# tt_instr_shim

### Nets reached from selected ports, tt_instr_shim

Scale: 6 px per um.
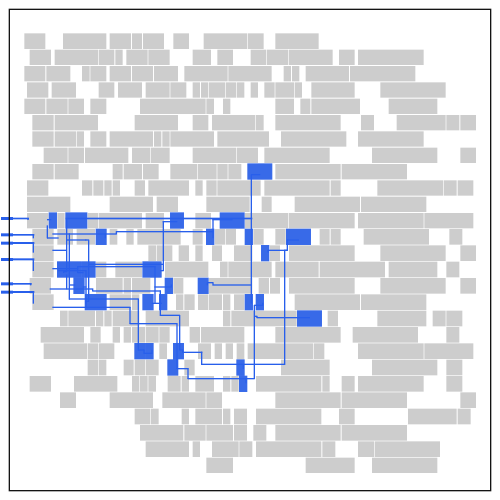

### config.mk
export PLATFORM = sky130hd
export DESIGN_NAME = tt_instr_shim
export DESIGN_NICKNAME = d
export VERILOG_FILES = /design/src/rtl/tt_instr_shim.sv
export SDC_FILE = /design/constraint.sdc
export NUM_CORES = 1
export LEC_CHECK = 0
export CAP_MARGIN = 40
export CORE_MARGIN = 2
export CORE_UTILIZATION = 57
export CTS_BUF_LIST = sky130_fd_sc_hd__clkbuf_2
export CTS_CLUSTER_SIZE = 25
export DETAILED_ROUTE_END_ITERATION = 12
export GPL_ROUTABILITY_DRIVEN = 0
export PLACE_DENSITY = 0.82
export SYNTH_ARGS = -nofsm -noshare
export SYNTH_HDL_FRONTEND = slang
export SYNTH_SLANG_ARGS = --single-unit
### constraint.sdc
create_clock -name clk -period 2.8 [get_ports clk]
set_input_delay 0.42 -clock clk [delete_from_list [all_inputs] [get_ports clk]]
set_output_delay 0.42 -clock clk [all_outputs]
set_load 0.1 [all_outputs]
### src/rtl/tt_instr_shim.sv
// TinyTapeout pin adapter: assembles chunked instructions into a FIFO for the core
// and time-multiplexes core output channels plus a status byte onto io_out.
module tt_instr_shim #(
    parameter int CHUNKS = 2,
    parameter int OUT_CH = 2,
    parameter int DEPTH  = 4
) (
    input  logic                  clk,
    input  logic                  rst,
    input  logic [5:0]            instr,
    output logic [7:0]            io_out,
    output logic [5*CHUNKS-1:0]   core_instr,
    output logic                  core_valid,
    input  logic                  core_ready,
    input  logic [8*OUT_CH-1:0]   core_out
);
    localparam int IW = 5 * CHUNKS;
    localparam int KW = 3;
    localparam int PW = $clog2(DEPTH);
    localparam int OW = PW + 1;
    localparam logic [3:0] OUT_CH4 = 4'(OUT_CH);

    logic [KW-1:0] k_q, k_d;
    logic [IW-1:0] shreg_q, shreg_d;
    logic          ovf_q, ovf_d;
    logic [3:0]    sel_q, sel_d;
    logic [7:0]    io_out_q, io_out_d;
    logic [PW-1:0] wptr_q, wptr_d, rptr_q, rptr_d;
    logic [OW-1:0] occ_q, occ_d;
    logic [IW-1:0] mem_q [DEPTH];

    logic          is_data, is_abort, is_sel, last, full, empty, pop, push_req, push_ok;
    logic [IW-1:0] word;

    always_comb begin
        is_data  = instr[5];
        is_abort = (instr == 6'b001111);
        is_sel   = (instr[5:4] == 2'b01);
        last     = (k_q == KW'(CHUNKS - 1));
        full     = (occ_q == OW'(DEPTH));
        empty    = (occ_q == '0);
        pop      = !empty && core_ready;
        push_req = is_data && last;
        // a full FIFO still takes the word when the head leaves in the same cycle
        push_ok  = push_req && (!full || pop);

        word = shreg_q;
        word[5*k_q +: 5] = instr[4:0];

        k_d     = k_q;
        shreg_d = shreg_q;
        ovf_d   = ovf_q;
        sel_d   = sel_q;
        if (is_data) begin
            if (last) begin
                k_d     = '0;
                shreg_d = '0;
                if (!push_ok) ovf_d = 1'b1;
            end else begin
                k_d     = k_q + KW'(1);
                shreg_d = word;
            end
        end else if (is_abort) begin
            k_d     = '0;
            shreg_d = '0;
            ovf_d   = 1'b0;
        end else if (is_sel && (instr[3:0] < OUT_CH4 || instr[3:0] == 4'hF)) begin
            sel_d = instr[3:0];
        end

        wptr_d = push_ok ? wptr_q + PW'(1) : wptr_q;
        rptr_d = pop     ? rptr_q + PW'(1) : rptr_q;
        occ_d  = occ_q;
        if (push_ok && !pop)      occ_d = occ_q + OW'(1);
        else if (!push_ok && pop) occ_d = occ_q - OW'(1);

        io_out_d = '0;
        for (int unsigned c = 0; c < OUT_CH; c++) begin
            if (sel_q == 4'(c)) io_out_d = core_out[8*c +: 8];
        end
        if (sel_q == 4'hF) io_out_d = {full, empty, ovf_q, (k_q != '0), 4'(occ_q)};
    end

    always_ff @(posedge clk) begin
        if (rst) begin
            k_q      <= '0;
            shreg_q  <= '0;
            ovf_q    <= 1'b0;
            sel_q    <= '0;
            io_out_q <= '0;
            wptr_q   <= '0;
            rptr_q   <= '0;
            occ_q    <= '0;
        end else begin
            k_q      <= k_d;
            shreg_q  <= shreg_d;
            ovf_q    <= ovf_d;
            sel_q    <= sel_d;
            io_out_q <= io_out_d;
            wptr_q   <= wptr_d;
            rptr_q   <= rptr_d;
            occ_q    <= occ_d;
        end
    end

    always_ff @(posedge clk) begin
        if (!rst && push_ok) mem_q[wptr_q] <= word;
    end

    assign io_out     = io_out_q;
    assign core_valid = !empty;
    assign core_instr = empty ? '0 : mem_q[rptr_q];

endmodule

# game_fsm

### src/rtl/game_pkg.sv
// Screen encodings and widths shared by the game-flow
// controller, the HUD text overlay and the pixel compositor.
package game_pkg;

    typedef enum logic [1:0] {
        SCR_START    = 2'd0,
        SCR_HOWTO    = 2'd1,
        SCR_PLAY     = 2'd2,
        SCR_GAMEOVER = 2'd3
    } screen_t;

    localparam int MAX_LIVES = 3;
    localparam int SCORE_W   = 8;
    localparam int LIVES_W   = $clog2(MAX_LIVES + 1);

endpackage

### src/rtl/btn_conditioner.sv
// Raw button to single-cycle press pulse: 2-flop sync,
// hold-time debounce, registered rising-edge detect.
module btn_conditioner #(
    parameter int DEBOUNCE_CYC = 250000
) (
    input  logic clk,
    input  logic rst_n,
    input  logic raw,
    output logic press
);

    localparam int CW = $clog2(DEBOUNCE_CYC + 1);

    logic          sync1;
    logic          sync2;
    logic          level;
    logic          level_q;
    logic [CW-1:0] cnt;

    always_ff @(posedge clk or negedge rst_n) begin
        if (!rst_n) begin
            sync1   <= 1'b0;
            sync2   <= 1'b0;
            level   <= 1'b0;
            level_q <= 1'b0;
            press   <= 1'b0;
            cnt     <= '0;
        end else begin
            sync1   <= raw;
            sync2   <= sync1;
            level_q <= level;
            press   <= level & ~level_q;
            // Any return to the accepted level restarts the hold timer
            if (sync2 == level) begin
                cnt <= '0;
            end else if (cnt == CW'(DEBOUNCE_CYC)) begin
                level <= sync2;
                cnt   <= '0;
            end else begin
                cnt <= cnt + CW'(1);
            end
        end
    end

endmodule

### src/rtl/game_fsm.sv
// Game-flow controller: screen select state machine plus
// score and lives bookkeeping driven by gameplay pulses.
module game_fsm
    import game_pkg::*;
#(
    parameter int START_LIVES  = 3,
    parameter int GOOD_PTS     = 1,
    parameter int SCORE_MAX    = 255,
    parameter int DEBOUNCE_CYC = 250000
) (
    input  logic               clk,
    input  logic               rst_n,
    input  logic               btn_start,
    input  logic               btn_help,
    input  logic               good_evt,
    input  logic               bad_evt,
    output logic [1:0]         screen,
    output logic [SCORE_W-1:0] score_val,
    output logic [LIVES_W-1:0] lives,
    output logic               play_active,
    output logic               game_reset
);

    localparam int SW1 = SCORE_W + 1;

    screen_t          state;
    logic             start_press;
    logic             help_press;
    logic [SW1-1:0]   score_sum;
    logic [SCORE_W-1:0] score_next;

    btn_conditioner #(
        .DEBOUNCE_CYC(DEBOUNCE_CYC)
    ) u_start (
        .clk  (clk),
        .rst_n(rst_n),
        .raw  (btn_start),
        .press(start_press)
    );

    btn_conditioner #(
        .DEBOUNCE_CYC(DEBOUNCE_CYC)
    ) u_help (
        .clk  (clk),
        .rst_n(rst_n),
        .raw  (btn_help),
        .press(help_press)
    );

    // Ninth bit keeps the carry so saturation sees true overflow
    assign score_sum  = {1'b0, score_val} + SW1'(GOOD_PTS);
    assign score_next = (score_sum > SW1'(SCORE_MAX))
                      ? SCORE_W'(SCORE_MAX)
                      : score_sum[SCORE_W-1:0];

    assign screen      = state;
    assign play_active = (state == SCR_PLAY);

    always_ff @(posedge clk or negedge rst_n) begin
        if (!rst_n) begin
            state      <= SCR_START;
            score_val  <= '0;
            lives      <= LIVES_W'(START_LIVES);
            game_reset <= 1'b0;
        end else begin
            game_reset <= 1'b0;
            unique case (state)
                SCR_START, SCR_HOWTO: begin
                    if (start_press) begin
                        state      <= SCR_PLAY;
                        score_val  <= '0;
                        lives      <= LIVES_W'(START_LIVES);
                        game_reset <= 1'b1;
                    end else if (help_press) begin
                        state <= (state == SCR_START)
                               ? SCR_HOWTO : SCR_START;
                    end
                end
                SCR_PLAY: begin
                    if (good_evt) begin
                        score_val <= score_next;
                    end
                    if (bad_evt && lives != '0) begin
                        lives <= lives - LIVES_W'(1);
                    end
                    if (bad_evt && lives == LIVES_W'(1)) begin
                        state <= SCR_GAMEOVER;
                    end
                end
                SCR_GAMEOVER: begin
                    if (start_press) begin
                        state <= SCR_START;
                    end
                end
            endcase
        end
    end

endmodule

### config.mk
export PLATFORM = sky130hd
export DESIGN_NAME = game_fsm
export DESIGN_NICKNAME = d
export VERILOG_FILES = /design/src/rtl/game_pkg.sv /design/src/rtl/btn_conditioner.sv /design/src/rtl/game_fsm.sv
export SDC_FILE = /design/constraint.sdc
export NUM_CORES = 1
export LEC_CHECK = 0
export CORE_MARGIN = 4
export CORE_UTILIZATION = 34
export CTS_CLUSTER_DIAMETER = 120
export DETAILED_ROUTE_END_ITERATION = 7
export GPL_ROUTABILITY_DRIVEN = 0
export GPL_TIMING_DRIVEN = 0
export SLEW_MARGIN = 5
export SYNTH_ARGS = -nofsm -noshare
export SYNTH_HDL_FRONTEND = slang
export SYNTH_SLANG_ARGS = --single-unit
### constraint.sdc
create_clock -name clk -period 1.8 [get_ports clk]
set_input_delay 0.18 -clock clk [delete_from_list [all_inputs] [get_ports clk]]
set_output_delay 0.18 -clock clk [all_outputs]
set_load 0.03 [all_outputs]
### Routed metal, one color a layer, tt_instr_shim

Scale: 4 px per um. Two of the layers only.
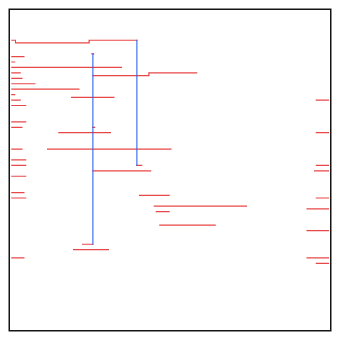
blue -> metal 4  # wire length 78.9 um
red -> metal 3  # wire length 315 um
number of vias in the routed layout: 2159
All-Layer GR Usage: 20.6%
routed wire length: 5.81 mm
routed wire length per instance: 14.9 um

### Where the registers sit, tt_instr_shim

Scale: 8 px per um.
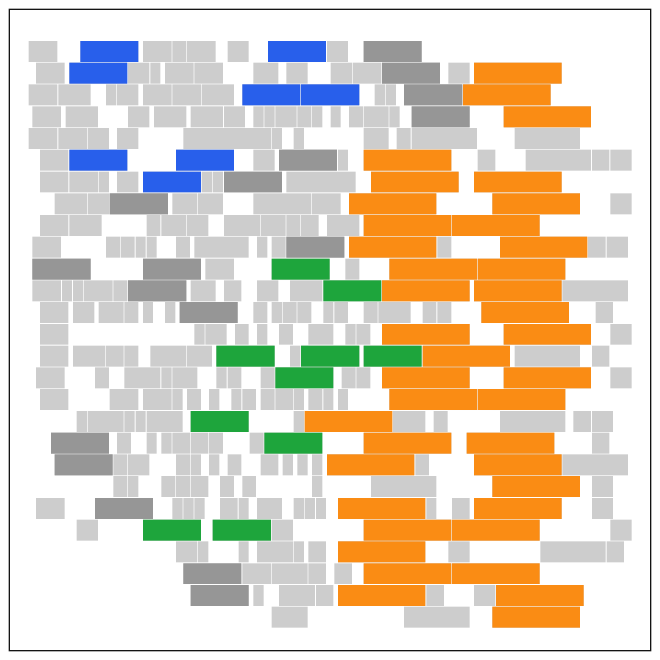
blue -> `io_out`  # flops 8
green -> `shreg_q`  # flops 10
orange -> `mem_q`  # flops 40, where a column on the right
not colored = 17
Storage cell area: 1900 sq um
Layout Utilization: 69.4%

Notes on 'Nets reached from selected ports' of tt_instr_shim above:
blue -> `instr`  # bits 6, direction input, end cells 28, buffers 7, wire 402 um
number of placed I/O pins: 44
number of input and output port buffers inserted: 43

==> summary.rpt, tt_instr_shim <==
PHYSICAL IMPLEMENTATION REPORT
----------------------------------------------------
[Critical path]
  Arrival time of the worst setup path ........................ roughly 2 ns
  Flop2flop setup slack ........................ 0.40 ns

[Logic synthesis]
  Synthesized-area fraction occupied by adder cells ........................ under 10%
  Share of synthesized area occupied by flip-flops and latches ........................ 57.8%
  Cell count listed in synth_stat.txt ........................ roughly 270
  Largest logic family ........................ simple AND/OR/NAND/NOR gates
  Prevailing post-synth register cell ........................ sky130_fd_sc_hd__edfxtp_1
  Cell accounting for the most synthesized area ........................ sky130_fd_sc_hd__edfxtp_1
  Synthesized chip area reported by yosys ........................ around 3300 sq um

[Placed design]
  Post-placement worst setup slack ........................ between 0.2 and 0.25 ns

[Layout]
  Diodes inserted ........................ 0

[Run status]
  Status ........................ completed

[Die]
  Die span in x ........................ between 70 and 80 um
  Count of inserted tapcells ........................ about 72

[Routing]
  Number of DRC markers in iteration 0 ........................ between 100 and 150

[STA]
  Clock period minus worst slack ........................ between 2 and 2.5 ns

----------------------------------------------------
### Placement view, game_fsm

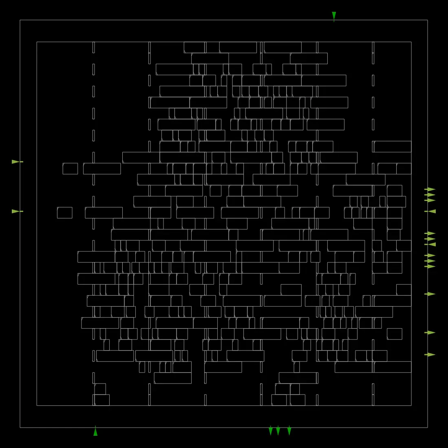
Final Non-Filler Cells: 432
count of inserted tapcells: 105
sequential fraction of total cell area: 41.3%
number of rows created at floorplan: 33

==> summary.rpt, game_fsm <==
PHYSICAL IMPLEMENTATION REPORT
----------------------------------------------------
[Worst hold path]
  Min-Delay Endpoint ........................ u_help.sync1
  Worst min-delay path category ........................ primary input to flip-flop

[Pwr]
  Main power group ........................ the clock network
  Gate power share ........................ roughly 3.4%
  Power share of the clock group ........................ approximately 51%

[Flow run]
  OpenROAD warning count ........................ 30

[Logic synthesis]
  Net count after synthesis ........................ roughly 300
  Yosys simple share ........................ 25.3%
  Portion of synthesized cell area occupied by the leading cell type ........................ approximately half
  Synthesized-area fraction occupied by adder cells ........................ approximately 3.8%

[GRT]
  Global-route track usage on met1 ........................ between 10% and 20%
  Most heavily used metal layer in global routing ........................ met2

[Placed design]
  Post-placement worst setup slack ........................ -0.294 ns

[Layout]
  Commonest non-fill, non-tap cells in the layout ........................ sky130_fd_sc_hd__dfrtp_1 (56), sky130_fd_sc_hd__nor2_1 (38), sky130_fd_sc_hd__nand3_1 (21), sky130_fd_sc_hd__xnor2_1 (17), sky130_fd_sc_hd__clkdlybuf4s50_1 (16)
  Share of final layout cell area taken by non-clock buffers ........................ around 7.4%
  Inverters, non-clock ........................ 15

[Routing]
  Routed wire length ........................ 5.33 mm
  Number of vias in the routed layout ........................ 2160

[Clock network]
  Worst skew pair latency ........................ 0.34 ns

[Run status]
  Status ........................ completed

----------------------------------------------------

# alu_control_fsm

--- src/rtl/alu_control_fsm.sv ---
// alu_control_fsm: multi-cycle MIPS control unit driving ALU selector, operand muxes and memory/PC/regfile strobes.
// Define ILLEGAL_TRAP_EN to make S_ILLEGAL terminal until reset; otherwise it is a timed NOP back to fetch.
module alu_control_fsm #(
    parameter int COUNT_WIDTH        = 32,
    parameter int ILLEGAL_NOP_CYCLES = 1
) (
    input  logic                   clock,
    input  logic                   reset,
    input  logic [5:0]             opcode,
    input  logic [5:0]             funct,
    input  logic                   zeroFlag,
    input  logic                   mem_ready,
    output logic [1:0]             selector,
    output logic                   alu_src_A,
    output logic [1:0]             alu_src_B,
    output logic                   i_or_d,
    output logic                   mem_read,
    output logic                   mem_write,
    output logic                   ir_write,
    output logic                   pc_write,
    output logic                   pc_write_cond,
    output logic [1:0]             pc_source,
    output logic                   reg_dst,
    output logic                   mem_to_reg,
    output logic                   reg_write,
    output logic [3:0]             state,
    output logic [COUNT_WIDTH-1:0] instr_count,
    output logic                   illegal
);
    localparam logic [3:0] S_FETCH     = 4'd0;
    localparam logic [3:0] S_DECODE    = 4'd1;
    localparam logic [3:0] S_MEM_ADDR  = 4'd2;
    localparam logic [3:0] S_MEM_READ  = 4'd3;
    localparam logic [3:0] S_MEM_WB    = 4'd4;
    localparam logic [3:0] S_MEM_WRITE = 4'd5;
    localparam logic [3:0] S_R_EXEC    = 4'd6;
    localparam logic [3:0] S_R_WB      = 4'd7;
    localparam logic [3:0] S_BRANCH    = 4'd8;
    localparam logic [3:0] S_JUMP      = 4'd9;
    localparam logic [3:0] S_I_EXEC    = 4'd10;
    localparam logic [3:0] S_I_WB      = 4'd11;
    localparam logic [3:0] S_ILLEGAL   = 4'd12;

    localparam logic [5:0] OP_R    = 6'h00;
    localparam logic [5:0] OP_LW   = 6'h23;
    localparam logic [5:0] OP_SW   = 6'h2B;
    localparam logic [5:0] OP_BEQ  = 6'h04;
    localparam logic [5:0] OP_ADDI = 6'h08;
    localparam logic [5:0] OP_J    = 6'h02;
    localparam logic [5:0] F_ADD   = 6'h20;
    localparam logic [5:0] F_SUB   = 6'h22;
    localparam logic [5:0] F_AND   = 6'h24;
    localparam logic [5:0] F_OR    = 6'h25;

    logic [3:0] next_state;
    logic       retire;
    logic       funct_ok;
    logic [1:0] r_sel;
    logic       illegal_done;
    logic       unused_zero;

    // zeroFlag gates the PC in the datapath together with pc_write_cond
    assign unused_zero = zeroFlag;
    assign funct_ok = (funct == F_ADD) || (funct == F_SUB) || (funct == F_AND) || (funct == F_OR);
    assign r_sel = (funct == F_SUB) ? 2'b01 : (funct == F_AND) ? 2'b10 : (funct == F_OR) ? 2'b11 : 2'b00;

`ifdef ILLEGAL_TRAP_EN
    assign illegal_done = 1'b0;
`else
    localparam int NW = $clog2(ILLEGAL_NOP_CYCLES + 1);
    logic [NW-1:0] nop_cnt;
    assign illegal_done = nop_cnt == NW'(ILLEGAL_NOP_CYCLES - 1);
    always_ff @(posedge clock) begin
        if (reset || state != S_ILLEGAL)
            nop_cnt <= '0;
        else
            nop_cnt <= nop_cnt + NW'(1);
    end
`endif

    always_comb begin
        next_state = state;
        retire = 1'b0;
        case (state)
            S_FETCH:     next_state = mem_ready ? S_DECODE : S_FETCH;
            S_DECODE:    next_state = (opcode == OP_R) ? S_R_EXEC :
                                      (opcode == OP_LW || opcode == OP_SW) ? S_MEM_ADDR :
                                      (opcode == OP_BEQ) ? S_BRANCH :
                                      (opcode == OP_ADDI) ? S_I_EXEC :
                                      (opcode == OP_J) ? S_JUMP : S_ILLEGAL;
            S_MEM_ADDR:  next_state = (opcode == OP_LW) ? S_MEM_READ : S_MEM_WRITE;
            S_MEM_READ:  next_state = mem_ready ? S_MEM_WB : S_MEM_READ;
            S_MEM_WRITE: begin
                next_state = mem_ready ? S_FETCH : S_MEM_WRITE;
                retire = mem_ready;
            end
            S_R_EXEC:    next_state = funct_ok ? S_R_WB : S_ILLEGAL;
            S_I_EXEC:    next_state = S_I_WB;
            S_MEM_WB, S_R_WB, S_BRANCH, S_JUMP, S_I_WB: begin
                next_state = S_FETCH;
                retire = 1'b1;
            end
            S_ILLEGAL:   next_state = illegal_done ? S_FETCH : S_ILLEGAL;
            default:     next_state = S_FETCH;
        endcase
    end

    always_ff @(posedge clock) begin
        if (reset) begin
            state <= S_FETCH;
            instr_count <= '0;
        end else begin
            state <= next_state;
            if (retire)
                instr_count <= instr_count + COUNT_WIDTH'(1);
        end
    end

    // every control output is held low while reset is asserted
    always_comb begin
        selector = 2'b00;
        alu_src_A = 1'b0;
        alu_src_B = 2'b00;
        i_or_d = 1'b0;
        mem_read = 1'b0;
        mem_write = 1'b0;
        ir_write = 1'b0;
        pc_write = 1'b0;
        pc_write_cond = 1'b0;
        pc_source = 2'b00;
        reg_dst = 1'b0;
        mem_to_reg = 1'b0;
        reg_write = 1'b0;
        illegal = 1'b0;
        if (!reset) begin
            case (state)
                S_FETCH: begin
                    mem_read = 1'b1;
                    alu_src_B = 2'b01;
                    ir_write = mem_ready;
                    pc_write = mem_ready;
                end
                S_DECODE:    alu_src_B = 2'b11;
                S_MEM_ADDR, S_I_EXEC: begin
                    alu_src_A = 1'b1;
                    alu_src_B = 2'b10;
                end
                S_MEM_READ: begin
                    mem_read = 1'b1;
                    i_or_d = 1'b1;
                end
                S_MEM_WB: begin
                    reg_write = 1'b1;
                    mem_to_reg = 1'b1;
                end
                S_MEM_WRITE: begin
                    mem_write = 1'b1;
                    i_or_d = 1'b1;
                end
                S_R_EXEC: begin
                    alu_src_A = 1'b1;
                    selector = r_sel;
                end
                S_R_WB: begin
                    reg_write = 1'b1;
                    reg_dst = 1'b1;
                end
                S_BRANCH: begin
                    alu_src_A = 1'b1;
                    selector = 2'b01;
                    pc_write_cond = 1'b1;
                    pc_source = 2'b01;
                end
                S_JUMP: begin
                    pc_write = 1'b1;
                    pc_source = 2'b10;
                end
                S_I_WB:      reg_write = 1'b1;
                S_ILLEGAL:   illegal = 1'b1;
                default:     illegal = 1'b0;
            endcase
        end
    end
endmodule

--- config.mk ---
export PLATFORM = sky130hd
export DESIGN_NAME = alu_control_fsm
export DESIGN_NICKNAME = d
export VERILOG_FILES = /design/src/rtl/alu_control_fsm.sv
export SDC_FILE = /design/constraint.sdc
export NUM_CORES = 1
export LEC_CHECK = 0
export ABC_AREA = 0
export CORE_UTILIZATION = 44
export DETAILED_ROUTE_END_ITERATION = 10
export GPL_TIMING_DRIVEN = 0
export PLACE_DENSITY = 0.81
export SYNTH_ARGS = -nofsm -noshare
export SYNTH_HDL_FRONTEND = slang
export SYNTH_SLANG_ARGS = --single-unit
--- constraint.sdc ---
create_clock -name clock -period 3.7 [get_ports clock]
set_clock_uncertainty 0.1 [all_clocks]
set_input_delay 0.74 -clock clock [delete_from_list [all_inputs] [get_ports clock]]
set_output_delay 0.74 -clock clock [all_outputs]
set_load 0.05 [all_outputs]
# line_buffer_5row_flat

File: config.mk
export PLATFORM = sky130hd
export DESIGN_NAME = line_buffer_5row_flat
export DESIGN_NICKNAME = d
export VERILOG_FILES = /design/src/rtl/line_buffer_5row_pkg.sv /design/src/rtl/line_buffer_5row_if.sv /design/src/rtl/line_buffer_5row_line_mem.sv /design/src/rtl/line_buffer_5row.sv /design/src/flat_wrapper.sv
export SDC_FILE = /design/constraint.sdc
export NUM_CORES = 1
export LEC_CHECK = 0
export ABC_AREA = 1
export ABC_CLOCK_PERIOD_IN_PS = 5000
export CAP_MARGIN = 20
export CORE_AREA = 2 2 200 251
export CTS_CLUSTER_DIAMETER = 120
export DETAILED_ROUTE_END_ITERATION = 8
export DIE_AREA = 0 0 202 253
export GPL_TIMING_DRIVEN = 0
export PLACE_DENSITY = 0.73
export SYNTH_ARGS = -nofsm -noshare
export SYNTH_HDL_FRONTEND = slang
export SYNTH_SLANG_ARGS = --single-unit
File: constraint.sdc
create_clock -name clk -period 5 [get_ports clk]
set_clock_uncertainty 0.05 [all_clocks]
set_input_delay 0.5 -clock clk [delete_from_list [all_inputs] [get_ports clk]]
set_output_delay 0.5 -clock clk [all_outputs]
set_load 0.01 [all_outputs]
File: src/rtl/line_buffer_5row_pkg.sv
// rtl/line_buffer_5row_pkg.sv - shared pixel width and FSM encoding for the 5-row line buffer
package line_buffer_5row_pkg;

  localparam int BIT_LENGTH = 5;
  localparam int FILL_ROWS  = 4;

  typedef logic [BIT_LENGTH-1:0] pixel_t;

  localparam logic [1:0] FILL   = 2'd0;
  localparam logic [1:0] STREAM = 2'd1;
  localparam logic [1:0] DONE   = 2'd2;

endpackage

File: src/rtl/line_buffer_5row_if.sv
// rtl/line_buffer_5row_if.sv - raster pixel input and 5-pixel column output bundle
interface line_buffer_5row_if;

  logic                         in_valid;
  line_buffer_5row_pkg::pixel_t pixel_in;
  line_buffer_5row_pkg::pixel_t pixel_out0;
  line_buffer_5row_pkg::pixel_t pixel_out1;
  line_buffer_5row_pkg::pixel_t pixel_out2;
  line_buffer_5row_pkg::pixel_t pixel_out3;
  line_buffer_5row_pkg::pixel_t pixel_out4;
  logic                         enable;
  logic                         frame_done;
  logic                         stall_err;

  modport master (
    output in_valid, pixel_in,
    input  pixel_out0, pixel_out1, pixel_out2, pixel_out3, pixel_out4,
    input  enable, frame_done, stall_err
  );

  modport slave (
    input  in_valid, pixel_in,
    output pixel_out0, pixel_out1, pixel_out2, pixel_out3, pixel_out4,
    output enable, frame_done, stall_err
  );

endinterface

File: src/rtl/line_buffer_5row_line_mem.sv
// rtl/line_buffer_5row_line_mem.sv - one image line of storage, combinational read-before-write
module line_mem
  import line_buffer_5row_pkg::*;
#(
  parameter int DEPTH = 32
) (
  input  logic                     clk,
  input  logic                     we,
  input  logic [$clog2(DEPTH)-1:0] addr,
  input  pixel_t                   wdata,
  output pixel_t                   rdata
);

  // Deliberately unreset: the FILL phase rewrites every entry before it is read.
  pixel_t mem [DEPTH];

  assign rdata = mem[addr];

  always_ff @(posedge clk) begin
    if (we) mem[addr] <= wdata;
  end

endmodule

File: src/rtl/line_buffer_5row.sv
// rtl/line_buffer_5row.sv - raster-to-column converter feeding the 5x5 Gaussian filter
module line_buffer_5row
  import line_buffer_5row_pkg::*;
#(
  parameter int IMG_WIDTH  = 32,
  parameter int IMG_HEIGHT = 32
) (
  input logic                clk,
  input logic                reset,
  line_buffer_5row_if.slave  bus
);

  localparam int CW = $clog2(IMG_WIDTH);
  localparam int RW = $clog2(IMG_HEIGHT);
  localparam logic [CW-1:0] COL_LAST  = CW'(IMG_WIDTH - 1);
  localparam logic [RW-1:0] ROW_LAST  = RW'(IMG_HEIGHT - 1);
  localparam logic [RW-1:0] FILL_LAST = RW'(FILL_ROWS - 1);

  logic [1:0]    state;
  logic [CW-1:0] col;
  logic [RW-1:0] row;
  logic          accept;
  logic          col_wrap;
  pixel_t        rd0, rd1, rd2, rd3;
  pixel_t        out0, out1, out2, out3, out4;
  logic          enable_q, stall_q;

  assign accept   = bus.in_valid && (state != DONE);
  assign col_wrap = (col == COL_LAST);

  // lb0 holds row r-1 ... lb3 holds row r-4; each shifts its old entry down one memory.
  line_mem #(.DEPTH(IMG_WIDTH)) u_lb0 (.clk(clk), .we(accept), .addr(col), .wdata(bus.pixel_in), .rdata(rd0));
  line_mem #(.DEPTH(IMG_WIDTH)) u_lb1 (.clk(clk), .we(accept), .addr(col), .wdata(rd0),          .rdata(rd1));
  line_mem #(.DEPTH(IMG_WIDTH)) u_lb2 (.clk(clk), .we(accept), .addr(col), .wdata(rd1),          .rdata(rd2));
  line_mem #(.DEPTH(IMG_WIDTH)) u_lb3 (.clk(clk), .we(accept), .addr(col), .wdata(rd2),          .rdata(rd3));

  always_ff @(posedge clk or posedge reset) begin
    if (reset) begin
      state    <= FILL;
      col      <= '0;
      row      <= '0;
      out0     <= '0;
      out1     <= '0;
      out2     <= '0;
      out3     <= '0;
      out4     <= '0;
      enable_q <= 1'b0;
      stall_q  <= 1'b0;
    end else begin
      if (state == STREAM && !bus.in_valid) stall_q <= 1'b1;
      if (accept) begin
        out4 <= bus.pixel_in;
        out3 <= rd0;
        out2 <= rd1;
        out1 <= rd2;
        out0 <= rd3;
        col  <= col_wrap ? '0 : col + CW'(1);
        if (col_wrap) row <= row + RW'(1);
        if (state == STREAM) begin
          enable_q <= 1'b1;
          if (col_wrap && row == ROW_LAST) state <= DONE;
        end else begin
          enable_q <= 1'b0;
          if (col_wrap && row == FILL_LAST) state <= STREAM;
        end
      end else begin
        enable_q <= 1'b0;
      end
    end
  end

  assign bus.pixel_out0 = out0;
  assign bus.pixel_out1 = out1;
  assign bus.pixel_out2 = out2;
  assign bus.pixel_out3 = out3;
  assign bus.pixel_out4 = out4;
  assign bus.enable     = enable_q;
  assign bus.frame_done = (state == DONE);
  assign bus.stall_err  = stall_q;

endmodule
File: src/flat_wrapper.sv
// flat-port wrapper written by rule: the top's interface ports become plain ports
module line_buffer_5row_flat import line_buffer_5row_pkg::*;
#(
  parameter int IMG_WIDTH  = 32,
  parameter int IMG_HEIGHT = 32
)
  (clk, reset, bus_in_valid, bus_pixel_in, bus_pixel_out0, bus_pixel_out1, bus_pixel_out2, bus_pixel_out3, bus_pixel_out4, bus_enable, bus_frame_done, bus_stall_err);
  line_buffer_5row_if bus_i ();
  input logic clk;
  input logic reset;
  input wire logic [$bits(bus_i.in_valid)-1:0] bus_in_valid;
  input wire logic [$bits(bus_i.pixel_in)-1:0] bus_pixel_in;
  output wire logic [$bits(bus_i.pixel_out0)-1:0] bus_pixel_out0;
  output wire logic [$bits(bus_i.pixel_out1)-1:0] bus_pixel_out1;
  output wire logic [$bits(bus_i.pixel_out2)-1:0] bus_pixel_out2;
  output wire logic [$bits(bus_i.pixel_out3)-1:0] bus_pixel_out3;
  output wire logic [$bits(bus_i.pixel_out4)-1:0] bus_pixel_out4;
  output wire logic [$bits(bus_i.enable)-1:0] bus_enable;
  output wire logic [$bits(bus_i.frame_done)-1:0] bus_frame_done;
  output wire logic [$bits(bus_i.stall_err)-1:0] bus_stall_err;
  assign bus_i.in_valid = bus_in_valid;
  assign bus_i.pixel_in = bus_pixel_in;
  assign bus_pixel_out0 = bus_i.pixel_out0;
  assign bus_pixel_out1 = bus_i.pixel_out1;
  assign bus_pixel_out2 = bus_i.pixel_out2;
  assign bus_pixel_out3 = bus_i.pixel_out3;
  assign bus_pixel_out4 = bus_i.pixel_out4;
  assign bus_enable = bus_i.enable;
  assign bus_frame_done = bus_i.frame_done;
  assign bus_stall_err = bus_i.stall_err;
  line_buffer_5row #(.IMG_WIDTH(IMG_WIDTH), .IMG_HEIGHT(IMG_HEIGHT)) u_core (.clk(clk), .reset(reset), .bus(bus_i));
endmodule
### Wiring heat map, line_buffer_5row_flat

Scale: 1.5 px per um. The die is cut into 20 by 25 equal tiles; dark blue is low, red is high, scaled to the fullest tile. Values are wire area over tile area, all layers added.
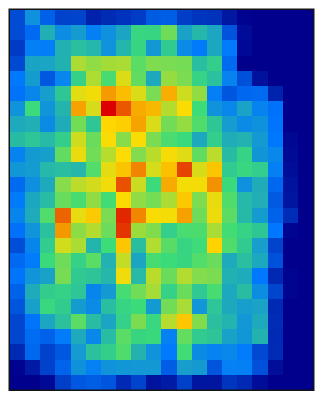
emptiest ninth of the die = upper right
densest ninth of the die = center
mean over tiles = 0.26
fullest tile = 0.70
tiles over half the peak = 30%
nearly empty tiles = 12%
number of vias in the routed layout: 20294
routed wire length: 77.7 mm
All-Layer GR Usage: 30.7%
routed wire length per instance: 21.1 um

==> summary.rpt, line_buffer_5row_flat <==
PHYSICAL IMPLEMENTATION REPORT
----------------------------------------------------
[Logic synthesis]
  Portion of synthesized cell area occupied by the leading cell type ........................ 66.5%
  Prevailing post-synth register cell ........................ sky130_fd_sc_hd__edfxtp_1
  Multiplexer share ........................ 0%

[STA]
  WHS ........................ around 0.36 ns
  Final hold violations ........................ 0

[Critical path]
  Arrival time of the worst setup path ........................ around 3.6 ns
  FF-to-FF path depth ........................ 8

[Placed design]
  Routability cong. ........................ 0.936
  Post-placement worst setup slack ........................ 1.29 ns

[Layout]
  Biggest area consumer among cell classes ........................ registers
  Count of clock buffers in the final design ........................ 79

[Clock network]
  Number of buffers inserted for hold repair after clock tree synthesis ........................ 0

[Run status]
  Status ........................ completed

[Pwr]
  Power density over the cells ........................ between 500 and 600 nW/um^2

[Routing]
  Number of DRC markers in iteration 0 ........................ 2553

[GRT]
  Global route overflow ........................ 0
  Met3 demand-to-capacity share in global routing ........................ between 4 and 5%

----------------------------------------------------
### Where the registers sit, alu_control_fsm

Scale: 8 px per um.
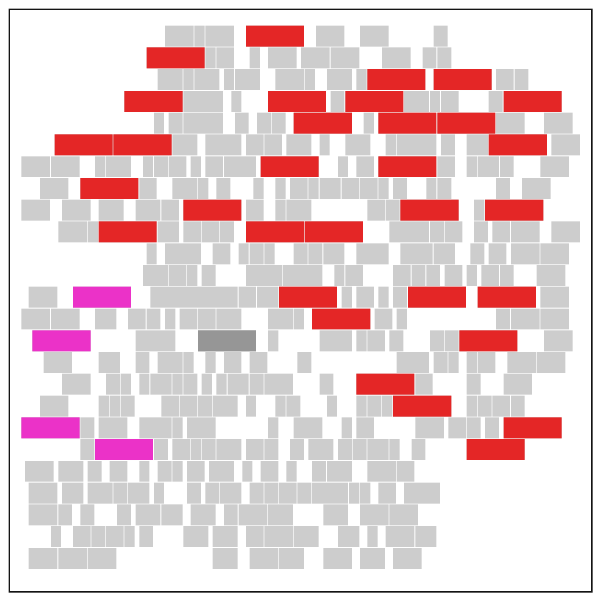
red -> `instr_count`  # flops 32
magenta -> `state`  # flops 4
not colored = 1
sequential group power: 0.418 mW
Layout Utilization: 64.4%
Storage cell area: 741 sq um
sequential fraction of total cell area: 24.2%

==> summary.rpt, alu_control_fsm <==
PHYSICAL IMPLEMENTATION REPORT
----------------------------------------------------
[GRT]
  Most heavily used metal layer in global routing ........................ met2
  Global-route track usage on met1 ........................ about a third
  First-pass GRT wire length ........................ approximately 10 mm

[Logic synthesis]
  Largest logic family ........................ simple AND/OR/NAND/NOR gates
  Fraction of registers with async set or reset after synthesis ........................ 0%
  Portion of synthesized cell area occupied by the leading cell type ........................ 33.8%
  Multiplexer share ........................ approximately 1.0%
  Yosys simple share ........................ about 38%

[STA]
  WHS ........................ between 0.3 and 0.4 ns

[Critical path]
  Data required, critical path ........................ 2.86 ns
  Origin of the worst setup path ........................ reset
  Master of the slowest instance on the critical path ........................ sky130_fd_sc_hd__clkdlybuf4s50_1

[Layout]
  Diodes inserted ........................ 0
  Max FFs per register ........................ 32
  Fraction of area in multi-input gates ........................ 44.3%
  Biggest area consumer among cell classes ........................ combinational gates
  Number of signal-net buffers in the layout ........................ a little over 80

[Flow run]
  OpenROAD warning count ........................ 27

[Die]
  Number of rows created at floorplan ........................ 25

[Pwr]
  Static power due to leakage ........................ about 1.0 nW

[Run status]
  Status ........................ completed

[Placed design]
  Routability cong. ........................ ~0.83

----------------------------------------------------

## Gallery

Placement view.
picture 1
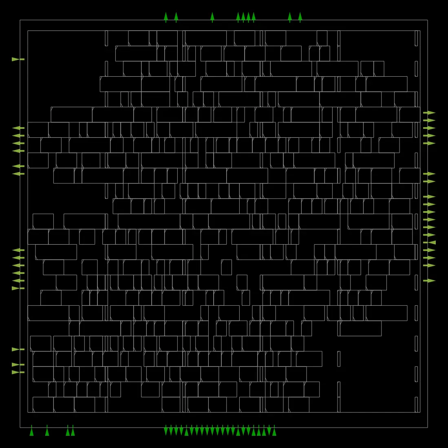
picture 2
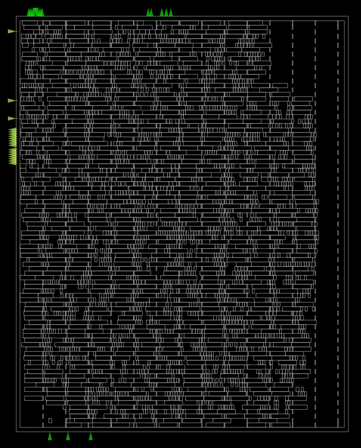
picture 2 -> line_buffer_5row_flat
picture 1 -> alu_control_fsm


# usb_tx

**config.mk**
```make
export PLATFORM = sky130hd
export DESIGN_NAME = usb_tx
export DESIGN_NICKNAME = d
export VERILOG_FILES = /design/src/rtl/usb_tx_pkg.sv /design/src/rtl/usb_tx_sync_fifo.sv /design/src/rtl/usb_tx.sv
export SDC_FILE = /design/constraint.sdc
export NUM_CORES = 1
export LEC_CHECK = 0
export ABC_AREA = 1
export CAP_MARGIN = 20
export CELL_PAD_IN_SITES_DETAIL_PLACEMENT = 1
export CELL_PAD_IN_SITES_GLOBAL_PLACEMENT = 2
export CORE_MARGIN = 2
export CORE_UTILIZATION = 43
export DETAILED_ROUTE_END_ITERATION = 10
export PLACE_DENSITY_LB_ADDON = 0.1
export SLEW_MARGIN = 20
export SYNTH_ARGS = -nofsm -noshare
export SYNTH_HDL_FRONTEND = slang
export SYNTH_SLANG_ARGS = --single-unit
```
**constraint.sdc**
```tcl
create_clock -name clk -period 4.2 [get_ports clk]
set_input_delay 0.84 -clock clk [delete_from_list [all_inputs] [get_ports clk]]
set_output_delay 0.84 -clock clk [all_outputs]
set_load 0.01 [all_outputs]
```
**src/rtl/usb_tx_pkg.sv**
```systemverilog
// rtl/usb_tx_pkg.sv - shared FT245 timing defaults and transmit FSM encoding
//
// Purpose: constants and types shared by the FT245 transmitter and receiver.
// Ports:   none (package).
package usb_tx_pkg;

  // Default FT245 timing in clk cycles at 50 MHz.
  localparam int WR_HIGH_CYC_DEF = 3;   // WR high >= 50 ns
  localparam int RECOVER_CYC_DEF = 4;   // idle after WR falls, covers TXE# resync
  localparam int SI_CYC_DEF      = 13;  // SI low >= 250 ns

  typedef enum logic [2:0] {
    ST_IDLE    = 3'd0,
    ST_SETUP   = 3'd1,
    ST_STROBE  = 3'd2,
    ST_HOLD    = 3'd3,
    ST_RECOVER = 3'd4,
    ST_SI      = 3'd5
  } ft_state_e;

  // Bits needed to hold a down-counter loaded with n-1.
  function automatic int cnt_width(input int n);
    return (n <= 2) ? 1 : $clog2(n);
  endfunction

endpackage

```
**src/rtl/usb_tx_sync_fifo.sv**
```systemverilog
// rtl/usb_tx_sync_fifo.sv - single-clock byte FIFO with registered count
//
// Purpose: buffers bytes between the core and the FT245 write FSM.
// Ports:
//   clk, rst_n         clock, asynchronous active-low reset
//   wr_en, wr_data     push request and data (ignored when full)
//   rd_en, rd_data     pop request; rd_data shows the head entry
//   full, empty        derived from the registered occupancy count
module usb_tx_sync_fifo #(
  parameter int AW = 4,
  parameter int DW = 8
) (
  input  logic          clk,
  input  logic          rst_n,
  input  logic          wr_en,
  input  logic [DW-1:0] wr_data,
  input  logic          rd_en,
  output logic [DW-1:0] rd_data,
  output logic          full,
  output logic          empty
);

  localparam int DEPTH = 1 << AW;

  logic [DW-1:0] mem_q [DEPTH];
  logic [AW-1:0] wr_ptr_q, wr_ptr_d;
  logic [AW-1:0] rd_ptr_q, rd_ptr_d;
  logic [AW:0]   count_q, count_d;
  logic          push, pop;

  assign full    = (count_q == (AW+1)'(DEPTH));
  assign empty   = (count_q == '0);
  assign push    = wr_en && !full;
  assign pop     = rd_en && !empty;
  assign rd_data = mem_q[rd_ptr_q];

  always_comb begin
    wr_ptr_d = push ? wr_ptr_q + 1'b1 : wr_ptr_q;
    rd_ptr_d = pop  ? rd_ptr_q + 1'b1 : rd_ptr_q;
    count_d  = count_q;
    // Simultaneous push and pop leaves the count unchanged.
    if (push && !pop) count_d = count_q + 1'b1;
    else if (pop && !push) count_d = count_q - 1'b1;
  end

  always_ff @(posedge clk or negedge rst_n) begin
    if (!rst_n) begin
      wr_ptr_q <= '0;
      rd_ptr_q <= '0;
      count_q  <= '0;
    end else begin
      wr_ptr_q <= wr_ptr_d;
      rd_ptr_q <= rd_ptr_d;
      count_q  <= count_d;
    end
  end

  // Storage needs no reset: the count alone defines which entries are valid.
  always_ff @(posedge clk) begin
    if (push) mem_q[wr_ptr_q] <= wr_data;
  end

endmodule

```
**src/rtl/usb_tx.sv**
```systemverilog
// rtl/usb_tx.sv - FT245 host-bound byte writer with WR strobe timing and SI flush
//
// Purpose: queues response bytes from the core and writes them to the FT245,
//          gated by TXE# and bus_gnt; issues an SI pulse on flush request.
// Ports:
//   clk, rst_n          system clock, asynchronous active-low reset
//   txe                 FT245 TXE# (active low, asynchronous to clk)
//   bus_gnt             receiver idle, d may be driven
//   in_data/in_valid    byte from the core; in_ready = FIFO not full
//   flush               one-cycle request for SI after queued bytes drain
//   wr, d_out, d_oe     FT245 WR strobe, data, and output enable for the d tristate
//   si                  FT245 SI/WU#, active low
//   busy                FSM active, bytes queued, or flush pending
module usb_tx
  import usb_tx_pkg::*;
#(
  parameter int FIFO_AW     = 4,
  parameter int WR_HIGH_CYC = WR_HIGH_CYC_DEF,
  parameter int RECOVER_CYC = RECOVER_CYC_DEF,
  parameter int SI_CYC      = SI_CYC_DEF
) (
  input  logic       clk,
  input  logic       rst_n,
  input  logic       txe,
  input  logic       bus_gnt,
  input  logic [7:0] in_data,
  input  logic       in_valid,
  output logic       in_ready,
  input  logic       flush,
  output logic       wr,
  output logic [7:0] d_out,
  output logic       d_oe,
  output logic       si,
  output logic       busy
);

  // One down-counter serves all timed states, sized for the longest phase.
  localparam int CNT_MAX = (SI_CYC > WR_HIGH_CYC)
                         ? ((SI_CYC > RECOVER_CYC) ? SI_CYC : RECOVER_CYC)
                         : ((WR_HIGH_CYC > RECOVER_CYC) ? WR_HIGH_CYC : RECOVER_CYC);
  localparam int CNT_W   = cnt_width(CNT_MAX);

  ft_state_e        state_q, state_d;
  logic [CNT_W-1:0] cnt_q, cnt_d;
  logic             wr_q, wr_d;
  logic             d_oe_q, d_oe_d;
  logic [7:0]       d_out_q, d_out_d;
  logic             si_q, si_d;
  logic             flush_pend_q, flush_pend_d;
  logic             txe_meta_q, txe_s_q;

  logic             fifo_pop;
  logic [7:0]       fifo_rdata;
  logic             fifo_full, fifo_empty;

  usb_tx_sync_fifo #(
    .AW (FIFO_AW),
    .DW (8)
  ) u_fifo (
    .clk     (clk),
    .rst_n   (rst_n),
    .wr_en   (in_valid),
    .wr_data (in_data),
    .rd_en   (fifo_pop),
    .rd_data (fifo_rdata),
    .full    (fifo_full),
    .empty   (fifo_empty)
  );

  // TXE# synchroniser; resets to 1 so nothing is written until the chip says ready.
  always_ff @(posedge clk or negedge rst_n) begin
    if (!rst_n) begin
      txe_meta_q <= 1'b1;
      txe_s_q    <= 1'b1;
    end else begin
      txe_meta_q <= txe;
      txe_s_q    <= txe_meta_q;
    end
  end

  always_comb begin
    state_d      = state_q;
    cnt_d        = (cnt_q != '0) ? cnt_q - 1'b1 : cnt_q;
    wr_d         = wr_q;
    d_oe_d       = d_oe_q;
    d_out_d      = d_out_q;
    si_d         = si_q;
    // A flush seen while SI is already low is absorbed by the pulse in progress.
    flush_pend_d = flush_pend_q | (flush && (state_q != ST_SI));
    fifo_pop     = 1'b0;

    case (state_q)
      ST_IDLE: begin
        // Data takes priority over SI so queued bytes always go out first.
        if (!fifo_empty && !txe_s_q && bus_gnt) begin
          fifo_pop = 1'b1;
          d_out_d  = fifo_rdata;
          d_oe_d   = 1'b1;
          state_d  = ST_SETUP;
        end else if (flush_pend_q && fifo_empty) begin
          si_d    = 1'b0;
          cnt_d   = CNT_W'(SI_CYC - 1);
          state_d = ST_SI;
        end
      end
      ST_SETUP: begin
        wr_d    = 1'b1;
        cnt_d   = CNT_W'(WR_HIGH_CYC - 1);
        state_d = ST_STROBE;
      end
      ST_STROBE: begin
        if (cnt_q == '0) begin
          wr_d    = 1'b0;
          state_d = ST_HOLD;
        end
      end
      ST_HOLD: begin
        // d_oe stays high this cycle to hold data past the WR falling edge.
        d_oe_d  = 1'b0;
        cnt_d   = CNT_W'(RECOVER_CYC - 1);
        state_d = ST_RECOVER;
      end
      ST_RECOVER: begin
        if (cnt_q == '0) state_d = ST_IDLE;
      end
      ST_SI: begin
        if (cnt_q == '0) begin
          si_d         = 1'b1;
          flush_pend_d = 1'b0;
          state_d      = ST_IDLE;
        end
      end
      default: state_d = ST_IDLE;
    endcase
  end

  always_ff @(posedge clk or negedge rst_n) begin
    if (!rst_n) begin
      state_q      <= ST_IDLE;
      cnt_q        <= '0;
      wr_q         <= 1'b0;
      d_oe_q       <= 1'b0;
      d_out_q      <= 8'h00;
      si_q         <= 1'b1;
      flush_pend_q <= 1'b0;
    end else begin
      state_q      <= state_d;
      cnt_q        <= cnt_d;
      wr_q         <= wr_d;
      d_oe_q       <= d_oe_d;
      d_out_q      <= d_out_d;
      si_q         <= si_d;
      flush_pend_q <= flush_pend_d;
    end
  end

  assign wr       = wr_q;
  assign d_oe     = d_oe_q;
  assign d_out    = d_out_q;
  assign si       = si_q;
  assign in_ready = !fifo_full;
  assign busy     = (state_q != ST_IDLE) || !fifo_empty || flush_pend_q;

endmodule

```
# mips_multicycle_controller

**config.mk**
```make
export PLATFORM = sky130hd
export DESIGN_NAME = mips_multicycle_controller
export DESIGN_NICKNAME = d
export VERILOG_FILES = /design/src/rtl/mips_multicycle_controller.sv
export SDC_FILE = /design/constraint.sdc
export NUM_CORES = 1
export LEC_CHECK = 0
export CAP_MARGIN = 30
export CORE_AREA = 2 2 43 45
export CTS_BUF_LIST = sky130_fd_sc_hd__clkbuf_4
export DETAILED_ROUTE_END_ITERATION = 8
export DIE_AREA = 0 0 45 47
export PLACE_DENSITY = 0.81
export SYNTH_ARGS = -nofsm -noshare
export SYNTH_HDL_FRONTEND = slang
export SYNTH_SLANG_ARGS = --single-unit
export TNS_END_PERCENT = 20
```
**constraint.sdc**
```tcl
create_clock -name clk -period 3.27 [get_ports clk]
set_input_delay 0.654 -clock clk [delete_from_list [all_inputs] [get_ports clk]]
set_output_delay 0.654 -clock clk [all_outputs]
set_load 0.02 [all_outputs]
```
**src/rtl/mips_multicycle_controller.sv**
```systemverilog
// Multicycle MIPS control FSM: sequences fetch/decode/execute/memory/writeback
// and drives all datapath selects, enables and ALU control.
module mips_multicycle_controller #(
  parameter int STATE_W      = 4,
  parameter bit TRAP_ILLEGAL = 1'b1
) (
  input  logic               clk,
  input  logic               reset,
  input  logic [5:0]         op,
  input  logic [5:0]         funct,
  input  logic               zero,
  output logic               iord,
  output logic               memwrite,
  output logic               irwrite,
  output logic               regdst,
  output logic               memtoreg,
  output logic               regwrite,
  output logic               alusrca,
  output logic [1:0]         alusrcb,
  output logic [1:0]         pcsrc,
  output logic [2:0]         alucontrol,
  output logic               pcen,
  output logic               illegal_op,
  output logic [STATE_W-1:0] state_dbg
);

  typedef enum logic [STATE_W-1:0] {
    FETCH   = STATE_W'(0),
    DECODE  = STATE_W'(1),
    MEMADR  = STATE_W'(2),
    MEMRD   = STATE_W'(3),
    MEMWB   = STATE_W'(4),
    MEMWR   = STATE_W'(5),
    EXECUTE = STATE_W'(6),
    ALUWB   = STATE_W'(7),
    BRANCH  = STATE_W'(8),
    ADDIEX  = STATE_W'(9),
    ADDIWB  = STATE_W'(10),
    JUMP    = STATE_W'(11)
  } state_t;

  localparam logic [5:0] OP_LW   = 6'b100011;
  localparam logic [5:0] OP_SW   = 6'b101011;
  localparam logic [5:0] OP_RTYP = 6'b000000;
  localparam logic [5:0] OP_BEQ  = 6'b000100;
  localparam logic [5:0] OP_ADDI = 6'b001000;
  localparam logic [5:0] OP_J    = 6'b000010;

  state_t     state, state_nxt, cur;
  logic       rst_hold, run;
  logic       irwrite_s, regwrite_s, memwrite_s, pcwrite, branch, known_op;
  logic [1:0] aluop;

  // rst_hold keeps the first post-reset cycle in an inert FETCH, so the first
  // enabled FETCH follows the edge that samples reset high.
  always_ff @(posedge clk) begin
    if (!reset) begin
      state    <= FETCH;
      rst_hold <= 1'b1;
    end else begin
      state    <= rst_hold ? FETCH : state_nxt;
      rst_hold <= 1'b0;
    end
  end

  assign run = reset & ~rst_hold;
  assign cur = run ? state : FETCH;

  always_comb begin
    known_op  = 1'b1;
    state_nxt = FETCH;
    case (state)
      FETCH:  state_nxt = DECODE;
      DECODE: begin
        case (op)
          OP_LW, OP_SW: state_nxt = MEMADR;
          OP_RTYP:      state_nxt = EXECUTE;
          OP_BEQ:       state_nxt = BRANCH;
          OP_ADDI:      state_nxt = ADDIEX;
          OP_J:         state_nxt = JUMP;
          default: begin
            state_nxt = FETCH;
            known_op  = 1'b0;
          end
        endcase
      end
      MEMADR:  state_nxt = (op == OP_LW) ? MEMRD : MEMWR;
      MEMRD:   state_nxt = MEMWB;
      EXECUTE: state_nxt = ALUWB;
      ADDIEX:  state_nxt = ADDIWB;
      default: state_nxt = FETCH;
    endcase
  end

  always_comb begin
    iord       = 1'b0;
    memwrite_s = 1'b0;
    irwrite_s  = 1'b0;
    regdst     = 1'b0;
    memtoreg   = 1'b0;
    regwrite_s = 1'b0;
    alusrca    = 1'b0;
    alusrcb    = 2'b00;
    pcsrc      = 2'b00;
    aluop      = 2'b00;
    pcwrite    = 1'b0;
    branch     = 1'b0;
    case (cur)
      FETCH: begin
        irwrite_s = 1'b1;
        pcwrite   = 1'b1;
        alusrcb   = 2'b01;
      end
      DECODE:  alusrcb = 2'b11;
      MEMADR: begin
        alusrca = 1'b1;
        alusrcb = 2'b10;
      end
      MEMRD:   iord = 1'b1;
      MEMWB: begin
        memtoreg   = 1'b1;
        regwrite_s = 1'b1;
      end
      MEMWR: begin
        iord       = 1'b1;
        memwrite_s = 1'b1;
      end
      EXECUTE: begin
        alusrca = 1'b1;
        aluop   = 2'b10;
      end
      ALUWB: begin
        regdst     = 1'b1;
        regwrite_s = 1'b1;
      end
      BRANCH: begin
        alusrca = 1'b1;
        aluop   = 2'b01;
        pcsrc   = 2'b01;
        branch  = 1'b1;
      end
      ADDIEX: begin
        alusrca = 1'b1;
        alusrcb = 2'b10;
      end
      ADDIWB:  regwrite_s = 1'b1;
      JUMP: begin
        pcsrc   = 2'b10;
        pcwrite = 1'b1;
      end
      default: ;
    endcase
  end

  always_comb begin
    alucontrol = 3'b010;
    case (aluop)
      2'b00: alucontrol = 3'b010;
      2'b01: alucontrol = 3'b110;
      2'b10: begin
        case (funct)
          6'b100010: alucontrol = 3'b110;
          6'b100100: alucontrol = 3'b000;
          6'b100101: alucontrol = 3'b001;
          6'b101010: alucontrol = 3'b111;
          default:   alucontrol = 3'b010;
        endcase
      end
      default: alucontrol = 3'b010;
    endcase
  end

  assign irwrite    = irwrite_s & run;
  assign regwrite   = regwrite_s & run;
  assign memwrite   = memwrite_s & run;
  assign pcen       = (pcwrite | (branch & zero)) & run;
  assign illegal_op = TRAP_ILLEGAL & run & (cur == DECODE) & ~known_op;
  assign state_dbg  = state;

endmodule

```
# imem_loader

$ cat config.mk
export PLATFORM = sky130hd
export DESIGN_NAME = imem_loader
export DESIGN_NICKNAME = d
export VERILOG_FILES = /design/src/rtl/imem_loader.sv
export SDC_FILE = /design/constraint.sdc
export NUM_CORES = 1
export LEC_CHECK = 0
export CAP_MARGIN = 20
export CELL_PAD_IN_SITES_DETAIL_PLACEMENT = 1
export CELL_PAD_IN_SITES_GLOBAL_PLACEMENT = 2
export CORE_MARGIN = 5
export CORE_UTILIZATION = 32
export DETAILED_ROUTE_END_ITERATION = 6
export PLACE_DENSITY_LB_ADDON = 0.1
export SLEW_MARGIN = 20
export SYNTH_ARGS = -nofsm -noshare
export SYNTH_HDL_FRONTEND = slang
export SYNTH_SLANG_ARGS = --single-unit
$ cat constraint.sdc
create_clock -name clk -period 2.3 [get_ports clk]
set_clock_uncertainty 0.1 [all_clocks]
set_input_delay 0.575 -clock clk [delete_from_list [all_inputs] [get_ports clk]]
set_output_delay 0.575 -clock clk [all_outputs]
set_load 0.03 [all_outputs]
$ cat src/rtl/imem_loader.sv
// ----------------------------------------------------------------------------
// imem_loader
//
// Synthesizable instruction-memory loader. It takes a byte stream, assembles
// big-endian 32-bit words and writes them through the instruction memory's
// word write port. The CPU is held in reset until a complete, well-formed
// image has been written.
//
// Frame: LEN_HI, LEN_LO (LEN = 16-bit word count), 4*LEN data bytes and, when
// IMEM_LOADER_CHECKSUM_EN is defined, one trailing checksum byte. With the
// checksum, the 8-bit sum of every accepted byte (length, data and checksum)
// must be 0.
//
// Optional feature macro: IMEM_LOADER_CHECKSUM_EN
//
// Parameters
//   ADDR_WIDTH  byte-address width of the instruction memory (valid 3..18);
//               capacity is 2^(ADDR_WIDTH-2) words.
//
// Ports
//   clk        in   clock, rising edge
//   reset      in   synchronous active-high reset
//   in_data    in   stream byte
//   in_valid   in   in_data is valid
//   in_ready   out  loader accepts a byte this cycle
//   mem_we     out  one-cycle word-write strobe
//   mem_addr   out  byte address of the written word (multiple of 4)
//   mem_wdata  out  written word, first stream byte in [31:24]
//   cpu_hold   out  keeps the CPU in reset while high
//   done       out  image loaded successfully (terminal)
//   error      out  image rejected (terminal)
// ----------------------------------------------------------------------------
module imem_loader #(
   parameter int ADDR_WIDTH = 10
) (
   input  logic                  clk,
   input  logic                  reset,
   input  logic [7:0]            in_data,
   input  logic                  in_valid,
   output logic                  in_ready,
   output logic                  mem_we,
   output logic [ADDR_WIDTH-1:0] mem_addr,
   output logic [31:0]           mem_wdata,
   output logic                  cpu_hold,
   output logic                  done,
   output logic                  error
);

   // One extra bit over the word index so LEN == capacity is representable.
   localparam int          WCNT_W    = ADDR_WIDTH - 1;
   localparam int unsigned CAP_WORDS = 1 << (ADDR_WIDTH - 2);

   typedef enum logic [2:0] {
      S_LEN_HI,
      S_LEN_LO,
      S_DATA,
`ifdef IMEM_LOADER_CHECKSUM_EN
      S_CHECK,
`else
      // Final mem_we cycle; completion is only signalled after the last
      // word has actually been presented to the memory.
      S_FLUSH,
`endif
      S_DONE,
      S_ERROR
   } state_t;

   state_t                  state_q;
   logic [7:0]              len_hi_q;
   logic [WCNT_W-1:0]       len_q;
   logic [WCNT_W-1:0]       wcnt_q;
   logic [1:0]              bcnt_q;
   logic [23:0]             shift_q;
`ifdef IMEM_LOADER_CHECKSUM_EN
   logic [7:0]              sum_q;
   logic [7:0]              sum_d;
`endif

   logic                    in_ready_q;
   logic                    mem_we_q;
   logic [ADDR_WIDTH-1:0]   mem_addr_q;
   logic [31:0]             mem_wdata_q;
   logic                    cpu_hold_q;
   logic                    done_q;
   logic                    error_q;

   logic                    xfer;
   logic [15:0]             len_d;
   logic                    len_ok;
   logic                    last_word;
   logic [ADDR_WIDTH-1:0]   word_addr;

   always_comb begin
      // NOTE: every combinational output gets a value before any branch so
      // no path leaves it unassigned and no latch is inferred.
      xfer      = in_valid && in_ready_q;
      len_d     = {len_hi_q, in_data};
      len_ok    = (32'(len_d) <= CAP_WORDS);
      last_word = (wcnt_q == len_q - WCNT_W'(1));
      word_addr = {wcnt_q[ADDR_WIDTH-3:0], 2'b00};
`ifdef IMEM_LOADER_CHECKSUM_EN
      sum_d     = sum_q + in_data;
`endif
   end

   always_ff @(posedge clk) begin
      // NOTE: all state here uses non-blocking assignments so every register
      // samples the pre-edge values regardless of statement order.
      if (reset) begin
         state_q     <= S_LEN_HI;
         len_hi_q    <= '0;
         len_q       <= '0;
         wcnt_q      <= '0;
         bcnt_q      <= '0;
         shift_q     <= '0;
`ifdef IMEM_LOADER_CHECKSUM_EN
         sum_q       <= '0;
`endif
         in_ready_q  <= 1'b1;
         mem_we_q    <= 1'b0;
         mem_addr_q  <= '0;
         mem_wdata_q <= '0;
         cpu_hold_q  <= 1'b1;
         done_q      <= 1'b0;
         error_q     <= 1'b0;
      end else begin
         // Strobe defaults low so it lasts exactly one cycle per word.
         mem_we_q <= 1'b0;

`ifdef IMEM_LOADER_CHECKSUM_EN
         if (xfer) begin
            sum_q <= sum_d;
         end
`endif

         unique case (state_q)
            S_LEN_HI: begin
               if (xfer) begin
                  len_hi_q <= in_data;
                  state_q  <= S_LEN_LO;
               end
            end

            S_LEN_LO: begin
               if (xfer) begin
                  len_q  <= WCNT_W'(len_d);
                  wcnt_q <= '0;
                  bcnt_q <= '0;
                  if (!len_ok) begin
                     // Rejected before any write, so addresses never wrap.
                     state_q    <= S_ERROR;
                     in_ready_q <= 1'b0;
                     error_q    <= 1'b1;
                  end else if (len_d == 16'd0) begin
`ifdef IMEM_LOADER_CHECKSUM_EN
                     state_q    <= S_CHECK;
`else
                     state_q    <= S_DONE;
                     in_ready_q <= 1'b0;
                     done_q     <= 1'b1;
                     cpu_hold_q <= 1'b0;
`endif
                  end else begin
                     state_q <= S_DATA;
                  end
               end
            end

            S_DATA: begin
               if (xfer) begin
                  bcnt_q  <= bcnt_q + 2'd1;
                  shift_q <= {shift_q[15:0], in_data};
                  if (bcnt_q == 2'd3) begin
                     // Earlier bytes sit higher in the word (big-endian).
                     mem_we_q    <= 1'b1;
                     mem_addr_q  <= word_addr;
                     mem_wdata_q <= {shift_q, in_data};
                     wcnt_q      <= wcnt_q + WCNT_W'(1);
                     if (last_word) begin
`ifdef IMEM_LOADER_CHECKSUM_EN
                        state_q    <= S_CHECK;
`else
                        state_q    <= S_FLUSH;
                        in_ready_q <= 1'b0;
`endif
                     end
                  end
               end
            end

`ifdef IMEM_LOADER_CHECKSUM_EN
            S_CHECK: begin
               if (xfer) begin
                  in_ready_q <= 1'b0;
                  if (sum_d == 8'd0) begin
                     state_q    <= S_DONE;
                     done_q     <= 1'b1;
                     cpu_hold_q <= 1'b0;
                  end else begin
                     state_q <= S_ERROR;
                     error_q <= 1'b1;
                  end
               end
            end
`else
            S_FLUSH: begin
               state_q    <= S_DONE;
               done_q     <= 1'b1;
               cpu_hold_q <= 1'b0;
            end
`endif

            // S_DONE and S_ERROR are terminal; only reset leaves them.
            default: begin
            end
         endcase
      end
   end

   assign in_ready  = in_ready_q;
   assign mem_we    = mem_we_q;
   assign mem_addr  = mem_addr_q;
   assign mem_wdata = mem_wdata_q;
   assign cpu_hold  = cpu_hold_q;
   assign done      = done_q;
   assign error     = error_q;

endmodule

# ex_pipe_reg

**src/rtl/ex_pipe_pkg.sv**
```systemverilog
// rtl/ex_pipe_pkg.sv - shared codes, state encoding and payload width for the EX/MEM pipeline register
package ex_pipe_pkg;

  localparam int EXP_NO_EXP   = 0;
  localparam int EXP_EXT_INT  = 1;
  localparam int EXP_OVERFLOW = 2;

  localparam int MEM_OP_NOP  = 0;
  localparam int CTRL_OP_NOP = 0;

  // Bit 0 doubles as "main entry valid", bit 1 as "skid entry valid".
  typedef enum logic [1:0] {
    EMPTY = 2'b00,
    ONE   = 2'b01,
    TWO   = 2'b11
  } state_e;

  function automatic int payload_w(input int addr_w, input int data_w, input int mem_op_w,
                                   input int ctrl_op_w, input int reg_addr_w, input int exp_w);
    return addr_w + 1 + mem_op_w + data_w + ctrl_op_w + reg_addr_w + 1 + exp_w + data_w;
  endfunction

endpackage

```
**src/rtl/ex_pipe_entry.sv**
```systemverilog
// rtl/ex_pipe_entry.sv - one payload register slot with synchronous load, clear and reset
module ex_pipe_entry
  import ex_pipe_pkg::*;
#(
  parameter int           W       = 8,
  parameter logic [W-1:0] RST_VAL = '0
) (
  input  logic         clk,
  input  logic         reset,
  input  logic         i_load,
  input  logic         i_clear,
  input  logic [W-1:0] i_d,
  output logic [W-1:0] o_q
);

  logic [W-1:0] r_q;

  always_ff @(posedge clk) begin
    if (!reset || i_clear) begin
      r_q <= RST_VAL;
    end else if (i_load) begin
      r_q <= i_d;
    end
  end

  assign o_q = r_q;

endmodule

```
**src/rtl/ex_pipe_reg.sv**
```systemverilog
// rtl/ex_pipe_reg.sv - 2-entry elastic EX/MEM register; EX_PIPE_REG_STALL_CNT_EN adds a backpressure counter
module ex_pipe_reg
  import ex_pipe_pkg::*;
#(
  parameter int DATA_W     = 32,
  parameter int ADDR_W     = 30,
  parameter int MEM_OP_W   = 2,
  parameter int CTRL_OP_W  = 2,
  parameter int REG_ADDR_W = 5,
  parameter int EXP_W      = 3
) (
  input  logic                  clk,
  input  logic                  reset,
  input  logic [DATA_W-1:0]     alu_out,
  input  logic                  alu_of,
  input  logic                  stall,
  input  logic                  flush,
  input  logic                  int_detect,
  input  logic                  id_en,
  input  logic [ADDR_W-1:0]     id_pc,
  input  logic                  id_br_flag,
  input  logic [MEM_OP_W-1:0]   id_mem_op,
  input  logic [DATA_W-1:0]     id_mem_wr_data,
  input  logic [CTRL_OP_W-1:0]  id_ctrl_op,
  input  logic [REG_ADDR_W-1:0] id_dst_addr,
  input  logic                  id_gpr_we_,
  input  logic [EXP_W-1:0]      id_exp_code,
  input  logic                  mem_ready,
  output logic                  ex_ready,
  output logic                  ex_en,
  output logic [ADDR_W-1:0]     ex_pc,
  output logic                  ex_br_flag,
  output logic [MEM_OP_W-1:0]   ex_mem_op,
  output logic [DATA_W-1:0]     ex_mem_wr_data,
  output logic [CTRL_OP_W-1:0]  ex_ctrl_op,
  output logic [REG_ADDR_W-1:0] ex_dst_addr,
  output logic                  ex_gpr_we_,
  output logic [EXP_W-1:0]      ex_exp_code,
  output logic [DATA_W-1:0]     ex_out,
  output logic [31:0]           ex_stall_cnt
);

  localparam int PW = payload_w(ADDR_W, DATA_W, MEM_OP_W, CTRL_OP_W, REG_ADDR_W, EXP_W);

  localparam logic [PW-1:0] RST_PAYLOAD = {
    ADDR_W'(0), 1'b0, MEM_OP_W'(MEM_OP_NOP), DATA_W'(0), CTRL_OP_W'(CTRL_OP_NOP),
    REG_ADDR_W'(0), 1'b1, EXP_W'(EXP_NO_EXP), DATA_W'(0)
  };

  state_e        r_state;
  state_e        w_next;
  logic          r_ready;
  logic          w_accept;
  logic          w_drain;
  logic          w_exc;
  logic          w_main_load;
  logic          w_main_from_skid;
  logic          w_skid_load;
  logic [PW-1:0] w_new;
  logic [PW-1:0] w_main_d;
  logic [PW-1:0] w_main_q;
  logic [PW-1:0] w_skid_q;

  assign ex_en    = (r_state != EMPTY);
  assign ex_ready = r_ready;
  assign w_accept = id_en & r_ready & ~stall & ~flush;
  assign w_drain  = ex_en & mem_ready;

  // Interrupt or overflow squashes every side effect but keeps pc/br_flag for the handler.
  assign w_exc = int_detect | alu_of;
  assign w_new = {
    id_pc,
    id_br_flag,
    w_exc ? MEM_OP_W'(MEM_OP_NOP) : id_mem_op,
    w_exc ? {DATA_W{1'b0}} : id_mem_wr_data,
    w_exc ? CTRL_OP_W'(CTRL_OP_NOP) : id_ctrl_op,
    w_exc ? {REG_ADDR_W{1'b0}} : id_dst_addr,
    w_exc ? 1'b1 : id_gpr_we_,
    int_detect ? EXP_W'(EXP_EXT_INT) : (alu_of ? EXP_W'(EXP_OVERFLOW) : id_exp_code),
    w_exc ? {DATA_W{1'b0}} : alu_out
  };

  always_comb begin
    w_next           = r_state;
    w_main_load      = 1'b0;
    w_main_from_skid = 1'b0;
    w_skid_load      = 1'b0;
    if (flush) begin
      w_next = EMPTY;
    end else begin
      case (r_state)
        EMPTY: begin
          if (w_accept) begin
            w_next      = ONE;
            w_main_load = 1'b1;
          end
        end
        ONE: begin
          if (w_accept && w_drain) begin
            w_main_load = 1'b1;
          end else if (w_accept) begin
            w_next      = TWO;
            w_skid_load = 1'b1;
          end else if (w_drain) begin
            w_next = EMPTY;
          end
        end
        TWO: begin
          if (w_drain) begin
            w_next           = ONE;
            w_main_load      = 1'b1;
            w_main_from_skid = 1'b1;
          end
        end
        default: w_next = EMPTY;
      endcase
    end
  end

  always_ff @(posedge clk) begin
    if (!reset) begin
      r_state <= EMPTY;
      r_ready <= 1'b1;
    end else begin
      r_state <= w_next;
      r_ready <= (w_next != TWO);
    end
  end

  assign w_main_d = w_main_from_skid ? w_skid_q : w_new;

  ex_pipe_entry #(.W(PW), .RST_VAL(RST_PAYLOAD)) u_main (
    .clk(clk), .reset(reset), .i_load(w_main_load), .i_clear(flush), .i_d(w_main_d), .o_q(w_main_q)
  );

  ex_pipe_entry #(.W(PW), .RST_VAL(RST_PAYLOAD)) u_skid (
    .clk(clk), .reset(reset), .i_load(w_skid_load), .i_clear(flush), .i_d(w_new), .o_q(w_skid_q)
  );

  assign {ex_pc, ex_br_flag, ex_mem_op, ex_mem_wr_data, ex_ctrl_op,
          ex_dst_addr, ex_gpr_we_, ex_exp_code, ex_out} = w_main_q;

`ifdef EX_PIPE_REG_STALL_CNT_EN
  logic [31:0] r_stall_cnt;

  // Survives flush so software can read cumulative MEM backpressure.
  always_ff @(posedge clk) begin
    if (!reset) begin
      r_stall_cnt <= '0;
    end else if (ex_en && !mem_ready && (r_stall_cnt != 32'hFFFF_FFFF)) begin
      r_stall_cnt <= r_stall_cnt + 32'd1;
    end
  end

  assign ex_stall_cnt = r_stall_cnt;
`else
  assign ex_stall_cnt = 32'd0;
`endif

endmodule

```
**config.mk**
```make
export PLATFORM = sky130hd
export DESIGN_NAME = ex_pipe_reg
export DESIGN_NICKNAME = d
export VERILOG_FILES = /design/src/rtl/ex_pipe_pkg.sv /design/src/rtl/ex_pipe_entry.sv /design/src/rtl/ex_pipe_reg.sv
export SDC_FILE = /design/constraint.sdc
export NUM_CORES = 1
export LEC_CHECK = 0
export CAP_MARGIN = 20
export CORE_MARGIN = 2
export CORE_UTILIZATION = 51
export DETAILED_ROUTE_END_ITERATION = 6
export PLACE_DENSITY_LB_ADDON = 0.2
export RECOVER_POWER = 50
export SKIP_CTS_REPAIR_TIMING = 1
export SYNTH_ARGS = -nofsm -noshare
export SYNTH_HDL_FRONTEND = slang
export SYNTH_SLANG_ARGS = --single-unit
export TNS_END_PERCENT = 20
```
**constraint.sdc**
```tcl
create_clock -name clk -period 5.3 [get_ports clk]
set_input_delay 0.53 -clock clk [delete_from_list [all_inputs] [get_ports clk]]
set_output_delay 0.53 -clock clk [all_outputs]
set_load 0.02 [all_outputs]
```
### Nets reached from selected ports, usb_tx

Scale: 4 px per um.
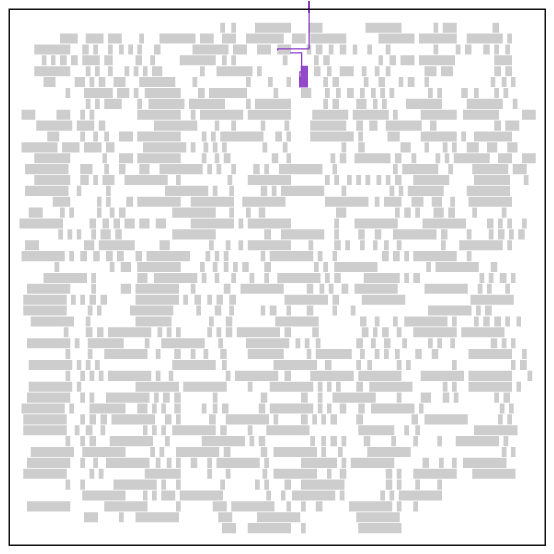
purple -> `bus_gnt`  # bits 1, direction input, end cells 2, buffers 1, wire 28.0 um
number of placed I/O pins: 27
number of input and output port buffers inserted: 26

==> summary.rpt, usb_tx <==
PHYSICAL IMPLEMENTATION REPORT
----------------------------------------------------
[Worst hold path]
  Worst min-delay path category ........................ flip-flop to flip-flop

[Layout]
  Share of final layout cell area taken by non-clock buffers ........................ 4.54%
  Fraction of area in clock buffers and inverters ........................ between 6 and 7%
  Register with the highest flop count ........................ u_fifo.mem_q

[Flow run]
  Number of max-cap violations ........................ 0

[Pwr]
  Power density over the cells ........................ approximately 680 nW/um^2

[Routing]
  Amount of wire on met3 after detailed routing ........................ about 580 um
  Routed wire length ........................ 18.1 mm
  Routed wire length per instance ........................ about 18 um

[Run status]
  Status ........................ completed

[Critical path]
  Capture point of the critical path ........................ u_fifo.count_q[4]
  Kind of start point of the critical path ........................ primary input
  Crit. End Element ........................ flip-flop

[Die]
  Number of rows created at floorplan ........................ 47

[Placed design]
  Placed wire-length estimate after detailed placement ........................ between 10 and 15 mm

----------------------------------------------------
### Where the registers sit, ex_pipe_reg

Scale: 4 px per um.
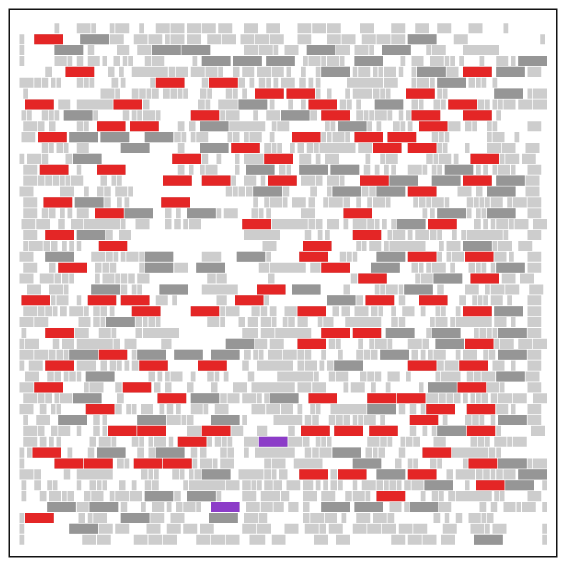
red -> `u_skid.o_q`  # flops 108, where widely spread
purple -> `r_state`  # flops 2
not colored = 109
Storage cell area: 4380 sq um
sequential fraction of total cell area: 37.0%

==> summary.rpt, ex_pipe_reg <==
PHYSICAL IMPLEMENTATION REPORT
----------------------------------------------------
[Layout]
  Area grow syn2layout ........................ 32.2%
  Ratio of cells with drive above 1 in the final layout ........................ between 3 and 4%

[Logic synthesis]
  Complex Gates by Area ........................ between 10% and 20%
  Area contributors post-synth ........................ sky130_fd_sc_hd__dfxtp_1 (49%), sky130_fd_sc_hd__nand2_1 (12%), sky130_fd_sc_hd__a311oi_1 (10%), sky130_fd_sc_hd__nand3_1 (8.3%), sky130_fd_sc_hd__a21oi_1 (6.1%)
  Synthesized-area fraction occupied by adder cells ........................ 0%
  Synthesized chip area reported by yosys ........................ 8950 sq um
  Cell accounting for the most synthesized area ........................ sky130_fd_sc_hd__dfxtp_1
  Cell count listed in synth_stat.txt ........................ between 1000 and 1500

[Die]
  Core Footprint ........................ around 17000 sq um
  Total die area ........................ around 19000 sq um

[Routing]
  Number of DRC markers in iteration 0 ........................ approximately 640
  Remaining antenna violation count ........................ 0
  Top Metal Used ........................ met5
  TritonRoute pass-1 iters ........................ 5

[Placed design]
  Post-placement worst setup slack ........................ 1.85 ns
  Post-place instance area ........................ ~11000 sq um
  Routability cong. ........................ between 0.7 and 0.8

[Run status]
  Status ........................ finished with violations
  Violations in the final reports ........................ capacitance limit, slew limit

[STA]
  Max-slew violation count ........................ between 200 and 250
  Final sum of negative setup slack ........................ 0 ns

[Critical path]
  FF-to-FF path depth ........................ 5
  Data required, critical path ........................ 5.55 ns
  Arrival time of the worst setup path ........................ about 3.4 ns
  Crit. End Element ........................ flip-flop

[Clock network]
  CTS H-tree lvls ........................ 1

[Worst hold path]
  Hold Path Origin ........................ u_skid.o_q[57]

[Pwr]
  Power density over the cells ........................ 302 nW/um^2

[Flow run]
  Number of max-cap violations ........................ 1

[GRT]
  Most heavily used metal layer in global routing ........................ met2

----------------------------------------------------
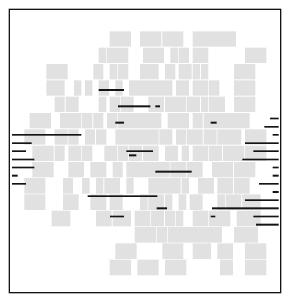
*M3 wires, mips_multicycle_controller*
Scale: 6 px per um. Cells faint in the background.
longest straight run = 11.3 um
main direction = horizontal
nets with wire on the layer = 28
routed wire length: 1.98 mm
met3 demand-to-capacity share in global routing: 3.46%

==> summary.rpt, mips_multicycle_controller <==
PHYSICAL IMPLEMENTATION REPORT
----------------------------------------------------
[Logic synthesis]
  Cell Area, Synth ........................ 587 sq um
  Count leader, synth ........................ sky130_fd_sc_hd__nor2_1
  Yosys reg bits ........................ 5
  Net count after synthesis ........................ 107

[STA]
  Clock tree skew after final layout ........................ 0.000760 ns
  Actual slew at the worst max-slew pin ........................ between 0.4 and 0.5 ns

[Clock network]
  Worst skew pair latency ........................ ~0.25 ns
  Num CTS Buffers ........................ 3

[Critical path]
  Arrival time of the worst setup path ........................ 2.55 ns
  Master of the slowest instance on the critical path ........................ sky130_fd_sc_hd__clkdlybuf4s50_1
  Crit Reg-Reg Endpoint ........................ state_dbg[2]
  FF-to-FF path depth ........................ 4
  Crit path max fanout ........................ 3
  Capture point of the critical path ........................ alucontrol[1]
  Most frequent cell on the critical path ........................ sky130_fd_sc_hd__buf_4
  Origin of the worst setup path ........................ reset

[Routing]
  Vias per std cell ........................ about 5.5

[Layout]
  Inverters, non-clock ........................ 3
  Non-Filler Cell Area, Final ........................ 1070 sq um

[GRT]
  Vias in the first global route ........................ between 700 and 800

[Placed design]
  Placed wire-length estimate after detailed placement ........................ 1.46 mm
  Dpl cells ........................ approximately 150
  Routability cong. ........................ between 0.8 and 0.9

[Run status]
  Status ........................ completed

[Pwr]
  Switching component of the power ........................ between 0.06 and 0.07 mW

----------------------------------------------------
### Where the registers sit, imem_loader

Scale: 4 px per um.
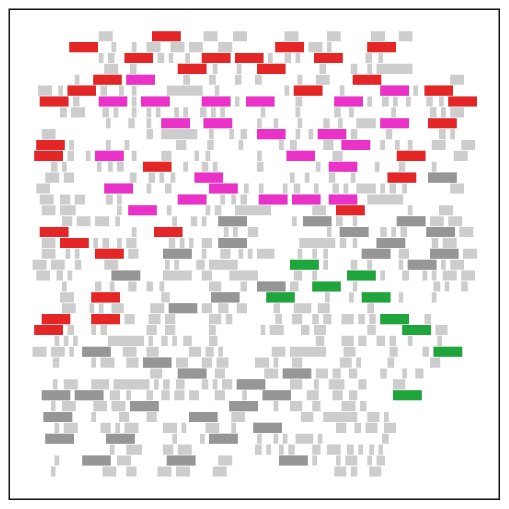
magenta -> `shift_q`  # flops 24
green -> `wcnt_q`  # flops 9, where middle right
red -> `mem_wdata`  # flops 32
not colored = 35
Storage cell area: 2000 sq um
Layout Utilization: 41.9%
sequential group power: 1.87 mW

### Placement view, imem_loader

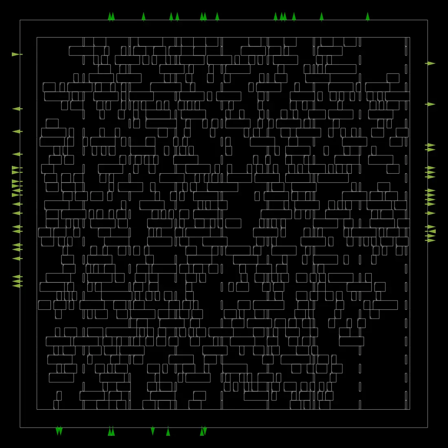
Core Footprint: 12500 sq um
number of rows created at floorplan: 41
Final Non-Filler Cells: 734
layout sequential cell count: 100
sequential fraction of total cell area: 38.4%

==> summary.rpt, imem_loader <==
PHYSICAL IMPLEMENTATION REPORT
----------------------------------------------------
[Pwr]
  Gate power share ........................ approximately 16%
  Internal Power ........................ 2.89 mW
  Power density over the cells ........................ around 770 nW/um^2

[GRT]
  Met2 usage ........................ 24.9%
  First-pass GRT wire length ........................ ~19 mm
  Vias in the first global route ........................ about 3600

[Logic synthesis]
  Share of synthesized area occupied by flip-flops and latches ........................ roughly 50%
  Synthesized chip area reported by yosys ........................ 4030 sq um
  Cell count listed in synth_stat.txt ........................ approximately 490
  Count leader, synth ........................ sky130_fd_sc_hd__nand2_1
  Synthesis Warnings ........................ 0
  Yosys simple share ........................ around 25%
  Avg Inst Size Synth ........................ roughly 8.1 sq um
  Fraction of synthesized cell area in xor and xnor cells ........................ around 3.5%

[Routing]
  Amount of wire on met3 after detailed routing ........................ roughly 500 um
  Number of DRC markers in iteration 0 ........................ approximately 250
  Remaining antenna violation count ........................ 0
  Vias per std cell ........................ around 4.8
  Routed wire length ........................ 11.4 mm

[Layout]
  Area grow syn2layout ........................ 29.7%
  Share of final layout cell area taken by non-clock buffers ........................ 15.6%

[Clock network]
  Clk buf depth ........................ 2
  Clock root buffer master ........................ sky130_fd_sc_hd__clkbuf_16

[Die]
  Vertical die dimension ........................ about 120 um

[Critical path]
  FF-to-FF path depth ........................ 8
  Critical Path, Cell by Cell ........................ clkdlybuf4s50_1, or4_4, nor3_2, and3b_1, o21ai_2, o2bb2ai_1, a31oi_1

[Run status]
  Status ........................ completed

[Placed design]
  Dpl cells ........................ 718

----------------------------------------------------

==> screenshots <==
Wiring heat map.
image #1
Scale: 3 px per um. The die is cut into 27 by 27 equal tiles; dark blue is low, red is high, scaled to the fullest tile. Values are wire area over tile area, all layers added.
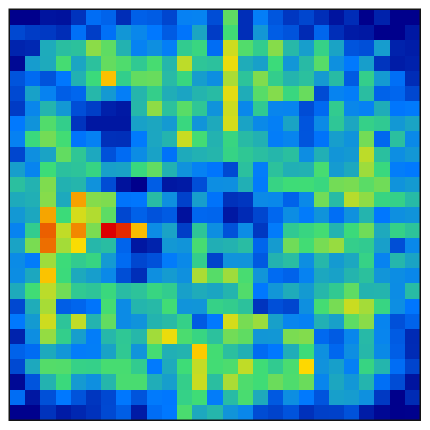
image #2
Scale: 3 px per um. The die is cut into 24 by 24 equal tiles; dark blue is low, red is high, scaled to the fullest tile. Values are wire area over tile area, all layers added.
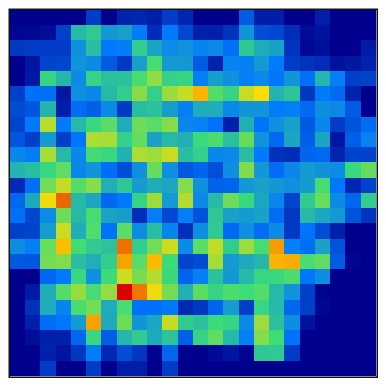
image #3
Scale: 3 px per um. The die is cut into 27 by 27 equal tiles; dark blue is low, red is high, scaled to the fullest tile. Values are wire area over tile area, all layers added.
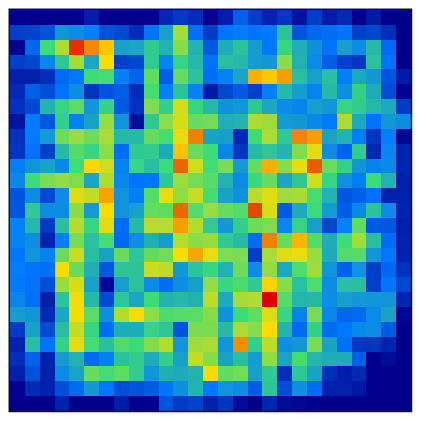
image #4
Scale: 8 px per um. The die is cut into 9 by 9 equal tiles; dark blue is low, red is high, scaled to the fullest tile. Values are wire area over tile area, all layers added.
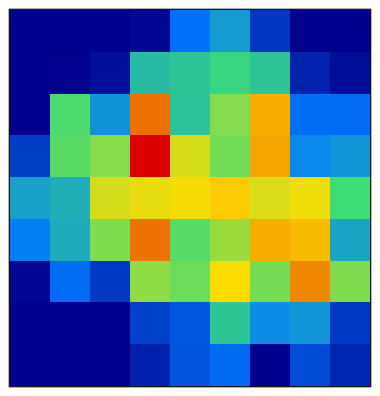
image #3 -> usb_tx
image #4 -> mips_multicycle_controller
image #1 -> ex_pipe_reg
image #2 -> imem_loader

Key to image #4:
nearly empty tiles = 21%
emptiest ninth of the die = lower left
densest ninth of the die = center
fullest tile = 0.43



==> layout pictures side by side <==
Wiring heat map.
(a)
Scale: 4 px per um. The die is cut into 15 by 15 equal tiles; dark blue is low, red is high, scaled to the fullest tile. Values are wire area over tile area, all layers added.
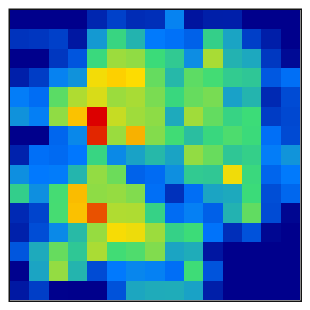
(b)
Scale: 4 px per um. The die is cut into 20 by 20 equal tiles; dark blue is low, red is high, scaled to the fullest tile. Values are wire area over tile area, all layers added.
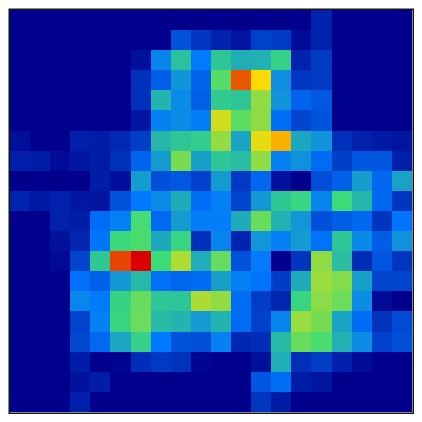
(c)
Scale: 4 px per um. The die is cut into 16 by 16 equal tiles; dark blue is low, red is high, scaled to the fullest tile. Values are wire area over tile area, all layers added.
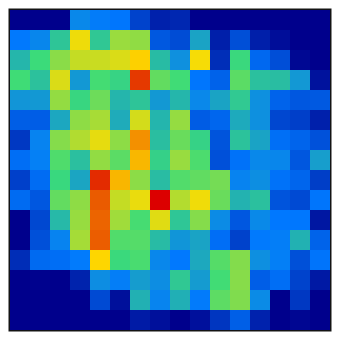
alu_control_fsm is (a).
tt_instr_shim is (c).
game_fsm is (b).
The one with the largest die is (b).
The one with the smallest die is (a).


## Gallery

Routed metal, one color a layer.
Plate I
Scale: 3 px per um. Two of the layers only.
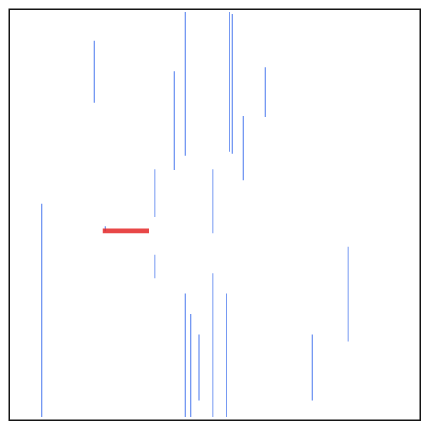
Plate II
Scale: 3 px per um. Two of the layers only.
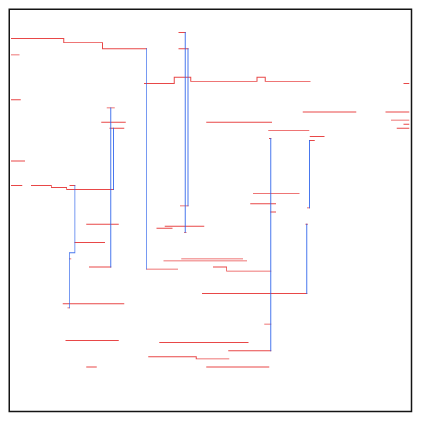
Plate III
Scale: 8 px per um. Two of the layers only.
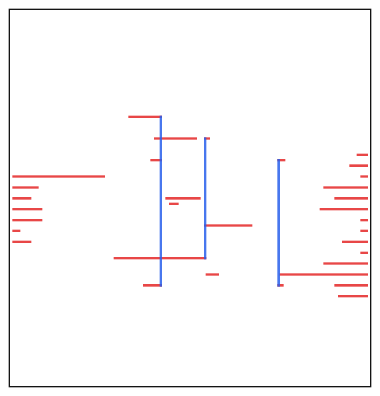
Plate IV
Scale: 3 px per um. Two of the layers only.
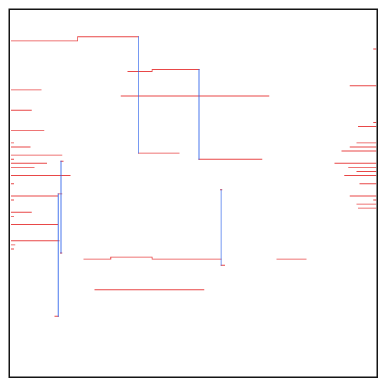
Plate V
Scale: 4 px per um. Two of the layers only.
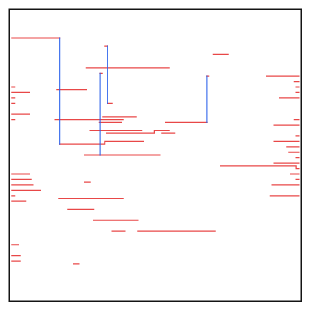
Plate VI
Scale: 4 px per um. Two of the layers only.
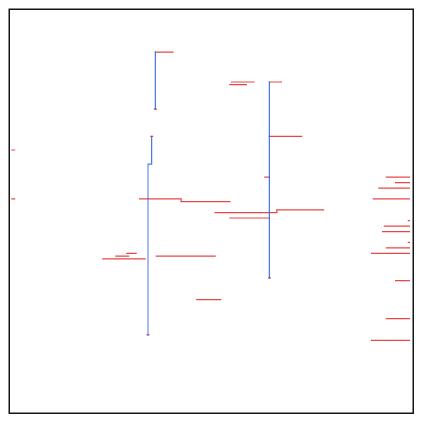
Plate II: usb_tx
Plate V: alu_control_fsm
Plate IV: imem_loader
Plate III: mips_multicycle_controller
Plate I: ex_pipe_reg
Plate VI: game_fsm

Key to Plate VI:
blue -> metal 4  # wire length 114 um
red -> metal 3  # wire length 199 um

Power is estimated from default activity; no workload was simulated.
